==================== block 1
block_1/drive_strength.png
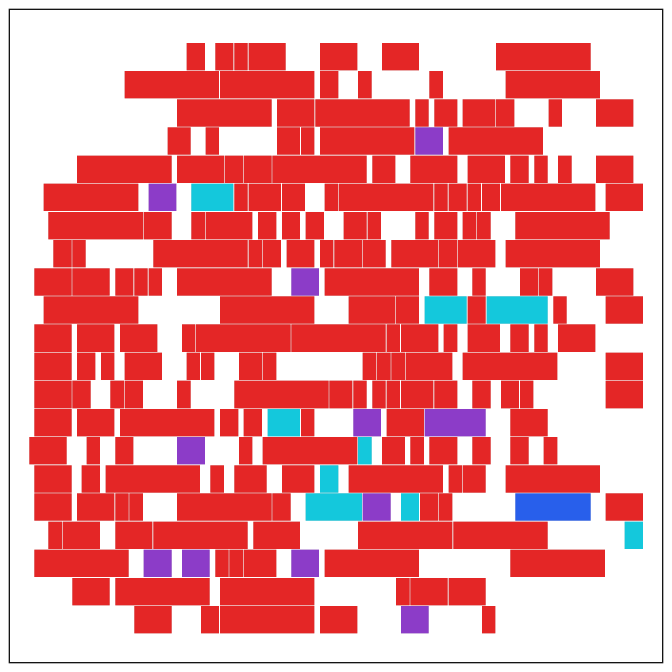

### config.mk
export PLATFORM = sky130hd
export DESIGN_NAME = bcd_seq_converter
export DESIGN_NICKNAME = d
export VERILOG_FILES = /design/src/rtl/bcd_seq_converter.sv
export SDC_FILE = /design/constraint.sdc
export NUM_CORES = 1
export LEC_CHECK = 0
export CAP_MARGIN = 0
export CORE_MARGIN = 1.5
export CORE_UTILIZATION = 53
export DETAILED_ROUTE_END_ITERATION = 8
export PLACE_DENSITY = 0.9
export SYNTH_ARGS = -nofsm -noshare
export SYNTH_HDL_FRONTEND = slang
export SYNTH_SLANG_ARGS = --single-unit
### constraint.sdc
create_clock -name clk -period 2 [get_ports clk]
set_input_delay 0.4 -clock clk [delete_from_list [all_inputs] [get_ports clk]]
set_output_delay 0.4 -clock clk [all_outputs]
set_load 0.01 [all_outputs]
### src/rtl/bcd_seq_converter.sv
//------------------------------------------------------------------------------
// Module      : bcd_seq_converter
// Description : Iterative shift-and-add-3 (double dabble) binary-to-BCD
//               converter. One iteration per clock, valid/ready input,
//               packed BCD output with a leading-zero blanking mask that is
//               held stable between conversions.
// Revision    : 1.0 - initial release
//------------------------------------------------------------------------------
`default_nettype none

module bcd_seq_converter #(
  parameter int BIN_W  = 8,
  parameter int DIGITS = 3,
  parameter int CNT_W  = 4
) (
  input  logic                  clk,
  input  logic                  rst_n,
  input  logic                  in_valid,
  output logic                  in_ready,
  input  logic [BIN_W-1:0]      bin_in,
  output logic [4*DIGITS-1:0]   bcd_out,
  output logic [DIGITS-1:0]     lz_mask,
  output logic                  done,
  output logic                  busy
);

  // Combined {bcd, bin} working register width
  localparam int SR_W = 4 * DIGITS + BIN_W;
  localparam int BCD_W = 4 * DIGITS;

  // Largest value representable in DIGITS decimal digits and largest input
  localparam longint c_DEC_LIMIT = longint'(10) ** DIGITS;
  localparam longint c_BIN_MAX   = (longint'(1) << BIN_W) - 1;
  localparam longint c_CNT_LIMIT = longint'(1) << CNT_W;

  // Reject parameter sets that could overflow the digits or the counter
  generate
    if (!(c_DEC_LIMIT > c_BIN_MAX)) begin : g_bad_digits
      $error("bcd_seq_converter: DIGITS too small for BIN_W");
    end
    if (!(c_CNT_LIMIT > longint'(BIN_W))) begin : g_bad_cnt_w
      $error("bcd_seq_converter: CNT_W too small for BIN_W");
    end
  endgenerate

  // Iteration index of the final iteration
  localparam logic [CNT_W-1:0] c_LAST_ITER = CNT_W'(BIN_W - 1);

  typedef enum logic [0:0] {
    S_IDLE  = 1'b0,
    S_SHIFT = 1'b1
  } state_t;

  state_t              state_q;
  logic [SR_W-1:0]     sr_q;
  logic [CNT_W-1:0]    iter_q;
  logic [BCD_W-1:0]    bcd_q;
  logic [DIGITS-1:0]   lz_q;
  logic                done_q;

  logic [BCD_W-1:0]    bcd_adj_d;
  logic [SR_W-1:0]     sr_d;
  logic [BCD_W-1:0]    bcd_new_d;
  logic [DIGITS-1:0]   lz_d;
  logic                accept_d;

  assign in_ready = (state_q == S_IDLE);
  assign busy     = ~in_ready;
  assign accept_d = in_valid & in_ready;
  assign bcd_out  = bcd_q;
  assign lz_mask  = lz_q;
  assign done     = done_q;

  // Add 3 to every BCD nibble that is 5 or more; nibbles are independent
  always_comb begin
    bcd_adj_d = '0;
    for (int k = 0; k < DIGITS; k++) begin
      if (sr_q[BIN_W + 4*k +: 4] >= 4'd5) begin
        bcd_adj_d[4*k +: 4] = sr_q[BIN_W + 4*k +: 4] + 4'd3;
      end else begin
        bcd_adj_d[4*k +: 4] = sr_q[BIN_W + 4*k +: 4];
      end
    end
  end

  // Shift the adjusted {bcd, bin} register left by one; the dropped top bit
  // is always zero because the digit range covers the input range
  assign sr_d      = {bcd_adj_d[BCD_W-2:0], sr_q[BIN_W-1:0], 1'b0};
  assign bcd_new_d = sr_d[SR_W-1 -: BCD_W];

  // Leading-zero mask of the final result: a digit is blankable when it and
  // every digit above it are zero; the units digit is never blanked
  always_comb begin
    logic above_zero;
    lz_d       = '0;
    above_zero = 1'b1;
    for (int k = DIGITS - 1; k >= 1; k--) begin
      lz_d[k]    = above_zero & (bcd_new_d[4*k +: 4] == 4'd0);
      above_zero = lz_d[k];
    end
  end

  // Conversion FSM with registered result, mask and done pulse
  always_ff @(posedge clk or negedge rst_n) begin
    if (!rst_n) begin
      state_q <= S_IDLE;
      sr_q    <= '0;
      iter_q  <= '0;
      bcd_q   <= '0;
      lz_q    <= '0;
      done_q  <= 1'b0;
    end else begin
      done_q <= 1'b0;
      case (state_q)
        S_IDLE: begin
          if (accept_d) begin
            sr_q    <= {{BCD_W{1'b0}}, bin_in};
            iter_q  <= '0;
            state_q <= S_SHIFT;
          end
        end
        S_SHIFT: begin
          sr_q   <= sr_d;
          iter_q <= iter_q + 1'b1;
          if (iter_q == c_LAST_ITER) begin
            bcd_q   <= bcd_new_d;
            lz_q    <= lz_d;
            done_q  <= 1'b1;
            state_q <= S_IDLE;
          end
        end
        default: begin
          state_q <= S_IDLE;
        end
      endcase
    end
  end

endmodule

`default_nettype wire

==================== block 2
===== config.mk =====
export PLATFORM = sky130hd
export DESIGN_NAME = apb2axi_dir_table
export DESIGN_NICKNAME = d
export VERILOG_FILES = /design/src/rtl/apb2axi_dir_table.sv
export SDC_FILE = /design/constraint.sdc
export NUM_CORES = 2
export LEC_CHECK = 0
export CORE_MARGIN = 3
export CORE_UTILIZATION = 35
export DETAILED_ROUTE_END_ITERATION = 10
export SLEW_MARGIN = 30
export SYNTH_ARGS = -nofsm -noshare
export SYNTH_HDL_FRONTEND = slang
export SYNTH_SLANG_ARGS = --single-unit

===== constraint.sdc =====
create_clock -name clk -period 65.6 [get_ports clk]
set_input_delay 9.84 -clock clk [delete_from_list [all_inputs] [get_ports clk]]
set_output_delay 9.84 -clock clk [all_outputs]
set_load 0.02 [all_outputs]

===== src/rtl/apb2axi_dir_table.sv =====
// apb2axi_dir_table
//   Outstanding-transaction directory for the APB2AXI converter. Holds up to
//   TAG_NUM committed requests. Each entry has a lifecycle state:
//     EMPTY -> PENDING (alloc) -> ISSUED (issue handshake)
//           -> DONE / ERROR (completion) -> EMPTY (free)
//   STAGED exists in the encoding but is never entered.
//   Requests are issued oldest first through a circular FIFO of tags.
//
// Ports
//   clk, rst            single clock, asynchronous active-high reset
//   alloc_*             gateway commit; alloc_tag is the lowest EMPTY entry
//   issue_*             head-of-queue entry offered to the AXI builder
//   cpl_*               completion from the response path (resp[1] = error)
//   free_*              retire from the APB readback path
//   query_tag/state     combinational state lookup; doubles as the debug view
//   used_cnt            number of non-EMPTY entries
//   pending_cnt         number of PENDING entries (= queue occupancy)
//   illegal_evt         one-cycle pulse after a rejected cpl and/or free
//   timeout_evt         one-cycle pulse after a watchdog expiry
//
// Handshakes
//   Valid/ready semantics throughout. A transfer happens in a cycle where both
//   valid and ready are high at the rising clock edge. alloc_ready and
//   issue_valid come only from registered state, so they never depend on the
//   partner's valid/ready in the same cycle. While issue_valid is high and
//   issue_ready is low, the issue_* outputs hold stable.
//
// Configuration
//   APB2AXI_DIR_TIMEOUT_EN : when defined, each ISSUED entry ages. When its
//   age reaches TIMEOUT_CYC-1 it becomes ERROR and timeout_evt pulses. A
//   completion arriving in that same cycle wins. When undefined, no age
//   counters are built and timeout_evt is tied to 0.
module apb2axi_dir_table #(
  parameter int TAG_NUM     = 16,
  parameter int TAG_W       = $clog2(TAG_NUM),
  parameter int ADDR_W      = 64,
  parameter int LEN_W       = 8,
  parameter int TIMEOUT_CYC = 1024
) (
  input  logic              clk,
  input  logic              rst,
  input  logic              alloc_valid,
  output logic              alloc_ready,
  input  logic              alloc_is_write,
  input  logic [ADDR_W-1:0] alloc_addr,
  input  logic [LEN_W-1:0]  alloc_len,
  input  logic [2:0]        alloc_size,
  input  logic [1:0]        alloc_burst,
  output logic [TAG_W-1:0]  alloc_tag,
  output logic              issue_valid,
  input  logic              issue_ready,
  output logic              issue_is_write,
  output logic [ADDR_W-1:0] issue_addr,
  output logic [LEN_W-1:0]  issue_len,
  output logic [2:0]        issue_size,
  output logic [1:0]        issue_burst,
  output logic [TAG_W-1:0]  issue_tag,
  input  logic              cpl_valid,
  input  logic [TAG_W-1:0]  cpl_tag,
  input  logic [1:0]        cpl_resp,
  input  logic              free_valid,
  input  logic [TAG_W-1:0]  free_tag,
  input  logic [TAG_W-1:0]  query_tag,
  output logic [2:0]        query_state,
  output logic [TAG_W:0]    used_cnt,
  output logic [TAG_W:0]    pending_cnt,
  output logic              illegal_evt,
  output logic              timeout_evt
);

  typedef enum logic [2:0] {
    ST_EMPTY   = 3'd0,
    ST_PENDING = 3'd1,
    ST_STAGED  = 3'd2,
    ST_ISSUED  = 3'd3,
    ST_DONE    = 3'd4,
    ST_ERROR   = 3'd5
  } dir_state_e;

  typedef struct packed {
    logic              is_write;
    logic [ADDR_W-1:0] addr;
    logic [LEN_W-1:0]  len;
    logic [2:0]        size;
    logic [1:0]        burst;
  } entry_t;

  localparam logic [TAG_W:0] FULL_CNT = (TAG_W+1)'(TAG_NUM);

  dir_state_e       state_q [TAG_NUM];
  dir_state_e       state_d [TAG_NUM];
  entry_t           entry_q [TAG_NUM];
  entry_t           entry_d [TAG_NUM];
  logic [TAG_W-1:0] fifo_q  [TAG_NUM];
  logic [TAG_W-1:0] fifo_d  [TAG_NUM];
  logic [TAG_W-1:0] rd_ptr_q, rd_ptr_d;
  logic [TAG_W-1:0] wr_ptr_q, wr_ptr_d;
  logic [TAG_W:0]   used_cnt_q, used_cnt_d;
  logic [TAG_W:0]   pending_cnt_q, pending_cnt_d;
  logic             illegal_q, illegal_d;

  logic [TAG_W-1:0] free_idx;
  logic [TAG_W-1:0] head_tag;
  logic             push, pop, cpl_ok, free_ok;
  logic             unused_resp;

  // Only resp[1] separates OKAY/EXOKAY from SLVERR/DECERR.
  assign unused_resp = cpl_resp[0];

`ifdef APB2AXI_DIR_TIMEOUT_EN
  localparam int AGE_W = (TIMEOUT_CYC > 2) ? $clog2(TIMEOUT_CYC) : 1;
  localparam logic [AGE_W-1:0] AGE_MAX = AGE_W'(TIMEOUT_CYC - 1);
  logic [AGE_W-1:0] age_q [TAG_NUM];
  logic [AGE_W-1:0] age_d [TAG_NUM];
  logic             timeout_q, timeout_d;
  assign timeout_evt = timeout_q;
`else
  assign timeout_evt = 1'b0;
`endif

  // Lowest-index EMPTY entry. Scanning downward lets the last hit win.
  always_comb begin
    free_idx = '0;
    for (int i = TAG_NUM - 1; i >= 0; i--) begin
      if (state_q[i] == ST_EMPTY) free_idx = TAG_W'(i);
    end
  end

  assign head_tag    = fifo_q[rd_ptr_q];
  assign alloc_ready = (used_cnt_q != FULL_CNT);
  assign alloc_tag   = free_idx;
  assign issue_valid = (pending_cnt_q != '0);

  assign push    = alloc_valid && alloc_ready;
  assign pop     = issue_valid && issue_ready;
  assign cpl_ok  = cpl_valid && (state_q[cpl_tag] == ST_ISSUED);
  assign free_ok = free_valid &&
                   ((state_q[free_tag] == ST_DONE) || (state_q[free_tag] == ST_ERROR));

  assign issue_is_write = entry_q[head_tag].is_write;
  assign issue_addr     = entry_q[head_tag].addr;
  assign issue_len      = entry_q[head_tag].len;
  assign issue_size     = entry_q[head_tag].size;
  assign issue_burst    = entry_q[head_tag].burst;
  assign issue_tag      = head_tag;

  assign query_state = state_q[query_tag];
  assign used_cnt    = used_cnt_q;
  assign pending_cnt = pending_cnt_q;
  assign illegal_evt = illegal_q;

  always_comb begin
    state_d       = state_q;
    entry_d       = entry_q;
    fifo_d        = fifo_q;
    rd_ptr_d      = rd_ptr_q;
    wr_ptr_d      = wr_ptr_q;
    used_cnt_d    = used_cnt_q;
    pending_cnt_d = pending_cnt_q;
    illegal_d     = (cpl_valid && !cpl_ok) || (free_valid && !free_ok);
`ifdef APB2AXI_DIR_TIMEOUT_EN
    age_d     = age_q;
    timeout_d = 1'b0;
    // Watchdog runs first so that a same-cycle completion overrides it below.
    for (int i = 0; i < TAG_NUM; i++) begin
      if (state_q[i] == ST_ISSUED) begin
        if ((age_q[i] == AGE_MAX) && !(cpl_ok && (cpl_tag == TAG_W'(i)))) begin
          state_d[i] = ST_ERROR;
          timeout_d  = 1'b1;
        end else begin
          age_d[i] = age_q[i] + AGE_W'(1);
        end
      end
    end
`endif
    // alloc, issue, cpl and free always hit distinct entries because each
    // one requires a different current state.
    if (push) begin
      state_d[free_idx] = ST_PENDING;
      entry_d[free_idx] = '{is_write: alloc_is_write, addr: alloc_addr,
                            len: alloc_len, size: alloc_size, burst: alloc_burst};
      fifo_d[wr_ptr_q]  = free_idx;
      wr_ptr_d          = wr_ptr_q + TAG_W'(1);
`ifdef APB2AXI_DIR_TIMEOUT_EN
      age_d[free_idx]   = '0;
`endif
    end
    if (pop) begin
      state_d[head_tag] = ST_ISSUED;
      rd_ptr_d          = rd_ptr_q + TAG_W'(1);
`ifdef APB2AXI_DIR_TIMEOUT_EN
      age_d[head_tag]   = '0;
`endif
    end
    if (cpl_ok)  state_d[cpl_tag]  = cpl_resp[1] ? ST_ERROR : ST_DONE;
    if (free_ok) state_d[free_tag] = ST_EMPTY;

    if (push && !free_ok)      used_cnt_d = used_cnt_q + (TAG_W+1)'(1);
    else if (!push && free_ok) used_cnt_d = used_cnt_q - (TAG_W+1)'(1);

    if (push && !pop)      pending_cnt_d = pending_cnt_q + (TAG_W+1)'(1);
    else if (!push && pop) pending_cnt_d = pending_cnt_q - (TAG_W+1)'(1);
  end

  always_ff @(posedge clk or posedge rst) begin
    if (rst) begin
      for (int i = 0; i < TAG_NUM; i++) begin
        state_q[i] <= ST_EMPTY;
        entry_q[i] <= '0;
        fifo_q[i]  <= '0;
`ifdef APB2AXI_DIR_TIMEOUT_EN
        age_q[i]   <= '0;
`endif
      end
      rd_ptr_q      <= '0;
      wr_ptr_q      <= '0;
      used_cnt_q    <= '0;
      pending_cnt_q <= '0;
      illegal_q     <= 1'b0;
`ifdef APB2AXI_DIR_TIMEOUT_EN
      timeout_q     <= 1'b0;
`endif
    end else begin
      state_q       <= state_d;
      entry_q       <= entry_d;
      fifo_q        <= fifo_d;
      rd_ptr_q      <= rd_ptr_d;
      wr_ptr_q      <= wr_ptr_d;
      used_cnt_q    <= used_cnt_d;
      pending_cnt_q <= pending_cnt_d;
      illegal_q     <= illegal_d;
`ifdef APB2AXI_DIR_TIMEOUT_EN
      age_q         <= age_d;
      timeout_q     <= timeout_d;
`endif
    end
  end

endmodule


block_2/met1.png
Supply wires on this layer in gray. Cells faint in the background.
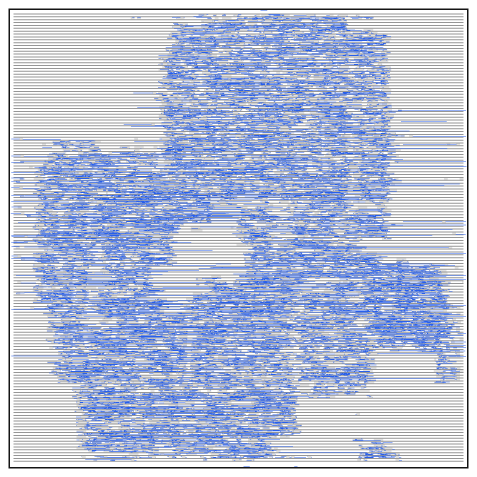
share of all routed wire: 45%
wire length on this layer: 81.7 mm
nets with wire on the layer: 5314
main direction: horizontal
met1 GRT Util: 25.79%
final WL: 181600 um
via count: 43790

==> results.py, block 2 <==
# Auto-generated metrics
metrics = {
    "cts": {
        "cts_setup_buffers": 0,
        "clk_pin_slew_ns": 0.06,
    },
    "global_routing": {
        "grt-ovfl-total": 0,
        "met2_usage_pct": 31.52,
        "grt_max_degree": 192,
    },
    "layout": {
        "lay_top_count": "dfrtp_1",
        "most-common-layout-cells": "1378 x dfrtp_1, 1186 x nand2_1, 1152 x mux2_2, 483 x nand3_1, 197 x clkdlybuf4s50_1",
        "clock_area_share_pct": 7.079,
        "largest_register_ffs": 1248,
        "flop-count": 1379,
        "signal_buffers": 281,
        "diodes": 9,
    },
    "sta": {
        "fin_tns_setup_ns": 0,
        "min_period_ns": 22.34,
        "skew_ns": 0.05846,
        "hold_viol": 0,
    },
    "status": {
        "status": "completed",
    },
    "synthesis": {
        "ys.flops": 1379,
        "yosysMostFrequentCell": "dfrtp_1",
        "synth.cell_area_um2": 63980,
        "synth_cell_types": 67,
        "synthCells": 5640,
        "syn_avg_cell_area_um2": 11.34,
    },
    "detailed_routing": {
        "wl_met1_um": 81670,
    },
    "worst_setup_path": {
        "critPathMaxStageDelay_ns": 0.97,
        "cp_max_fo": 12,
    },
    "place": {
        "dpl-instance-area_um2": 67860,
    },
}
block_1/cell_classes.png
Scale bar: 20 um.
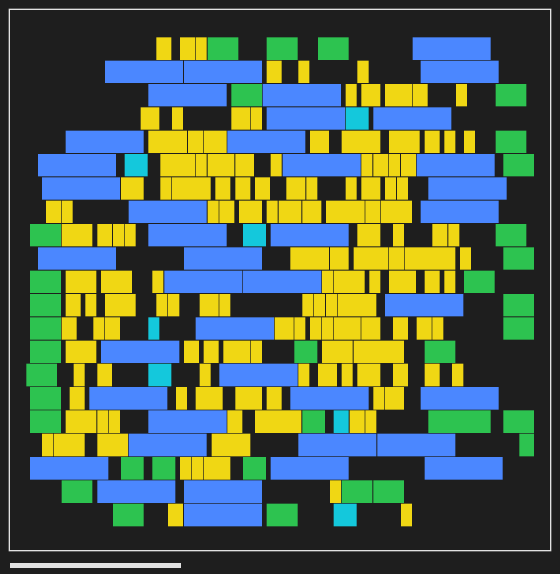
| color | class | cells |
|---|---|---|
| blue | flops | 40 |
| yellow | all other logic | 143 |
| green | other buffers and delay cells | 34 |
| cyan | clock drivers and dummy loads | 7 |
Row Count: 21
Core ar.: 3390 um^2
sequential share of cell area: 43.50%

block_1/final_clocks.png
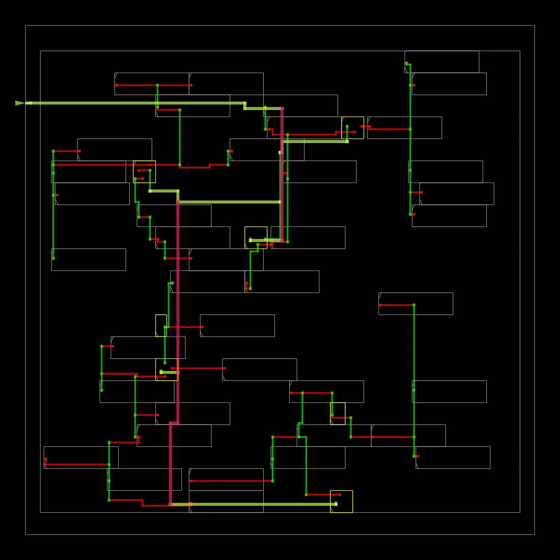
Num CTS Buffers: 5
clkbuf count: 6
Skew-Pair Late Insertion Delay: 0.35 ns

## Picture notes: block_1/drive_strength.png
| color | size | cells | share |
|---|---|---|---|
| red | drive 1 or less | 203 | 91% |
| cyan | drive 2 | 9 | 4.0% |
| purple | drive 3 to 4 | 11 | 4.9% |
| blue | drive 6 and up | 1 | 0.45% |
Final Cell Area: 2301 um^2
non-clock buffer count: 34
Area Overhead vs Synth: 20.67%
setup ws final: 0.2020 ns

==> results.py, block 1 <==
# Auto-generated metrics
metrics = {
    "worst_setup_path": {
        "cp-startpoint": "busy",
        "crit_chain": "inv_2 -> clkdlybuf4s50_1",
    },
    "layout": {
        "clock_area_share_pct": 2.012,
        "fin_nets": 242,
        "comb_area_share_pct": 35.51,
        "largest_class": "sequential cells",
        "diodes": 0,
        "drive_gt1_share_pct": 9.375,
    },
    "synthesis": {
        "top_area_share_pct": 52.49,
        "synthTopCellsByCount": "40 x dfrtp_1, 37 x nand2_1, 21 x o21ai_0",
        "aoi_share_pct": 14.83,
        "floorplan.nets": 210,
    },
    "place": {
        "dp_hpwl_um": 2565,
    },
    "cts": {
        "cts.sinks": 40,
        "cts_buffer_depth": 2,
    },
    "detailed_routing": {
        "viasPerCell": 5.311,
        "wl_um": 3471,
    },
    "status": {
        "status": "completed",
    },
    "worst_hold_path": {
        "hold_start": "bcd_out[8]",
    },
}

==================== block 3
block_3/met1.png
Supply wires on this layer in gray. Cells faint in the background.
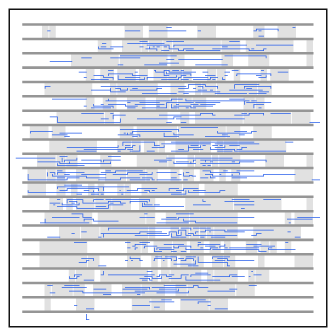

## src/rtl/run_ctrl_pkg.sv

```systemverilog
// run_ctrl_pkg: run-sequencer state encoding and per-program entry table shared with the InstROM layout
package run_ctrl_pkg;
  typedef enum logic [1:0] {IDLE, ARM, RUN, DONE} state_t;
  localparam int NPROG = 3;
  localparam int ADDR_W = 10;
  localparam logic [ADDR_W-1:0] START_ADDR [NPROG] = '{10'h000, 10'h100, 10'h200};
endpackage

```

## src/rtl/run_ctrl_sat_counter.sv

```systemverilog
// sat_counter: async-reset up counter that sticks at all-ones, with synchronous clear over enable
module sat_counter #(
  parameter int W = 16
) (
  input  logic         Clk,
  input  logic         Reset,
  input  logic         Clr,
  input  logic         En,
  output logic [W-1:0] Q
);
  always_ff @(posedge Clk or posedge Reset)
    if (Reset) Q <= '0;
    else if (Clr) Q <= '0;
    else if (En && Q != '1) Q <= Q + 1'b1;
endmodule

```

## src/rtl/run_ctrl.sv

```systemverilog
// run_ctrl: Start/Ack run sequencer loading program entry addresses, gating PC advance, counting and watchdogging runs
module run_ctrl
  import run_ctrl_pkg::*;
#(
  parameter int          AW      = ADDR_W,
  parameter int          CW      = 16,
  parameter logic [CW-1:0] MAX_CYC = 16'hFFF0
) (
  input  logic          Clk,
  input  logic          Reset,
  input  logic          Start,
  input  logic          Halt,
  output logic          PcEn,
  output logic          PcLoad,
  output logic [AW-1:0] PcLoadAddr,
  output logic [1:0]    ProgIdx,
  output logic [CW-1:0] CycleCt,
  output logic          Timeout,
  output logic          Ack
);
  state_t state;
  logic [1:0] nextIdx;
  logic watchdog;
  assign nextIdx = ProgIdx == 2'(NPROG - 1) ? 2'd0 : ProgIdx + 2'd1;
  assign watchdog = CycleCt == MAX_CYC - 1'b1;
  assign PcEn = state == RUN && !Halt;
  assign PcLoadAddr = AW'(START_ADDR[ProgIdx]);
  // every state heads to ARM on Start, so Start alone clears the count on ARM entry
  sat_counter #(.W(CW)) cycleCounter (
    .Clk(Clk),
    .Reset(Reset),
    .Clr(Start),
    .En(state == RUN),
    .Q(CycleCt)
  );
  always_ff @(posedge Clk or posedge Reset)
    if (Reset) begin
      state <= IDLE;
      PcLoad <= 1'b0;
      Ack <= 1'b0;
      Timeout <= 1'b0;
      ProgIdx <= 2'd0;
    end else begin
      case (state)
        IDLE: if (Start) begin
          state <= ARM;
          PcLoad <= 1'b1;
          Timeout <= 1'b0;
        end
        ARM: if (!Start) begin
          state <= RUN;
          PcLoad <= 1'b0;
        end
        RUN: if (Start) begin
          state <= ARM;
          PcLoad <= 1'b1;
          Timeout <= 1'b0;
        end else if (Halt || watchdog) begin
          state <= DONE;
          Ack <= 1'b1;
          Timeout <= !Halt;
          ProgIdx <= nextIdx;
        end
        DONE: if (Start) begin
          state <= ARM;
          PcLoad <= 1'b1;
          Ack <= 1'b0;
          Timeout <= 1'b0;
        end
        default: state <= IDLE;
      endcase
    end
endmodule

```

## config.mk

```make
export PLATFORM = sky130hd
export DESIGN_NAME = run_ctrl
export DESIGN_NICKNAME = d
export VERILOG_FILES = /design/src/rtl/run_ctrl_pkg.sv /design/src/rtl/run_ctrl_sat_counter.sv /design/src/rtl/run_ctrl.sv
export SDC_FILE = /design/constraint.sdc
export NUM_CORES = 1
export LEC_CHECK = 0
export ABC_CLOCK_PERIOD_IN_PS = 2700
export CORE_MARGIN = 2
export CORE_UTILIZATION = 49
export DETAILED_ROUTE_END_ITERATION = 10
export PLACE_DENSITY = 0.79
export RECOVER_POWER = 25
export SLEW_MARGIN = 0
export SYNTH_ARGS = -nofsm -noshare
export SYNTH_HDL_FRONTEND = slang
export SYNTH_SLANG_ARGS = --single-unit
```

## constraint.sdc

```tcl
create_clock -name Clk -period 2.7 [get_ports Clk]
set_clock_uncertainty 0.15 [all_clocks]
set_input_delay 0.54 -clock Clk [delete_from_list [all_inputs] [get_ports Clk]]
set_output_delay 0.54 -clock Clk [all_outputs]
set_load 0.005 [all_outputs]
```

==================== block 4
==> src/rtl/core_pkg.sv <==
// Shared definitions for the core memory-port logic.
package core_pkg;

  localparam int unsigned MEM_AW = 8;
  localparam int unsigned MEM_DW = 8;

  // Data returned on ls_rsp_data when a store is acknowledged.
  localparam logic [MEM_DW-1:0] STORE_ACK_DATA = 8'h00;

  // Which requester owns the memory read data returning this cycle.
  typedef enum logic [1:0] {
    NONE  = 2'd0,
    IF    = 2'd1,
    LS_RD = 2'd2,
    LS_WR = 2'd3
  } mem_owner_e;

endpackage

==> src/rtl/arb_starve_ctr.sv <==
// Saturating count of consecutive fetch denials; flags when fetch must win.
module arb_starve_ctr #(
  parameter int unsigned STARVE_LIMIT = 4
) (
  input  logic clk,
  input  logic rst_n,
  input  logic inc,
  input  logic clr,
  output logic at_limit
);

  localparam int unsigned CW = $clog2(STARVE_LIMIT + 1);

  logic [CW-1:0] cnt;

  assign at_limit = (cnt == CW'(STARVE_LIMIT));

  // Count denials, holding at the limit; a fetch grant or idle fetch clears.
  always_ff @(posedge clk or negedge rst_n) begin
    if (!rst_n) begin
      cnt <= '0;
    end else if (clr) begin
      cnt <= '0;
    end else if (inc && !at_limit) begin
      cnt <= cnt + CW'(1);
    end
  end

endmodule

==> src/rtl/mem_port_arbiter.sv <==
// Shares one single-port memory between fetch and load/store requesters and
// steers the 1-cycle-latency read data back to whichever side issued it.
module mem_port_arbiter
  import core_pkg::*;
#(
  parameter int unsigned STARVE_LIMIT = 4
) (
  input  logic              clk,
  input  logic              rst_n,
  input  logic              if_req_valid,
  input  logic [MEM_AW-1:0] if_req_addr,
  output logic              if_req_ready,
  input  logic              if_flush,
  output logic              if_rsp_valid,
  output logic [MEM_DW-1:0] if_rsp_data,
  input  logic              ls_req_valid,
  input  logic              ls_req_wr,
  input  logic [MEM_AW-1:0] ls_req_addr,
  input  logic [MEM_DW-1:0] ls_req_wdata,
  output logic              ls_req_ready,
  output logic              ls_rsp_valid,
  output logic [MEM_DW-1:0] ls_rsp_data,
  output logic              mem_enable,
  output logic              mem_wr,
  output logic [MEM_AW-1:0] mem_addr,
  output logic [MEM_DW-1:0] mem_data_in,
  input  logic [MEM_DW-1:0] mem_data_out
);

  logic       if_gnt;
  logic       ls_gnt;
  logic       at_limit;
  mem_owner_e owner;
  mem_owner_e owner_next;

  arb_starve_ctr #(
    .STARVE_LIMIT (STARVE_LIMIT)
  ) u_starve (
    .clk      (clk),
    .rst_n    (rst_n),
    .inc      (if_req_valid && !if_flush && ls_gnt),
    .clr      (if_gnt || !if_req_valid),
    .at_limit (at_limit)
  );

  // Grant: ls has priority unless fetch has hit its starvation limit;
  // flush removes fetch from contention, and reset blocks both.
  always_comb begin
    if_gnt = rst_n && if_req_valid && !if_flush && (!ls_req_valid || at_limit);
    ls_gnt = rst_n && ls_req_valid && !if_gnt;
    if_req_ready = if_gnt;
    ls_req_ready = ls_gnt;
  end

  // Drive the memory port from the granted request and note the new owner.
  always_comb begin
    mem_enable  = 1'b0;
    mem_wr      = 1'b0;
    mem_addr    = '0;
    mem_data_in = '0;
    owner_next  = NONE;
    if (if_gnt) begin
      mem_enable = 1'b1;
      mem_addr   = if_req_addr;
      owner_next = IF;
    end else if (ls_gnt) begin
      mem_enable = 1'b1;
      mem_addr   = ls_req_addr;
      if (ls_req_wr) begin
        mem_wr      = 1'b1;
        mem_data_in = ls_req_wdata;
        owner_next  = LS_WR;
      end else begin
        owner_next = LS_RD;
      end
    end
  end

  // Owner of the access whose response is due next cycle.
  always_ff @(posedge clk or negedge rst_n) begin
    if (!rst_n) begin
      owner <= NONE;
    end else begin
      owner <= owner_next;
    end
  end

  // Steer returning data; data outputs stay zero when not valid.
  always_comb begin
    if_rsp_valid = 1'b0;
    if_rsp_data  = '0;
    ls_rsp_valid = 1'b0;
    ls_rsp_data  = '0;
    unique case (owner)
      IF: begin
        if (!if_flush) begin
          if_rsp_valid = 1'b1;
          if_rsp_data  = mem_data_out;
        end
      end
      LS_RD: begin
        ls_rsp_valid = 1'b1;
        ls_rsp_data  = mem_data_out;
      end
      LS_WR: begin
        ls_rsp_valid = 1'b1;
        ls_rsp_data  = STORE_ACK_DATA;
      end
      default: ;
    endcase
  end

endmodule

==> config.mk <==
export PLATFORM = sky130hd
export DESIGN_NAME = mem_port_arbiter
export DESIGN_NICKNAME = d
export VERILOG_FILES = /design/src/rtl/core_pkg.sv /design/src/rtl/arb_starve_ctr.sv /design/src/rtl/mem_port_arbiter.sv
export SDC_FILE = /design/constraint.sdc
export NUM_CORES = 1
export LEC_CHECK = 0
export ABC_CLOCK_PERIOD_IN_PS = 1850
export CAP_MARGIN = 20
export CORE_ASPECT_RATIO = 1.2
export CORE_UTILIZATION = 24
export DETAILED_ROUTE_END_ITERATION = 12
export PLACE_DENSITY = 0.85
export RECOVER_POWER = 100
export SYNTH_ARGS = -nofsm -noshare
export SYNTH_HDL_FRONTEND = slang
export SYNTH_SLANG_ARGS = --single-unit
==> constraint.sdc <==
create_clock -name clk -period 1.85 [get_ports clk]
set_clock_uncertainty 0.2 [all_clocks]
set_input_delay 0.185 -clock clk [delete_from_list [all_inputs] [get_ports clk]]
set_output_delay 0.185 -clock clk [all_outputs]
set_load 0.01 [all_outputs]
block_4/met1.png
Supply wires on this layer in gray. Cells faint in the background.
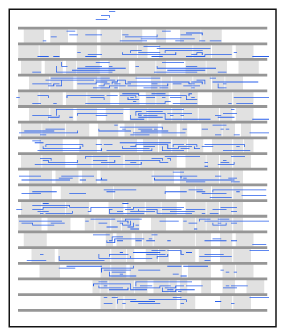
longest straight run: 22.1 um
nets with wire on the layer: 178
met1 GRT Util: 25.35%
via count: 971
final WL: 3063 um

block_4/drive_strength.png
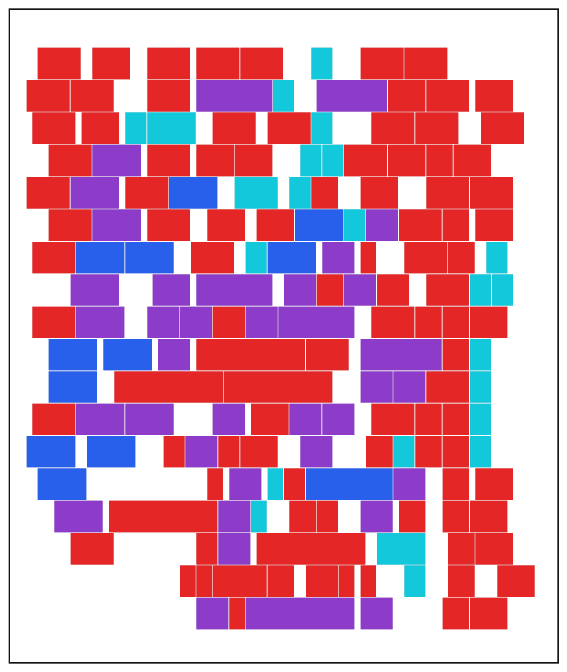
| color | size | cells | share | most used |
|---|---|---|---|---|
| blue | drive 6 and up | 12 | 7.0% | buf_6 |
| purple | drive 3 to 4 | 37 | 22% | buf_4 |
| red | drive 1 or less | 99 | 58% | clkdlybuf4s50_1 |
| cyan | drive 2 | 23 | 13% | buf_2 |
non-clock buffer count: 98
Final Cell Area: 1577 um^2
Area Overhead vs Synth: 182.5%

==> results.py, block 4 <==
# Auto-generated metrics
metrics = {
    "sta": {
        "worst_slack_ns": -0.1522,
        "setup_viol": 19,
    },
    "detailed_routing": {
        "antenna_left": 0,
    },
    "worst_setup_path": {
        "required_ns": 1.46,
        "reg2reg_to": "owner[1]",
        "critPathMaxStageDelay_ns": 0.38,
        "crit_buf_inv": 2,
    },
    "layout": {
        "clkbuf_count": 4,
        "buf_share_pct": 53.33,
        "fin_nets": 212,
    },
    "status": {
        "status": "finished with violations",
        "violations": "setup timing",
    },
    "global_routing": {
        "grt_pass1_vias": 925,
    },
    "pwr": {
        "clock_net_power_w": 0.000127,
        "combPwrFrac_pct": 50.6,
    },
    "synthesis": {
        "aoi_share_pct": 23.09,
        "top_area_share_pct": 22.42,
    },
    "cts": {
        "root_buffer": "clkbuf_4",
    },
}
block_3/drive_strength.png
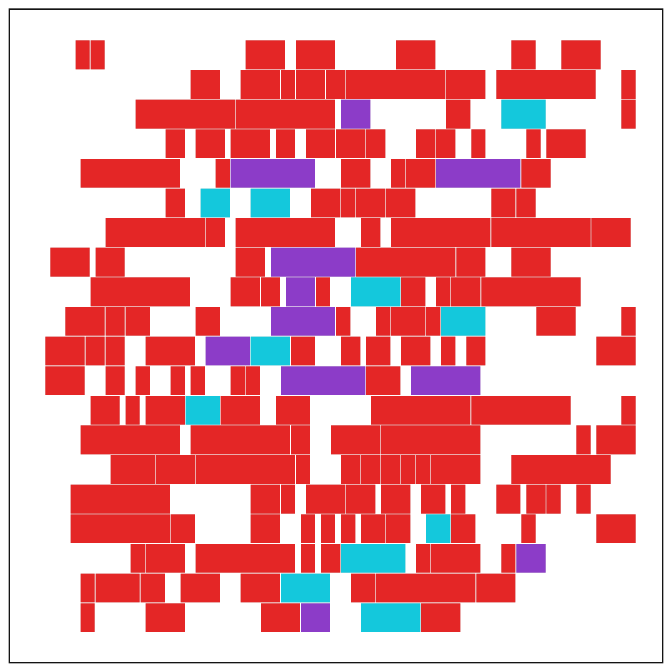
| color | size | cells | share |
|---|---|---|---|
| purple | drive 3 to 4 | 11 | 5.9% |
| red | drive 1 or less | 164 | 88% |
| cyan | drive 2 | 11 | 5.9% |
non-clock buffer count: 29
setup ws final: 0.1209 ns
Final Cell Area: 1826 um^2

## Picture notes: block_3/met1.png
share of all routed wire: 47%
nets with wire on the layer: 168
final WL: 3254 um
met1 GRT Util: 25.07%

==> results.py, block 3 <==
# Auto-generated metrics
metrics = {
    "synthesis": {
        "edf_count": 0,
        "postSynthSeqShare_pct": 37.61,
        "yosysMostFrequentCell": "dfrtp_1",
    },
    "cts": {
        "cts_buffers": 3,
        "root_buffer": "clkbuf_4",
    },
    "worst_setup_path": {
        "critPathMaxStageDelay_ns": 0.50,
        "critPathSlowestCell": "clkdlybuf4s50_1",
        "critical_path_cell_count": 5,
        "cp_max_fo": 10,
    },
    "sta": {
        "slew_viol_final": 0,
        "whs_ns": 0.4067,
    },
    "pwr": {
        "p_sw_share_pct": 36.47,
    },
    "status": {
        "status": "completed",
    },
    "detailed_routing": {
        "antenna_left": 0,
        "drc": 0,
    },
    "global_routing": {
        "grt_max_degree": 24,
    },
}

==================== block 5
block_5/final_clocks.png
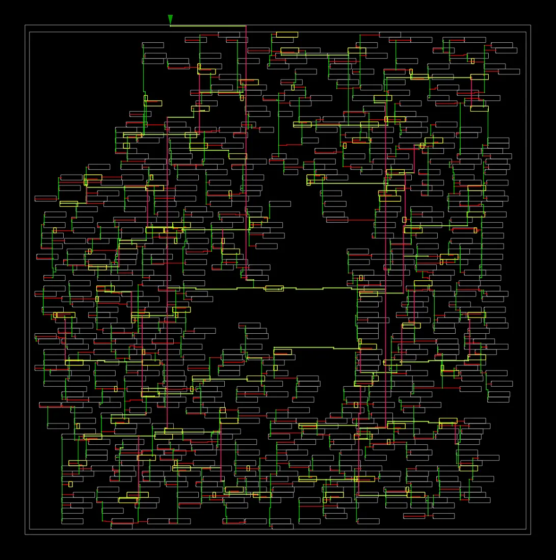

### config.mk
export PLATFORM = sky130hd
export DESIGN_NAME = dcache_core_responder
export DESIGN_NICKNAME = d
export VERILOG_FILES = /design/src/rtl/dcache_core_responder.sv
export SDC_FILE = /design/constraint.sdc
export NUM_CORES = 1
export LEC_CHECK = 0
export ABC_AREA = 1
export CAP_MARGIN = 20
export CORE_AREA = 2 2 258 260
export DETAILED_ROUTE_END_ITERATION = 8
export DIE_AREA = 0 0 260 262
export PLACE_DENSITY = 0.6
export REMOVE_ABC_BUFFERS = 1
export SYNTH_ARGS = -nofsm -noshare
export SYNTH_HDL_FRONTEND = slang
export SYNTH_SLANG_ARGS = --single-unit
export TNS_END_PERCENT = 1
### constraint.sdc
create_clock -name clk -period 9.5 [get_ports clk]
set_input_delay 1.425 -clock clk [delete_from_list [all_inputs] [get_ports clk]]
set_output_delay 1.425 -clock clk [all_outputs]
set_load 0.03 [all_outputs]
### src/rtl/dcache_core_responder.sv
// dcache_core_responder: responder end of the core data-side request bus.
// Writes are acknowledged immediately and parked in a posted write buffer
// that drains to the memory port one entry at a time. Reads wait for the
// buffer to drain, fetch over the same memory port and are returned on a
// response channel that holds until the core consumes it.
module dcache_core_responder #(
  parameter int DEPTH = 4,
  parameter int TAG_W = 10
) (
  input  logic                       clk,
  input  logic                       reset,
  input  logic                       reqcyc,
  input  logic [63:0]                req,
  input  logic [63:0]                reqdata,
  input  logic [TAG_W-1:0]           reqtag,
  output logic                       reqack,
  output logic                       respcyc,
  output logic [63:0]                resp,
  output logic [TAG_W-1:0]           resptag,
  input  logic                       respack,
  output logic                       mem_reqcyc,
  output logic [63:0]                mem_addr,
  output logic [63:0]                mem_wdata,
  output logic                       mem_we,
  input  logic                       mem_ack,
  input  logic [63:0]                mem_rdata,
  output logic [$clog2(DEPTH+1)-1:0] wbuf_count,
  output logic                       wbuf_full
);
  localparam int DATA_W = 64;
  localparam int PTR_W  = $clog2(DEPTH);
  localparam int CNT_W  = $clog2(DEPTH+1);

  typedef enum logic [1:0] {IDLE, RD_DRAIN, RD_MEM, RESP} state_t;
  state_t state, state_next;

  logic [DATA_W-1:0] buf_addr [DEPTH];
  logic [DATA_W-1:0] buf_data [DEPTH];
  logic [PTR_W-1:0]  wr_ptr, rd_ptr;
  logic [CNT_W-1:0]  count;
  logic              wr_active;
  logic [DATA_W-1:0] rd_addr, rd_data;
  logic [TAG_W-1:0]  rd_tag;

  logic can_take, accept_wr, accept_rd, pop, drain_start;

  // Only the WRITE bit of the tag is decoded; a request presented while the
  // previous accept pulse is still high is the same request and is ignored.
  // Fullness uses the current count, so a same-cycle pop frees its slot one
  // cycle later. A drain may start on the very edge that pushes into an
  // empty buffer, so the first write reaches memory together with reqack.
  assign can_take    = reqcyc && !reqack && (state == IDLE);
  assign accept_wr   = can_take && reqtag[TAG_W-1] && !wbuf_full;
  assign accept_rd   = can_take && !reqtag[TAG_W-1];
  assign pop         = wr_active && mem_ack;
  assign drain_start = !wr_active && (state != RD_MEM) &&
                       ((count != '0) || accept_wr);

  assign wbuf_count = count;
  assign wbuf_full  = (count == CNT_W'(DEPTH));

  // Control state: FSM register, accept pulse, buffer pointers/count, drain flag.
  always_ff @(posedge clk) begin
    if (reset) begin
      state     <= IDLE;
      reqack    <= 1'b0;
      wr_ptr    <= '0;
      rd_ptr    <= '0;
      count     <= '0;
      wr_active <= 1'b0;
    end else begin
      state  <= state_next;
      reqack <= accept_wr || accept_rd;
      if (accept_wr) wr_ptr <= wr_ptr + PTR_W'(1);
      if (pop)       rd_ptr <= rd_ptr + PTR_W'(1);
      if (accept_wr && !pop)      count <= count + CNT_W'(1);
      else if (!accept_wr && pop) count <= count - CNT_W'(1);
      if (pop)              wr_active <= 1'b0;
      else if (drain_start) wr_active <= 1'b1;
    end
  end

  // Payload storage: buffer entries, latched read request and returned data.
  always_ff @(posedge clk) begin
    if (accept_wr) begin
      buf_addr[wr_ptr] <= req;
      buf_data[wr_ptr] <= reqdata;
    end
    if (accept_rd) begin
      rd_addr <= req;
      rd_tag  <= reqtag;
    end
    if ((state == RD_MEM) && mem_ack) rd_data <= mem_rdata;
  end

  // Read FSM next state: wait for the buffer and port to go quiet, fetch, hold.
  always_comb begin
    state_next = state;
    case (state)
      IDLE:     if (accept_rd) state_next = RD_DRAIN;
      RD_DRAIN: if ((count == '0) && !wr_active) state_next = RD_MEM;
      RD_MEM:   if (mem_ack) state_next = RESP;
      RESP:     if (respack) state_next = IDLE;
      default:  state_next = IDLE;
    endcase
  end

  // Output muxing: write drain and read fetch never overlap; idle outputs are 0.
  always_comb begin
    mem_reqcyc = wr_active || (state == RD_MEM);
    mem_we     = wr_active;
    mem_addr   = '0;
    mem_wdata  = '0;
    if (wr_active) begin
      mem_addr  = buf_addr[rd_ptr];
      mem_wdata = buf_data[rd_ptr];
    end else if (state == RD_MEM) begin
      mem_addr = rd_addr;
    end
    respcyc = (state == RESP);
    resp    = respcyc ? rd_data : '0;
    resptag = respcyc ? rd_tag : '0;
  end

endmodule

==================== block 6
[src/rtl/uart_pkg.sv]
// Shared definitions for the UART transmit path: data width and the
// arbiter FSM state encoding (also exported on the debug port).
package uart_pkg;

  localparam int UART_DATA_W = 8;

  typedef enum logic [1:0] {
    ARB   = 2'd0,
    START = 2'd1,
    WAIT  = 2'd2,
    HOLD  = 2'd3
  } arb_state_e;

endpackage

[src/rtl/uart_tx_arbiter_if.sv]
// Requester-side byte stream bundle: per-requester valid/data/last with a
// per-requester ready returned by the arbiter.
interface uart_tx_arbiter_if
  import uart_pkg::*;
#(
  parameter int NUM_REQ = 4
) ();

  logic [NUM_REQ-1:0]             req_valid;
  logic [UART_DATA_W*NUM_REQ-1:0] req_data;
  logic [NUM_REQ-1:0]             req_last;
  logic [NUM_REQ-1:0]             req_ready;

  modport master (output req_valid, req_data, req_last, input  req_ready);
  modport slave  (input  req_valid, req_data, req_last, output req_ready);

endinterface

[src/rtl/rr_arbiter.sv]
// Combinational round-robin picker: first set request searching upward
// from i_ptr+1, wrapping modulo NUM_REQ.
module rr_arbiter #(
  parameter int NUM_REQ = 4
) (
  input  logic [NUM_REQ-1:0]         i_req,
  input  logic [$clog2(NUM_REQ)-1:0] i_ptr,
  output logic [NUM_REQ-1:0]         o_gnt_onehot,
  output logic [$clog2(NUM_REQ)-1:0] o_gnt_id,
  output logic                       o_any
);

  localparam int ID_W = $clog2(NUM_REQ);

  always_comb begin
    int   idx;
    logic found;
    // NOTE: every output and temporary gets a default before any branch,
    // otherwise paths that skip an assignment would infer a latch.
    idx          = 0;
    found        = 1'b0;
    o_gnt_onehot = '0;
    o_gnt_id     = '0;
    for (int i = 0; i < NUM_REQ; i++) begin
      idx = int'(i_ptr) + 1 + i;
      if (idx >= NUM_REQ) idx = idx - NUM_REQ;
      if (!found && i_req[ID_W'(idx)]) begin
        found                      = 1'b1;
        o_gnt_id                   = ID_W'(idx);
        o_gnt_onehot[ID_W'(idx)]   = 1'b1;
      end
    end
    o_any = found;
  end

endmodule

[src/rtl/uart_tx_arbiter.sv]
// Shares one UART serializer among NUM_REQ byte sources: round-robin between
// messages, grant locked to one owner until its last byte or a hold timeout.
module uart_tx_arbiter
  import uart_pkg::*;
#(
  parameter int NUM_REQ      = 4,
  parameter int HOLD_TIMEOUT = 1024,
  parameter int ID_W         = $clog2(NUM_REQ)
) (
  input  logic                   i_clk,
  input  logic                   i_rst_n,
  uart_tx_arbiter_if.slave       req,
  output logic [UART_DATA_W-1:0] o_tx_data,
  output logic                   o_tx_start,
  input  logic                   i_tx_busy,
  input  logic                   i_tx_done,
  output logic [ID_W-1:0]        o_grant_id,
  output logic                   o_owner_valid,
  output logic [1:0]             o_state_debug
);

  localparam int               CNT_W    = $clog2(HOLD_TIMEOUT) + 1;
  localparam logic [CNT_W-1:0] CNT_LAST = CNT_W'(HOLD_TIMEOUT - 1);

  arb_state_e       state;
  logic [ID_W-1:0]  ptr;
  logic             last_q;
  logic [CNT_W-1:0] hold_cnt;

  logic [NUM_REQ-1:0]     gnt_onehot;
  logic [ID_W-1:0]        gnt_id;
  logic                   gnt_any;
  logic [NUM_REQ-1:0]     ready;
  logic                   hold_expired;
  logic                   hold_accept;
  logic [ID_W-1:0]        cap_id;
  logic [UART_DATA_W-1:0] cap_data;
  logic                   cap_last;

  rr_arbiter #(.NUM_REQ(NUM_REQ)) u_rr_arbiter (
    .i_req        (req.req_valid),
    .i_ptr        (ptr),
    .o_gnt_onehot (gnt_onehot),
    .o_gnt_id     (gnt_id),
    .o_any        (gnt_any)
  );

  // Expiry is checked before the owner's valid, so a late byte loses the lock.
  assign hold_expired = (state == HOLD) && (hold_cnt >= CNT_LAST);
  assign hold_accept  = (state == HOLD) && !hold_expired && req.req_valid[o_grant_id];

  assign cap_id   = (state == ARB) ? gnt_id : o_grant_id;
  assign cap_data = req.req_data[int'(cap_id)*UART_DATA_W +: UART_DATA_W];
  assign cap_last = req.req_last[cap_id];

  always_comb begin
    ready = '0;
    if (i_rst_n) begin
      if (state == ARB)      ready = gnt_onehot;
      else if (hold_accept)  ready[o_grant_id] = 1'b1;
    end
  end

  assign req.req_ready   = ready;
  assign o_tx_start      = (state == START) && !i_tx_busy;
  assign o_owner_valid   = (state != ARB);
  assign o_state_debug   = state;

  // NOTE: non-blocking assignments so every register samples pre-edge values
  // regardless of statement order within the block.
  always_ff @(posedge i_clk or negedge i_rst_n) begin
    if (!i_rst_n) begin
      state      <= ARB;
      ptr        <= ID_W'(NUM_REQ - 1);
      last_q     <= 1'b0;
      hold_cnt   <= '0;
      o_tx_data  <= '0;
      o_grant_id <= '0;
    end else begin
      case (state)
        ARB: begin
          if (gnt_any) begin
            o_tx_data  <= cap_data;
            last_q     <= cap_last;
            o_grant_id <= gnt_id;
            state      <= START;
          end
        end
        START: begin
          if (!i_tx_busy) state <= WAIT;
        end
        WAIT: begin
          if (i_tx_done) begin
            if (last_q) begin
              ptr   <= o_grant_id;
              state <= ARB;
            end else begin
              hold_cnt <= '0;
              state    <= HOLD;
            end
          end
        end
        HOLD: begin
          if (hold_expired) begin
            ptr   <= o_grant_id;
            state <= ARB;
          end else if (hold_accept) begin
            o_tx_data <= cap_data;
            last_q    <= cap_last;
            state     <= START;
          end else if (hold_cnt != '1) begin
            hold_cnt <= hold_cnt + CNT_W'(1);
          end
        end
        default: state <= ARB;
      endcase
    end
  end

endmodule

[src/flat_wrapper.sv]
// flat-port wrapper written by rule: the top's interface ports become plain ports
module uart_tx_arbiter_flat import uart_pkg::*;
#(
  parameter int NUM_REQ      = 4,
  parameter int HOLD_TIMEOUT = 1024,
  parameter int ID_W         = $clog2(NUM_REQ)
)
  (i_clk, i_rst_n, o_tx_data, o_tx_start, i_tx_busy, i_tx_done, o_grant_id, o_owner_valid, o_state_debug, req_req_valid, req_req_data, req_req_last, req_req_ready);
  uart_tx_arbiter_if #(.NUM_REQ(NUM_REQ)) req_i ();
  input  logic i_clk;
  input  logic i_rst_n;
  output logic [UART_DATA_W-1:0] o_tx_data;
  output logic o_tx_start;
  input  logic i_tx_busy;
  input  logic i_tx_done;
  output logic [ID_W-1:0] o_grant_id;
  output logic o_owner_valid;
  output logic [1:0] o_state_debug;
  input wire logic [$bits(req_i.req_valid)-1:0] req_req_valid;
  input wire logic [$bits(req_i.req_data)-1:0] req_req_data;
  input wire logic [$bits(req_i.req_last)-1:0] req_req_last;
  output wire logic [$bits(req_i.req_ready)-1:0] req_req_ready;
  assign req_i.req_valid = req_req_valid;
  assign req_i.req_data = req_req_data;
  assign req_i.req_last = req_req_last;
  assign req_req_ready = req_i.req_ready;
  uart_tx_arbiter #(.NUM_REQ(NUM_REQ), .HOLD_TIMEOUT(HOLD_TIMEOUT), .ID_W(ID_W)) u_core (.i_clk(i_clk), .i_rst_n(i_rst_n), .req(req_i), .o_tx_data(o_tx_data), .o_tx_start(o_tx_start), .i_tx_busy(i_tx_busy), .i_tx_done(i_tx_done), .o_grant_id(o_grant_id), .o_owner_valid(o_owner_valid), .o_state_debug(o_state_debug));
endmodule
[config.mk]
export PLATFORM = sky130hd
export DESIGN_NAME = uart_tx_arbiter_flat
export DESIGN_NICKNAME = d
export VERILOG_FILES = /design/src/rtl/uart_pkg.sv /design/src/rtl/uart_tx_arbiter_if.sv /design/src/rtl/rr_arbiter.sv /design/src/rtl/uart_tx_arbiter.sv /design/src/flat_wrapper.sv
export SDC_FILE = /design/constraint.sdc
export NUM_CORES = 1
export LEC_CHECK = 0
export CORE_ASPECT_RATIO = 0.5
export CORE_MARGIN = 2
export CORE_UTILIZATION = 40
export DETAILED_ROUTE_END_ITERATION = 8
export GPL_TIMING_DRIVEN = 1
export PLACE_DENSITY = 0.77
export RECOVER_POWER = 50
export REMOVE_ABC_BUFFERS = 1
export SETUP_SLACK_MARGIN = 0.5
export SYNTH_ARGS = -nofsm -noshare
export SYNTH_HDL_FRONTEND = slang
export SYNTH_HIERARCHICAL = 1
export SYNTH_SLANG_ARGS = --single-unit
[constraint.sdc]
create_clock -name i_clk -period 4.09 [get_ports i_clk]
set_clock_uncertainty 0.2 [all_clocks]
set_input_delay 0.818 -clock i_clk [delete_from_list [all_inputs] [get_ports i_clk]]
set_output_delay 0.818 -clock i_clk [all_outputs]
set_load 0.01 [all_outputs]
==================== block 7
--- config.mk ---
export PLATFORM = sky130hd
export DESIGN_NAME = mdu_sequencer_flat
export DESIGN_NICKNAME = d
export VERILOG_FILES = /design/src/rtl/mdu_pkg.sv /design/src/rtl/mdu_sequencer_if.sv /design/src/rtl/mdu_sequencer.sv /design/src/flat_wrapper.sv
export SDC_FILE = /design/constraint.sdc
export NUM_CORES = 1
export LEC_CHECK = 0
export CORE_MARGIN = 2
export CORE_UTILIZATION = 55
export CTS_BUF_LIST = sky130_fd_sc_hd__clkbuf_4 sky130_fd_sc_hd__clkbuf_8
export DETAILED_ROUTE_END_ITERATION = 12
export HOLD_SLACK_MARGIN = 0.1
export PLACE_DENSITY = 0.75
export SLEW_MARGIN = 0
export SYNTH_ARGS = -nofsm -noshare
export SYNTH_HDL_FRONTEND = slang
export SYNTH_SLANG_ARGS = --single-unit
export TNS_END_PERCENT = 100
--- constraint.sdc ---
create_clock -name clk -period 3.72 [get_ports clk]
set_input_delay 0.744 -clock clk [delete_from_list [all_inputs] [get_ports clk]]
set_output_delay 0.744 -clock clk [all_outputs]
set_load 0.05 [all_outputs]
--- src/rtl/mdu_pkg.sv ---
// Shared types for the RV32M iterative multiply/divide sequencer.
package mdu_pkg;

  typedef enum logic [1:0] {IDLE, CALC, FIX, DONE} mdu_state_t;

  typedef enum logic [2:0] {
    OP_MUL    = 3'b000,
    OP_MULH   = 3'b001,
    OP_MULHSU = 3'b010,
    OP_MULHU  = 3'b011,
    OP_DIV    = 3'b100,
    OP_DIVU   = 3'b101,
    OP_REM    = 3'b110,
    OP_REMU   = 3'b111
  } mdu_op_t;

  localparam logic [6:0] FUNCT7_MULDIV = 7'b0000001;

endpackage

--- src/rtl/mdu_sequencer_if.sv ---
// EX-stage request/response bundle between the pipeline and the mul/div sequencer.
interface mdu_sequencer_if #(parameter int XLEN = 32) ();
  logic            start;
  logic            flush;
  logic [2:0]      Funct3;
  logic [XLEN-1:0] SrcA;
  logic [XLEN-1:0] SrcB;
  logic            busy;
  logic            done;
  logic [XLEN-1:0] Result;

  modport master (output start, flush, Funct3, SrcA, SrcB,
                  input  busy, done, Result);
  modport slave  (input  start, flush, Funct3, SrcA, SrcB,
                  output busy, done, Result);
endinterface

--- src/rtl/mdu_sequencer.sv ---
// Radix-2 iterative RV32M unit: shift-add multiply, restoring divide on
// operand magnitudes, with sign correction applied once in FIX.
module mdu_sequencer
  import mdu_pkg::*;
#(
  parameter int XLEN = 32
) (
  input  logic          clk,
  input  logic          reset,
  mdu_sequencer_if.slave bus
);

  localparam int              CW   = $clog2(XLEN) + 1;
  localparam logic [CW-1:0]   LAST = CW'(XLEN - 1);
  localparam logic [XLEN-1:0] MIN_INT = {1'b1, {(XLEN-1){1'b0}}};

  mdu_state_t        state_q, state_d;
  mdu_op_t           op_q, op_d;
  logic [CW-1:0]     cnt_q, cnt_d;
  logic [XLEN-1:0]   opnd_q, opnd_d;
  logic [2*XLEN-1:0] acc_q, acc_d;
  logic              sa_q, sa_d, sb_q, sb_d;
  logic [XLEN-1:0]   result_q, result_d;

  // Request decode, evaluated only when a start is accepted in IDLE.
  mdu_op_t         op_in;
  logic            sgn_a_in, sgn_b_in, div_by_zero, div_ovf;
  logic [XLEN-1:0] mag_a, mag_b;

  assign op_in       = mdu_op_t'(bus.Funct3);
  assign sgn_a_in    = bus.SrcA[XLEN-1] &
                       (op_in inside {OP_MULH, OP_MULHSU, OP_DIV, OP_REM});
  assign sgn_b_in    = bus.SrcB[XLEN-1] & (op_in inside {OP_MULH, OP_DIV, OP_REM});
  assign mag_a       = sgn_a_in ? -bus.SrcA : bus.SrcA;
  assign mag_b       = sgn_b_in ? -bus.SrcB : bus.SrcB;
  assign div_by_zero = bus.Funct3[2] && (bus.SrcB == '0);
  assign div_ovf     = (op_in inside {OP_DIV, OP_REM}) &&
                       (bus.SrcA == MIN_INT) && (bus.SrcB == '1);

  // One multiply step: conditionally add multiplicand into the high half, shift right.
  logic [XLEN:0]     mul_sum;
  logic [2*XLEN-1:0] mul_step;
  assign mul_sum  = {1'b0, acc_q[2*XLEN-1:XLEN]} + (acc_q[0] ? {1'b0, opnd_q} : '0);
  assign mul_step = {mul_sum, acc_q[XLEN-1:1]};

  // One restoring divide step: remainder in the high half, dividend/quotient in the low half.
  logic [XLEN:0]     rem_sh, rem_diff;
  logic              borrow;
  logic [XLEN-1:0]   rem_new;
  logic [2*XLEN-1:0] div_step;
  assign rem_sh   = {acc_q[2*XLEN-1:XLEN], acc_q[XLEN-1]};
  assign rem_diff = rem_sh - {1'b0, opnd_q};
  assign borrow   = rem_diff[XLEN];
  assign rem_new  = borrow ? rem_sh[XLEN-1:0] : rem_diff[XLEN-1:0];
  assign div_step = {rem_new, acc_q[XLEN-2:0], ~borrow};

  logic [2*XLEN-1:0] prod_fix;
  logic [XLEN-1:0]   quo_fix, rem_fix, fix_result;
  always_comb begin
    prod_fix = (sa_q ^ sb_q) ? -acc_q : acc_q;
    quo_fix  = (sa_q ^ sb_q) ? -acc_q[XLEN-1:0] : acc_q[XLEN-1:0];
    rem_fix  = sa_q ? -acc_q[2*XLEN-1:XLEN] : acc_q[2*XLEN-1:XLEN];
    unique case (op_q)
      OP_MUL:                        fix_result = prod_fix[XLEN-1:0];
      OP_MULH, OP_MULHSU, OP_MULHU:  fix_result = prod_fix[2*XLEN-1:XLEN];
      OP_DIV, OP_DIVU:               fix_result = quo_fix;
      default:                       fix_result = rem_fix;
    endcase
  end

  always_comb begin
    // NOTE: every _d starts as its _q so no path through the case leaves a latch.
    state_d  = state_q;
    op_d     = op_q;
    cnt_d    = cnt_q;
    opnd_d   = opnd_q;
    acc_d    = acc_q;
    sa_d     = sa_q;
    sb_d     = sb_q;
    result_d = result_q;

    unique case (state_q)
      IDLE: begin
        if (bus.start && !bus.flush) begin
          op_d  = op_in;
          sa_d  = sgn_a_in;
          sb_d  = sgn_b_in;
          cnt_d = '0;
          if (bus.Funct3[2]) begin
            opnd_d = mag_b;
            acc_d  = {{XLEN{1'b0}}, mag_a};
          end else begin
            opnd_d = mag_a;
            acc_d  = {{XLEN{1'b0}}, mag_b};
          end
          if (div_by_zero) begin
            result_d = bus.Funct3[1] ? bus.SrcA : '1;
            state_d  = DONE;
          end else if (div_ovf) begin
            result_d = bus.Funct3[1] ? '0 : bus.SrcA;
            state_d  = DONE;
          end else begin
            state_d = CALC;
          end
        end
      end
      CALC: begin
        acc_d = op_q[2] ? div_step : mul_step;
        cnt_d = cnt_q + CW'(1);
        if (cnt_q == LAST) state_d = FIX;
      end
      FIX: begin
        result_d = fix_result;
        state_d  = DONE;
      end
      DONE:    state_d = IDLE;
      default: state_d = IDLE;
    endcase

    // An aborted op must leave Result untouched, even if it was in FIX.
    if (bus.flush && (state_q != IDLE)) begin
      state_d  = IDLE;
      result_d = result_q;
    end
  end

  always_ff @(posedge clk) begin
    // NOTE: non-blocking assignments so every flop samples pre-edge values.
    if (reset) begin
      state_q  <= IDLE;
      op_q     <= OP_MUL;
      cnt_q    <= '0;
      opnd_q   <= '0;
      acc_q    <= '0;
      sa_q     <= 1'b0;
      sb_q     <= 1'b0;
      result_q <= '0;
    end else begin
      state_q  <= state_d;
      op_q     <= op_d;
      cnt_q    <= cnt_d;
      opnd_q   <= opnd_d;
      acc_q    <= acc_d;
      sa_q     <= sa_d;
      sb_q     <= sb_d;
      result_q <= result_d;
    end
  end

  assign bus.busy   = (state_q != IDLE);
  assign bus.done   = (state_q == DONE);
  assign bus.Result = result_q;

endmodule
--- src/flat_wrapper.sv ---
// flat-port wrapper written by rule: the top's interface ports become plain ports
module mdu_sequencer_flat import mdu_pkg::*;
#(
  parameter int XLEN = 32
)
  (clk, reset, bus_start, bus_flush, bus_Funct3, bus_SrcA, bus_SrcB, bus_busy, bus_done, bus_Result);
  mdu_sequencer_if #(.XLEN(XLEN)) bus_i ();
  input  logic clk;
  input  logic reset;
  input wire logic [$bits(bus_i.start)-1:0] bus_start;
  input wire logic [$bits(bus_i.flush)-1:0] bus_flush;
  input wire logic [$bits(bus_i.Funct3)-1:0] bus_Funct3;
  input wire logic [$bits(bus_i.SrcA)-1:0] bus_SrcA;
  input wire logic [$bits(bus_i.SrcB)-1:0] bus_SrcB;
  output wire logic [$bits(bus_i.busy)-1:0] bus_busy;
  output wire logic [$bits(bus_i.done)-1:0] bus_done;
  output wire logic [$bits(bus_i.Result)-1:0] bus_Result;
  assign bus_i.start = bus_start;
  assign bus_i.flush = bus_flush;
  assign bus_i.Funct3 = bus_Funct3;
  assign bus_i.SrcA = bus_SrcA;
  assign bus_i.SrcB = bus_SrcB;
  assign bus_busy = bus_i.busy;
  assign bus_done = bus_i.done;
  assign bus_Result = bus_i.Result;
  mdu_sequencer #(.XLEN(XLEN)) u_core (.clk(clk), .reset(reset), .bus(bus_i));
endmodule
==================== block 8
File: src/rtl/lfsr_keystream_ctrl_if.sv
`default_nettype none
// ============================================================================
//  Module      : lfsr_keystream_ctrl_if
//  Description : Keystream word channel between the LFSR keystream
//                controller (source) and its consumer (sink). The channel
//                is a plain valid/ready handshake. A word transfers on any
//                rising edge where both word_valid and word_ready are high.
//  Signals     : word_data  [WIDTH] packed keystream word    (source -> sink)
//                word_valid          word_data is valid      (source -> sink)
//                word_ready          sink accepts the word   (sink -> source)
//  Revision    : 1.0  initial release
// ============================================================================
interface lfsr_keystream_ctrl_if #(
    parameter int WIDTH = 8
) ();

    logic [WIDTH-1:0] word_data;
    logic             word_valid;
    logic             word_ready;

    modport master (
        output word_data,
        output word_valid,
        input  word_ready
    );

    modport slave (
        input  word_data,
        input  word_valid,
        output word_ready
    );

endinterface
`default_nettype wire

File: src/rtl/lfsr_keystream_ctrl.sv
`default_nettype none
// ============================================================================
//  Module      : lfsr_keystream_ctrl
//  Description : Sequencing controller for an external LFSR keystream
//                generator. It seeds the LFSR, discards a warm-up run, and
//                packs the serial LFSR output MSB-first into WIDTH-bit
//                words. Words go out over a valid/ready channel. Reseeds
//                happen on request or every RESEED_PERIOD accepted words.
//  Parameters  : WIDTH          bits per output word (>= 1)
//                SEED_W         LFSR state / seed width
//                WARMUP         LFSR steps discarded after every load (0 ok)
//                RESEED_PERIOD  words between automatic reseeds, 0 = never
//  Ports       : clk         clock, rising edge
//                rst         synchronous reset, active low
//                start       begin operation (only looked at while idle)
//                stop        abort to idle from any active state
//                seed        seed, sampled on start and on every reseed
//                reseed_req  single-cycle reseed request
//                lfsr_load   one-cycle parallel-load strobe to the LFSR
//                lfsr_seed   value the LFSR loads on lfsr_load
//                lfsr_en     LFSR advance enable (bit captured same edge)
//                lfsr_bit    current LFSR output bit
//                busy        controller is not idle
//                word_count  accepted words since reset, wraps at 16 bits
//                word        keystream word channel (master side)
//  Revision    : 1.0  initial release
// ============================================================================
module lfsr_keystream_ctrl #(
    parameter int WIDTH         = 8,
    parameter int SEED_W        = 16,
    parameter int WARMUP        = 32,
    parameter int RESEED_PERIOD = 1024
) (
    input  wire                  clk,
    input  wire                  rst,
    input  wire                  start,
    input  wire                  stop,
    input  wire [SEED_W-1:0]     seed,
    input  wire                  reseed_req,
    output logic                 lfsr_load,
    output logic [SEED_W-1:0]    lfsr_seed,
    output logic                 lfsr_en,
    input  wire                  lfsr_bit,
    output logic                 busy,
    output logic [15:0]          word_count,
    lfsr_keystream_ctrl_if.master word
);

    // ------------------------------------------------------------------
    // Constants
    // ------------------------------------------------------------------
    // One down-counter-free step counter serves both warm-up and fill, so
    // it is sized for whichever run is longer.
    localparam int c_cnt_max = (WARMUP > WIDTH) ? WARMUP : WIDTH;
    localparam int c_cnt_w   = (c_cnt_max > 1) ? $clog2(c_cnt_max) : 1;
    localparam int c_per_w   = (RESEED_PERIOD > 1) ? $clog2(RESEED_PERIOD + 1) : 1;

    localparam logic [c_cnt_w-1:0] c_warm_last = c_cnt_w'((WARMUP > 0) ? (WARMUP - 1) : 0);
    localparam logic [c_cnt_w-1:0] c_fill_last = c_cnt_w'(WIDTH - 1);
    localparam logic [c_cnt_w-1:0] c_cnt_one   = c_cnt_w'(1);
    localparam logic [c_per_w-1:0] c_period    = c_per_w'(RESEED_PERIOD);
    localparam logic [c_per_w-1:0] c_per_one   = c_per_w'(1);
    localparam logic [SEED_W-1:0]  c_seed_one  = SEED_W'(1);

    // ------------------------------------------------------------------
    // State encoding
    // ------------------------------------------------------------------
    typedef enum logic [2:0] {
        S_IDLE   = 3'd0,
        S_LOAD   = 3'd1,
        S_WARMUP = 3'd2,
        S_FILL   = 3'd3,
        S_HOLD   = 3'd4
    } state_t;

    state_t               r_state;
    logic [c_cnt_w-1:0]   r_cnt;
    logic [c_per_w-1:0]   r_period;
    logic                 r_pending;

    logic [SEED_W-1:0]    w_seed_fixed;
    logic [c_per_w-1:0]   w_period_inc;
    logic                 w_period_hit;
    logic                 w_handshake;
    logic [WIDTH-1:0]     w_word_next;

    // An all-zero seed would lock the LFSR up, so it is promoted to 1.
    assign w_seed_fixed = (seed == '0) ? c_seed_one : seed;

    // Period count after the current handshake is taken into account.
    assign w_period_inc = r_period + c_per_one;
    assign w_period_hit = (RESEED_PERIOD != 0) && (w_period_inc == c_period);

    assign w_handshake  = word.word_valid && word.word_ready;

    // ------------------------------------------------------------------
    // Bit packer: the first captured bit ends up in the word MSB. Only
    // WIDTH-1 bits need to be stored; the last bit is taken straight from
    // lfsr_bit when the word is registered.
    // ------------------------------------------------------------------
    generate
        if (WIDTH > 1) begin : g_shift
            logic [WIDTH-2:0] r_shift;

            always_ff @(posedge clk) begin
                if (!rst) begin
                    r_shift <= '0;
                end else if (lfsr_en && (r_state == S_FILL)) begin
                    r_shift <= w_word_next[WIDTH-2:0];
                end
            end

            assign w_word_next = {r_shift, lfsr_bit};
        end else begin : g_shift_single
            assign w_word_next = lfsr_bit;
        end
    endgenerate

    // ------------------------------------------------------------------
    // Sequencer. All controller outputs are registered here together with
    // the state, so lfsr_load / lfsr_en / word_valid / busy are glitch-free
    // and line up with the state they belong to.
    // ------------------------------------------------------------------
    always_ff @(posedge clk) begin
        if (!rst) begin
            r_state          <= S_IDLE;
            r_cnt            <= '0;
            r_period         <= '0;
            r_pending        <= 1'b0;
            lfsr_load        <= 1'b0;
            lfsr_en          <= 1'b0;
            lfsr_seed        <= '0;
            busy             <= 1'b0;
            word_count       <= '0;
            word.word_data   <= '0;
            word.word_valid  <= 1'b0;
        end else if ((r_state != S_IDLE) && stop) begin
            // Abort wins over everything, including a handshake in the
            // same cycle: the held word is dropped and not counted.
            r_state          <= S_IDLE;
            r_cnt            <= '0;
            r_pending        <= 1'b0;
            lfsr_load        <= 1'b0;
            lfsr_en          <= 1'b0;
            busy             <= 1'b0;
            word.word_valid  <= 1'b0;
        end else begin
            case (r_state)
                S_IDLE: begin
                    // reseed_req is deliberately not looked at while idle.
                    if (start) begin
                        lfsr_seed <= w_seed_fixed;
                        lfsr_load <= 1'b1;
                        busy      <= 1'b1;
                        r_state   <= S_LOAD;
                    end
                end

                S_LOAD: begin
                    // The load in progress already uses a fresh seed, so a
                    // request arriving in this cycle is absorbed by it.
                    lfsr_load <= 1'b0;
                    lfsr_en   <= 1'b1;
                    r_pending <= 1'b0;
                    r_period  <= '0;
                    r_cnt     <= '0;
                    r_state   <= (WARMUP == 0) ? S_FILL : S_WARMUP;
                end

                S_WARMUP: begin
                    r_pending <= r_pending | reseed_req;
                    if (r_cnt == c_warm_last) begin
                        r_cnt   <= '0;
                        r_state <= S_FILL;
                    end else begin
                        r_cnt   <= r_cnt + c_cnt_one;
                    end
                end

                S_FILL: begin
                    r_pending <= r_pending | reseed_req;
                    if (r_cnt == c_fill_last) begin
                        r_cnt           <= '0;
                        lfsr_en         <= 1'b0;
                        word.word_data  <= w_word_next;
                        word.word_valid <= 1'b1;
                        r_state         <= S_HOLD;
                    end else begin
                        r_cnt           <= r_cnt + c_cnt_one;
                    end
                end

                S_HOLD: begin
                    if (w_handshake) begin
                        word.word_valid <= 1'b0;
                        word_count      <= word_count + 16'd1;
                        r_period        <= w_period_inc;
                        if (r_pending || w_period_hit) begin
                            lfsr_seed <= w_seed_fixed;
                            lfsr_load <= 1'b1;
                            r_pending <= 1'b0;
                            r_state   <= S_LOAD;
                        end else begin
                            // r_pending is known clear on this path.
                            r_pending <= reseed_req;
                            lfsr_en   <= 1'b1;
                            r_state   <= S_FILL;
                        end
                    end else begin
                        r_pending <= r_pending | reseed_req;
                    end
                end

                default: begin
                    r_state          <= S_IDLE;
                    r_cnt            <= '0;
                    r_pending        <= 1'b0;
                    lfsr_load        <= 1'b0;
                    lfsr_en          <= 1'b0;
                    busy             <= 1'b0;
                    word.word_valid  <= 1'b0;
                end
            endcase
        end
    end

endmodule
`default_nettype wire

File: src/flat_wrapper.sv
// flat-port wrapper written by rule: the top's interface ports become plain ports
module lfsr_keystream_ctrl_flat 
#(
    parameter int WIDTH         = 8,
    parameter int SEED_W        = 16,
    parameter int WARMUP        = 32,
    parameter int RESEED_PERIOD = 1024
)
  (clk, rst, start, stop, seed, reseed_req, lfsr_load, lfsr_seed, lfsr_en, lfsr_bit, busy, word_count, word_word_data, word_word_valid, word_word_ready);
  lfsr_keystream_ctrl_if #(.WIDTH(WIDTH)) word_i ();
  input  wire clk;
  input  wire rst;
  input  wire start;
  input  wire stop;
  input  wire [SEED_W-1:0] seed;
  input  wire reseed_req;
  output logic lfsr_load;
  output logic [SEED_W-1:0] lfsr_seed;
  output logic lfsr_en;
  input  wire lfsr_bit;
  output logic busy;
  output logic [15:0] word_count;
  output wire logic [$bits(word_i.word_data)-1:0] word_word_data;
  output wire logic [$bits(word_i.word_valid)-1:0] word_word_valid;
  input wire logic [$bits(word_i.word_ready)-1:0] word_word_ready;
  assign word_word_data = word_i.word_data;
  assign word_word_valid = word_i.word_valid;
  assign word_i.word_ready = word_word_ready;
  lfsr_keystream_ctrl #(.WIDTH(WIDTH), .SEED_W(SEED_W), .WARMUP(WARMUP), .RESEED_PERIOD(RESEED_PERIOD)) u_core (.clk(clk), .rst(rst), .start(start), .stop(stop), .seed(seed), .reseed_req(reseed_req), .lfsr_load(lfsr_load), .lfsr_seed(lfsr_seed), .lfsr_en(lfsr_en), .lfsr_bit(lfsr_bit), .busy(busy), .word_count(word_count), .word(word_i));
endmodule
File: config.mk
export PLATFORM = sky130hd
export DESIGN_NAME = lfsr_keystream_ctrl_flat
export DESIGN_NICKNAME = d
export VERILOG_FILES = /design/src/rtl/lfsr_keystream_ctrl_if.sv /design/src/rtl/lfsr_keystream_ctrl.sv /design/src/flat_wrapper.sv
export SDC_FILE = /design/constraint.sdc
export NUM_CORES = 1
export LEC_CHECK = 0
export ABC_AREA = 1
export CAP_MARGIN = 20
export CORE_MARGIN = 10
export CORE_UTILIZATION = 50
export DETAILED_ROUTE_END_ITERATION = 10
export DONT_BUFFER_PORTS = 1
export GPL_TIMING_DRIVEN = 0
export PLACE_DENSITY = 0.76
export REMOVE_ABC_BUFFERS = 1
export SETUP_SLACK_MARGIN = 0.05
export SYNTH_ARGS = -nofsm -noshare
export SYNTH_HDL_FRONTEND = slang
export SYNTH_SLANG_ARGS = --single-unit
export TNS_END_PERCENT = 50
File: constraint.sdc
create_clock -name clk -period 2.4 [get_ports clk]
set_clock_uncertainty 0.1 [all_clocks]
set_input_delay 0.24 -clock clk [delete_from_list [all_inputs] [get_ports clk]]
set_output_delay 0.24 -clock clk [all_outputs]
set_load 0.05 [all_outputs]
block_7/met1.png
Supply wires on this layer in gray. Cells faint in the background.
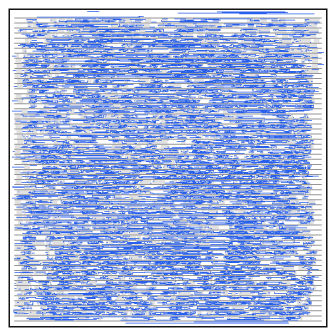
share of all routed wire: 41%
nets with wire on the layer: 2273
longest straight run: 87.9 um
wire length on this layer: 25.2 mm
met1 GRT Util: 56.91%
via count: 17660
final WL: 61200 um

==> results.py, block 7 <==
# Auto-generated metrics
metrics = {
    "status": {
        "status": "completed",
    },
    "global_routing": {
        "grt-ovfl-total": 0,
        "grt_first_pass_wirelength_um": 93130,
        "met2_usage_pct": 61.95,
    },
    "layout": {
        "fin_nets": 2429,
        "largest_register_ffs": 64,
        "lay_top_count": "nor2_1",
        "comb_area_share_pct": 65.11,
        "final_core_util_pct": 65.44,
        "diodes": 0,
        "design_area_um2": 17690,
    },
    "die": {
        "die_x_um": 170.2,
        "io_pins": 105,
    },
    "synthesis": {
        "ys_sh_simple_pct": 24.19,
        "ys_sh_xor_pct": 10.03,
        "ff_type": "dfxtp_1",
        "yosysTopAreaCell": "dfxtp_1",
    },
    "sta": {
        "slew_viol_final": 0,
        "timing.final.crit_share_pct": 97.12,
        "whs_ns": 0.4639,
    },
    "worst_setup_path": {
        "critical_path_cell_count": 9,
        "crit_arrival_ns": 3.96,
        "crit_end": "u_core.bus.Result[11]",
        "cp-startpoint": "u_core.acc_q[38]",
        "cp_max_fo": 11,
    },
    "cts": {
        "cts_tree": "built",
        "clk_pin_slew_ns": 0.12,
    },
    "detailed_routing": {
        "viasPerCell": 6.700,
    },
    "place": {
        "place_inst": 2604,
    },
    "pwr": {
        "power_density_nw_per_um2": 418.0,
    },
}
block_8/clock_map.png
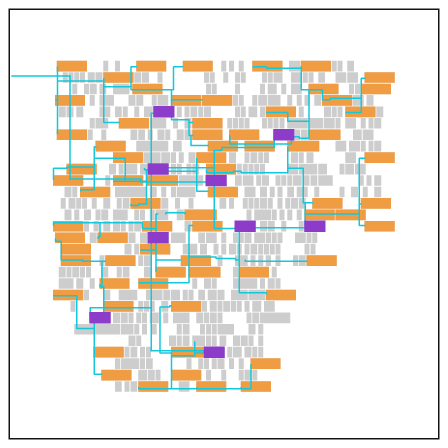
[cyan] clock wires | length: 892 um
[orange] flip-flops | count: 71
[purple] cells driving clock nets | count: 9
routed clock nets: 10
Skew-Pair Late Insertion Delay: 0.35 ns
Clk power: 0.000987 W
clock share of power: 24.0%

==> results.py, block 8 <==
# Auto-generated metrics
metrics = {
    "status": {
        "status": "finished with violations",
        "violations": "hold timing",
    },
    "sta": {
        "min_period_ns": 2.199,
        "hold_viol": 31,
        "worst_pin_slew_ns": 0.7423,
        "whs_ns": -0.09758,
    },
    "worst_setup_path": {
        "crit_arrival_ns": 2.33,
        "critPathMaxStageDelay_ns": 0.57,
        "r2r_slack_ns": 0.20,
    },
    "detailed_routing": {
        "met3_length_um": 653,
        "antenna_left": 0,
        "wl_per_cell_um": 14.18,
    },
    "die": {
        "die_area_um2": 10350,
        "io_pins": 67,
    },
    "worst_hold_path": {
        "hold_start": "rst",
    },
    "synthesis": {
        "postSynthSeqShare_pct": 42.56,
        "synthTopCellsByCount": "110 x nand2_1, 71 x dfxtp_1, 69 x nor2_1",
        "aoi_share_pct": 13.34,
        "yosysMostFrequentCell": "nand2_1",
        "top_area_share_pct": 42.56,
    },
    "layout": {
        "fin_nets": 512,
        "flop-count": 71,
        "lay_top_count": "nand2_1",
    },
    "pwr": {
        "p_seq_w": 0.00204,
    },
    "place": {
        "dp_hpwl_um": 5578,
    },
}
block_5/clock_map.png
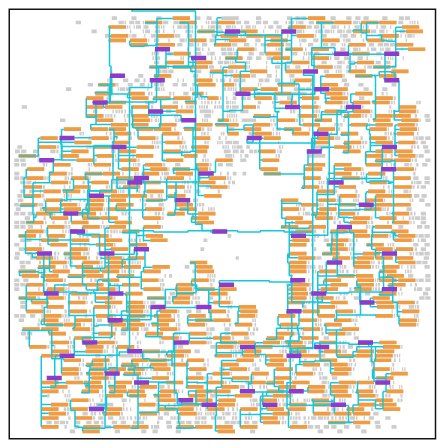
[purple] cells driving clock nets | count: 72
[cyan] clock wires | length: 7890 um
[orange] flip-flops | count: 663
flops lie: all over the die
clock share of power: 31.8%
Skew-Pair Late Insertion Delay: 0.61 ns
Post-Route Skew: 0.02309 ns
Clk power: 0.00263 W

Notes on block_5/final_clocks.png above:
Seq cells: 663
clock sinks: 663
clkbuf count: 93
Num CTS Buffers: 72

==> results.py, block 5 <==
# Auto-generated metrics
metrics = {
    "status": {
        "status": "completed",
    },
    "layout": {
        "num-multi-input-gates": 1169,
        "buf_share_pct": 13.07,
        "seq-cell-share_pct": 60.05,
        "lay_top_count": "edfxtp_1",
    },
    "worst_setup_path": {
        "crit_chain": "inv_6 -> buf_4 -> o21ai_0 -> a21oi_1 -> clkdlybuf4s50_1",
        "worstSetupEndpointType": "output port",
        "critPathKind": "flip-flop to output port",
        "critPathMaxStageDelay_ns": 0.86,
        "crit_buf_inv": 3,
    },
    "detailed_routing": {
        "wl_per_cell_um": 20.04,
        "viasPerCell": 5.051,
        "met3_length_um": 3824,
    },
    "synthesis": {
        "ys_sh_xor_pct": 0.03390,
        "ys_sh_adder_pct": 0.5618,
        "mux_area_share_pct": 0,
        "synthCells": 2057,
        "postSynthSeqShare_pct": 76.56,
    },
    "sta": {
        "min_period_ns": 5.476,
        "timing.final.crit_share_pct": 57.64,
        "fmax_ghz": 0.1826,
    },
    "pwr": {
        "vdd.ir_drop.worst_mv": 0.1673,
        "p_total_w": 0.008287,
        "power_density_nw_per_um2": 251.5,
    },
    "cts": {
        "cts_buffer_depth": 3,
        "cts_tree": "built",
    },
    "die": {
        "nWellTaps": 864,
        "rows": 94,
    },
    "place": {
        "place_inst": 3234,
        "place_ws_ns": 4.660,
    },
}
block_6/final_clocks.png
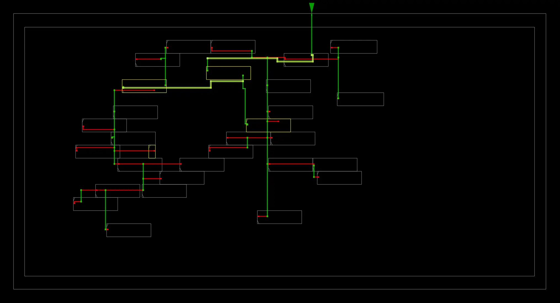
Num CTS Buffers: 3
Seq cells: 26
clkbuf count: 4
clock sinks: 26

block_6/cell_classes.png
Scale bar: 20 um.
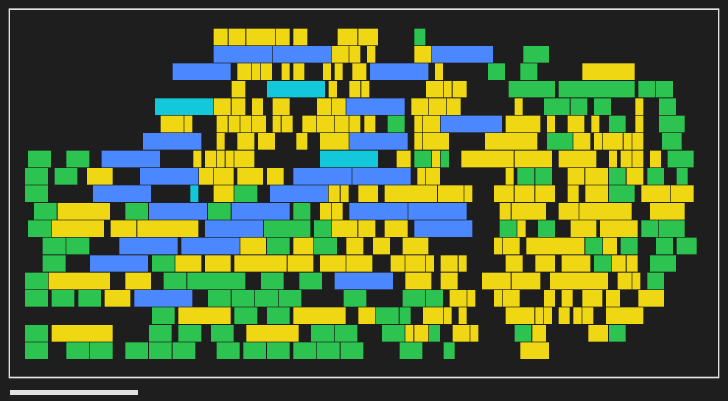
| color | class | cells |
|---|---|---|
| cyan | clock drivers and dummy loads | 4 |
| yellow | all other logic | 194 |
| blue | flops | 26 |
| green | other buffers and delay cells | 100 |
Row Count: 19
post-route core utilization: 62.91%
sequential share of cell area: 18.99%

==> results.py, block 6 <==
# Auto-generated metrics
metrics = {
    "status": {
        "status": "completed",
    },
    "synthesis": {
        "top_area_share_pct": 26.49,
        "yosysMostFrequentCell": "dfrtp_1",
    },
    "worst_setup_path": {
        "required_ns": 3.07,
        "reg2reg_to": "u_core/o_tx_data[7]",
        "crit_family": "simple AND/OR/NAND/NOR gates",
    },
    "pwr": {
        "p_comb_w": 0.00134,
    },
    "global_routing": {
        "grt_first_pass_wirelength_um": 10950,
    },
    "layout": {
        "largest_class": "multi-input combinational cells",
        "signal_buffers": 100,
    },
    "sta": {
        "slew_headroom_pct": 16.83,
        "rsz0062_at_grt": "true",
    },
    "worst_hold_path": {
        "whs_path_depth": 1,
    },
    "place": {
        "place_inst": 376,
    },
    "detailed_routing": {
        "first_pass_iters": 4,
    },
}


## Gallery

M1 wires.
Supply wires on this layer in gray. Cells faint in the background.
image #1
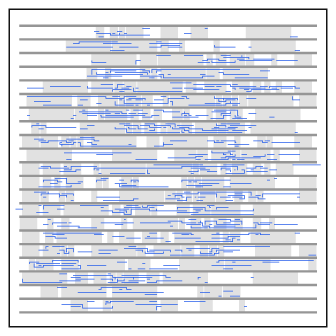
image #2
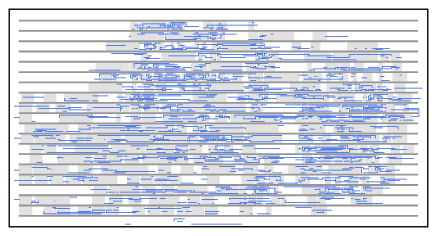
image #3
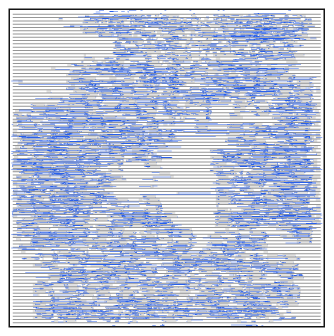
image #4
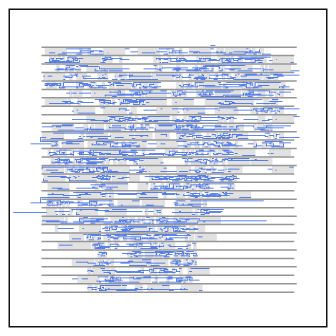
For block 1, see image #1.
For block 8, see image #4.
For block 6, see image #2.
For block 5, see image #3.


## Gallery

Placed cells, one color a class.
(a)
Scale bar: 10 um.
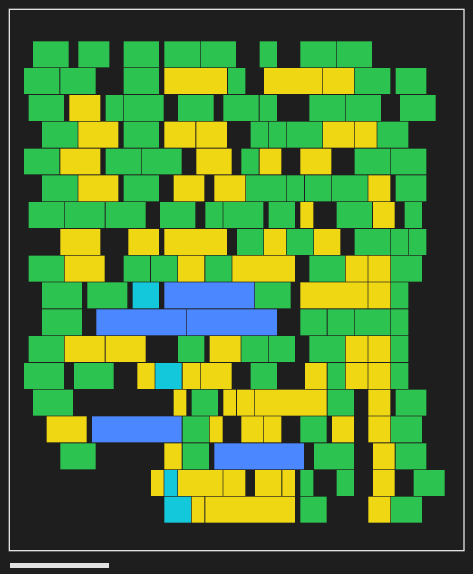
(b)
Scale bar: 20 um.
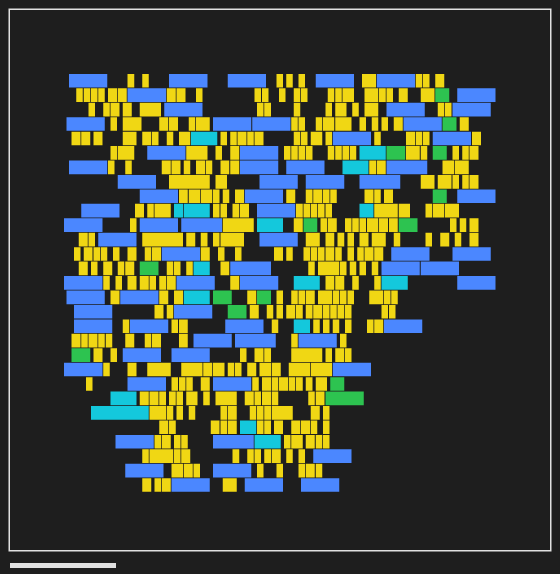
(c)
Scale bar: 50 um.
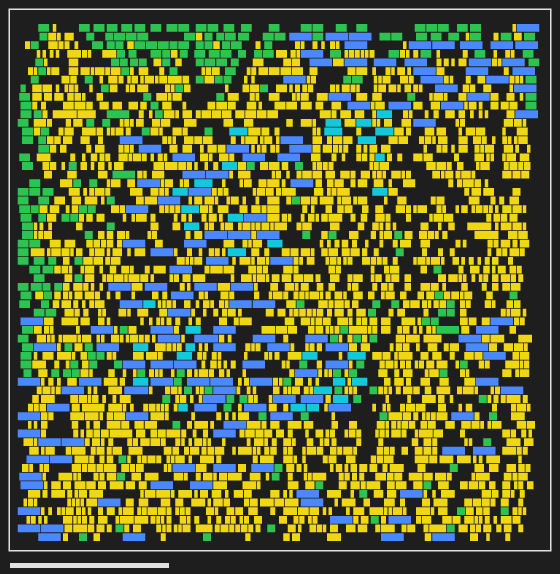
(d)
Scale bar: 100 um.
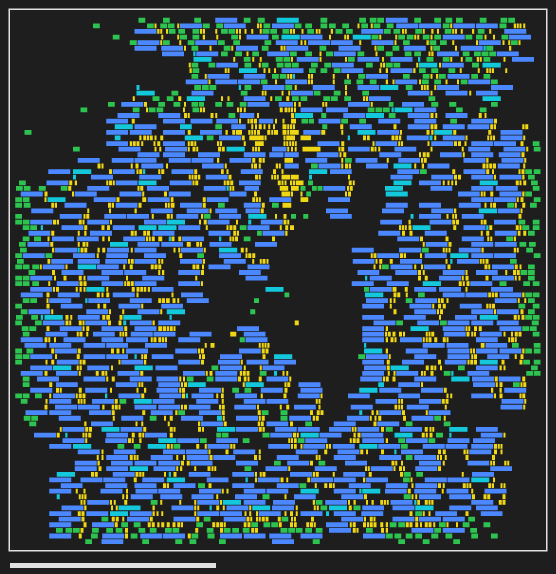
(e)
Scale bar: 100 um.
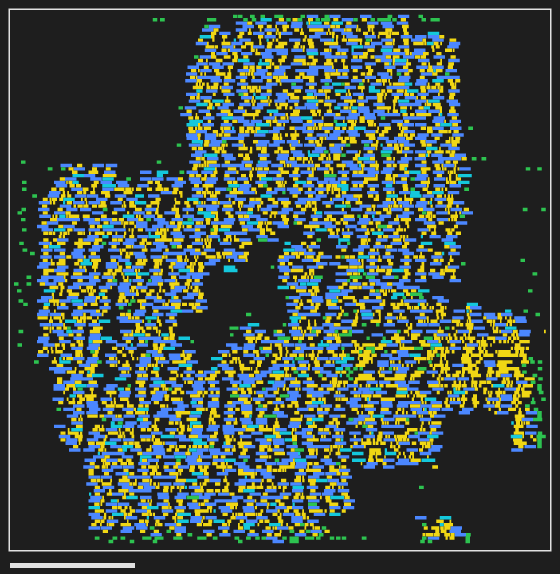
(f)
Scale bar: 20 um.
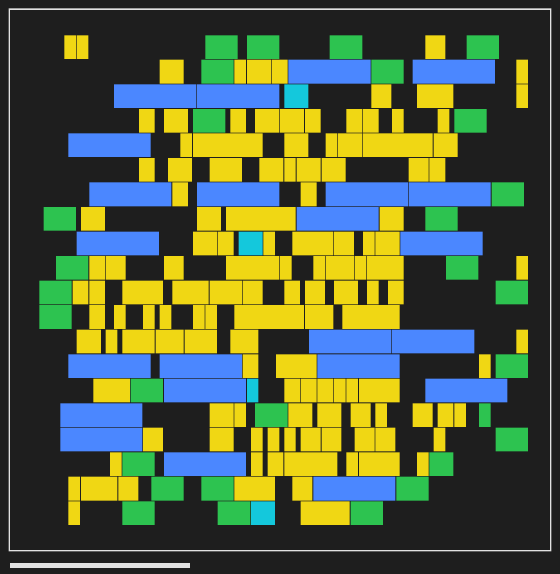
(a) -> block 4
(e) -> block 2
(b) -> block 8
(f) -> block 3
(c) -> block 7
(d) -> block 5
Of these, lowest utilization: (e)

No activity file was given, so power comes from the tool's default toggle rates.
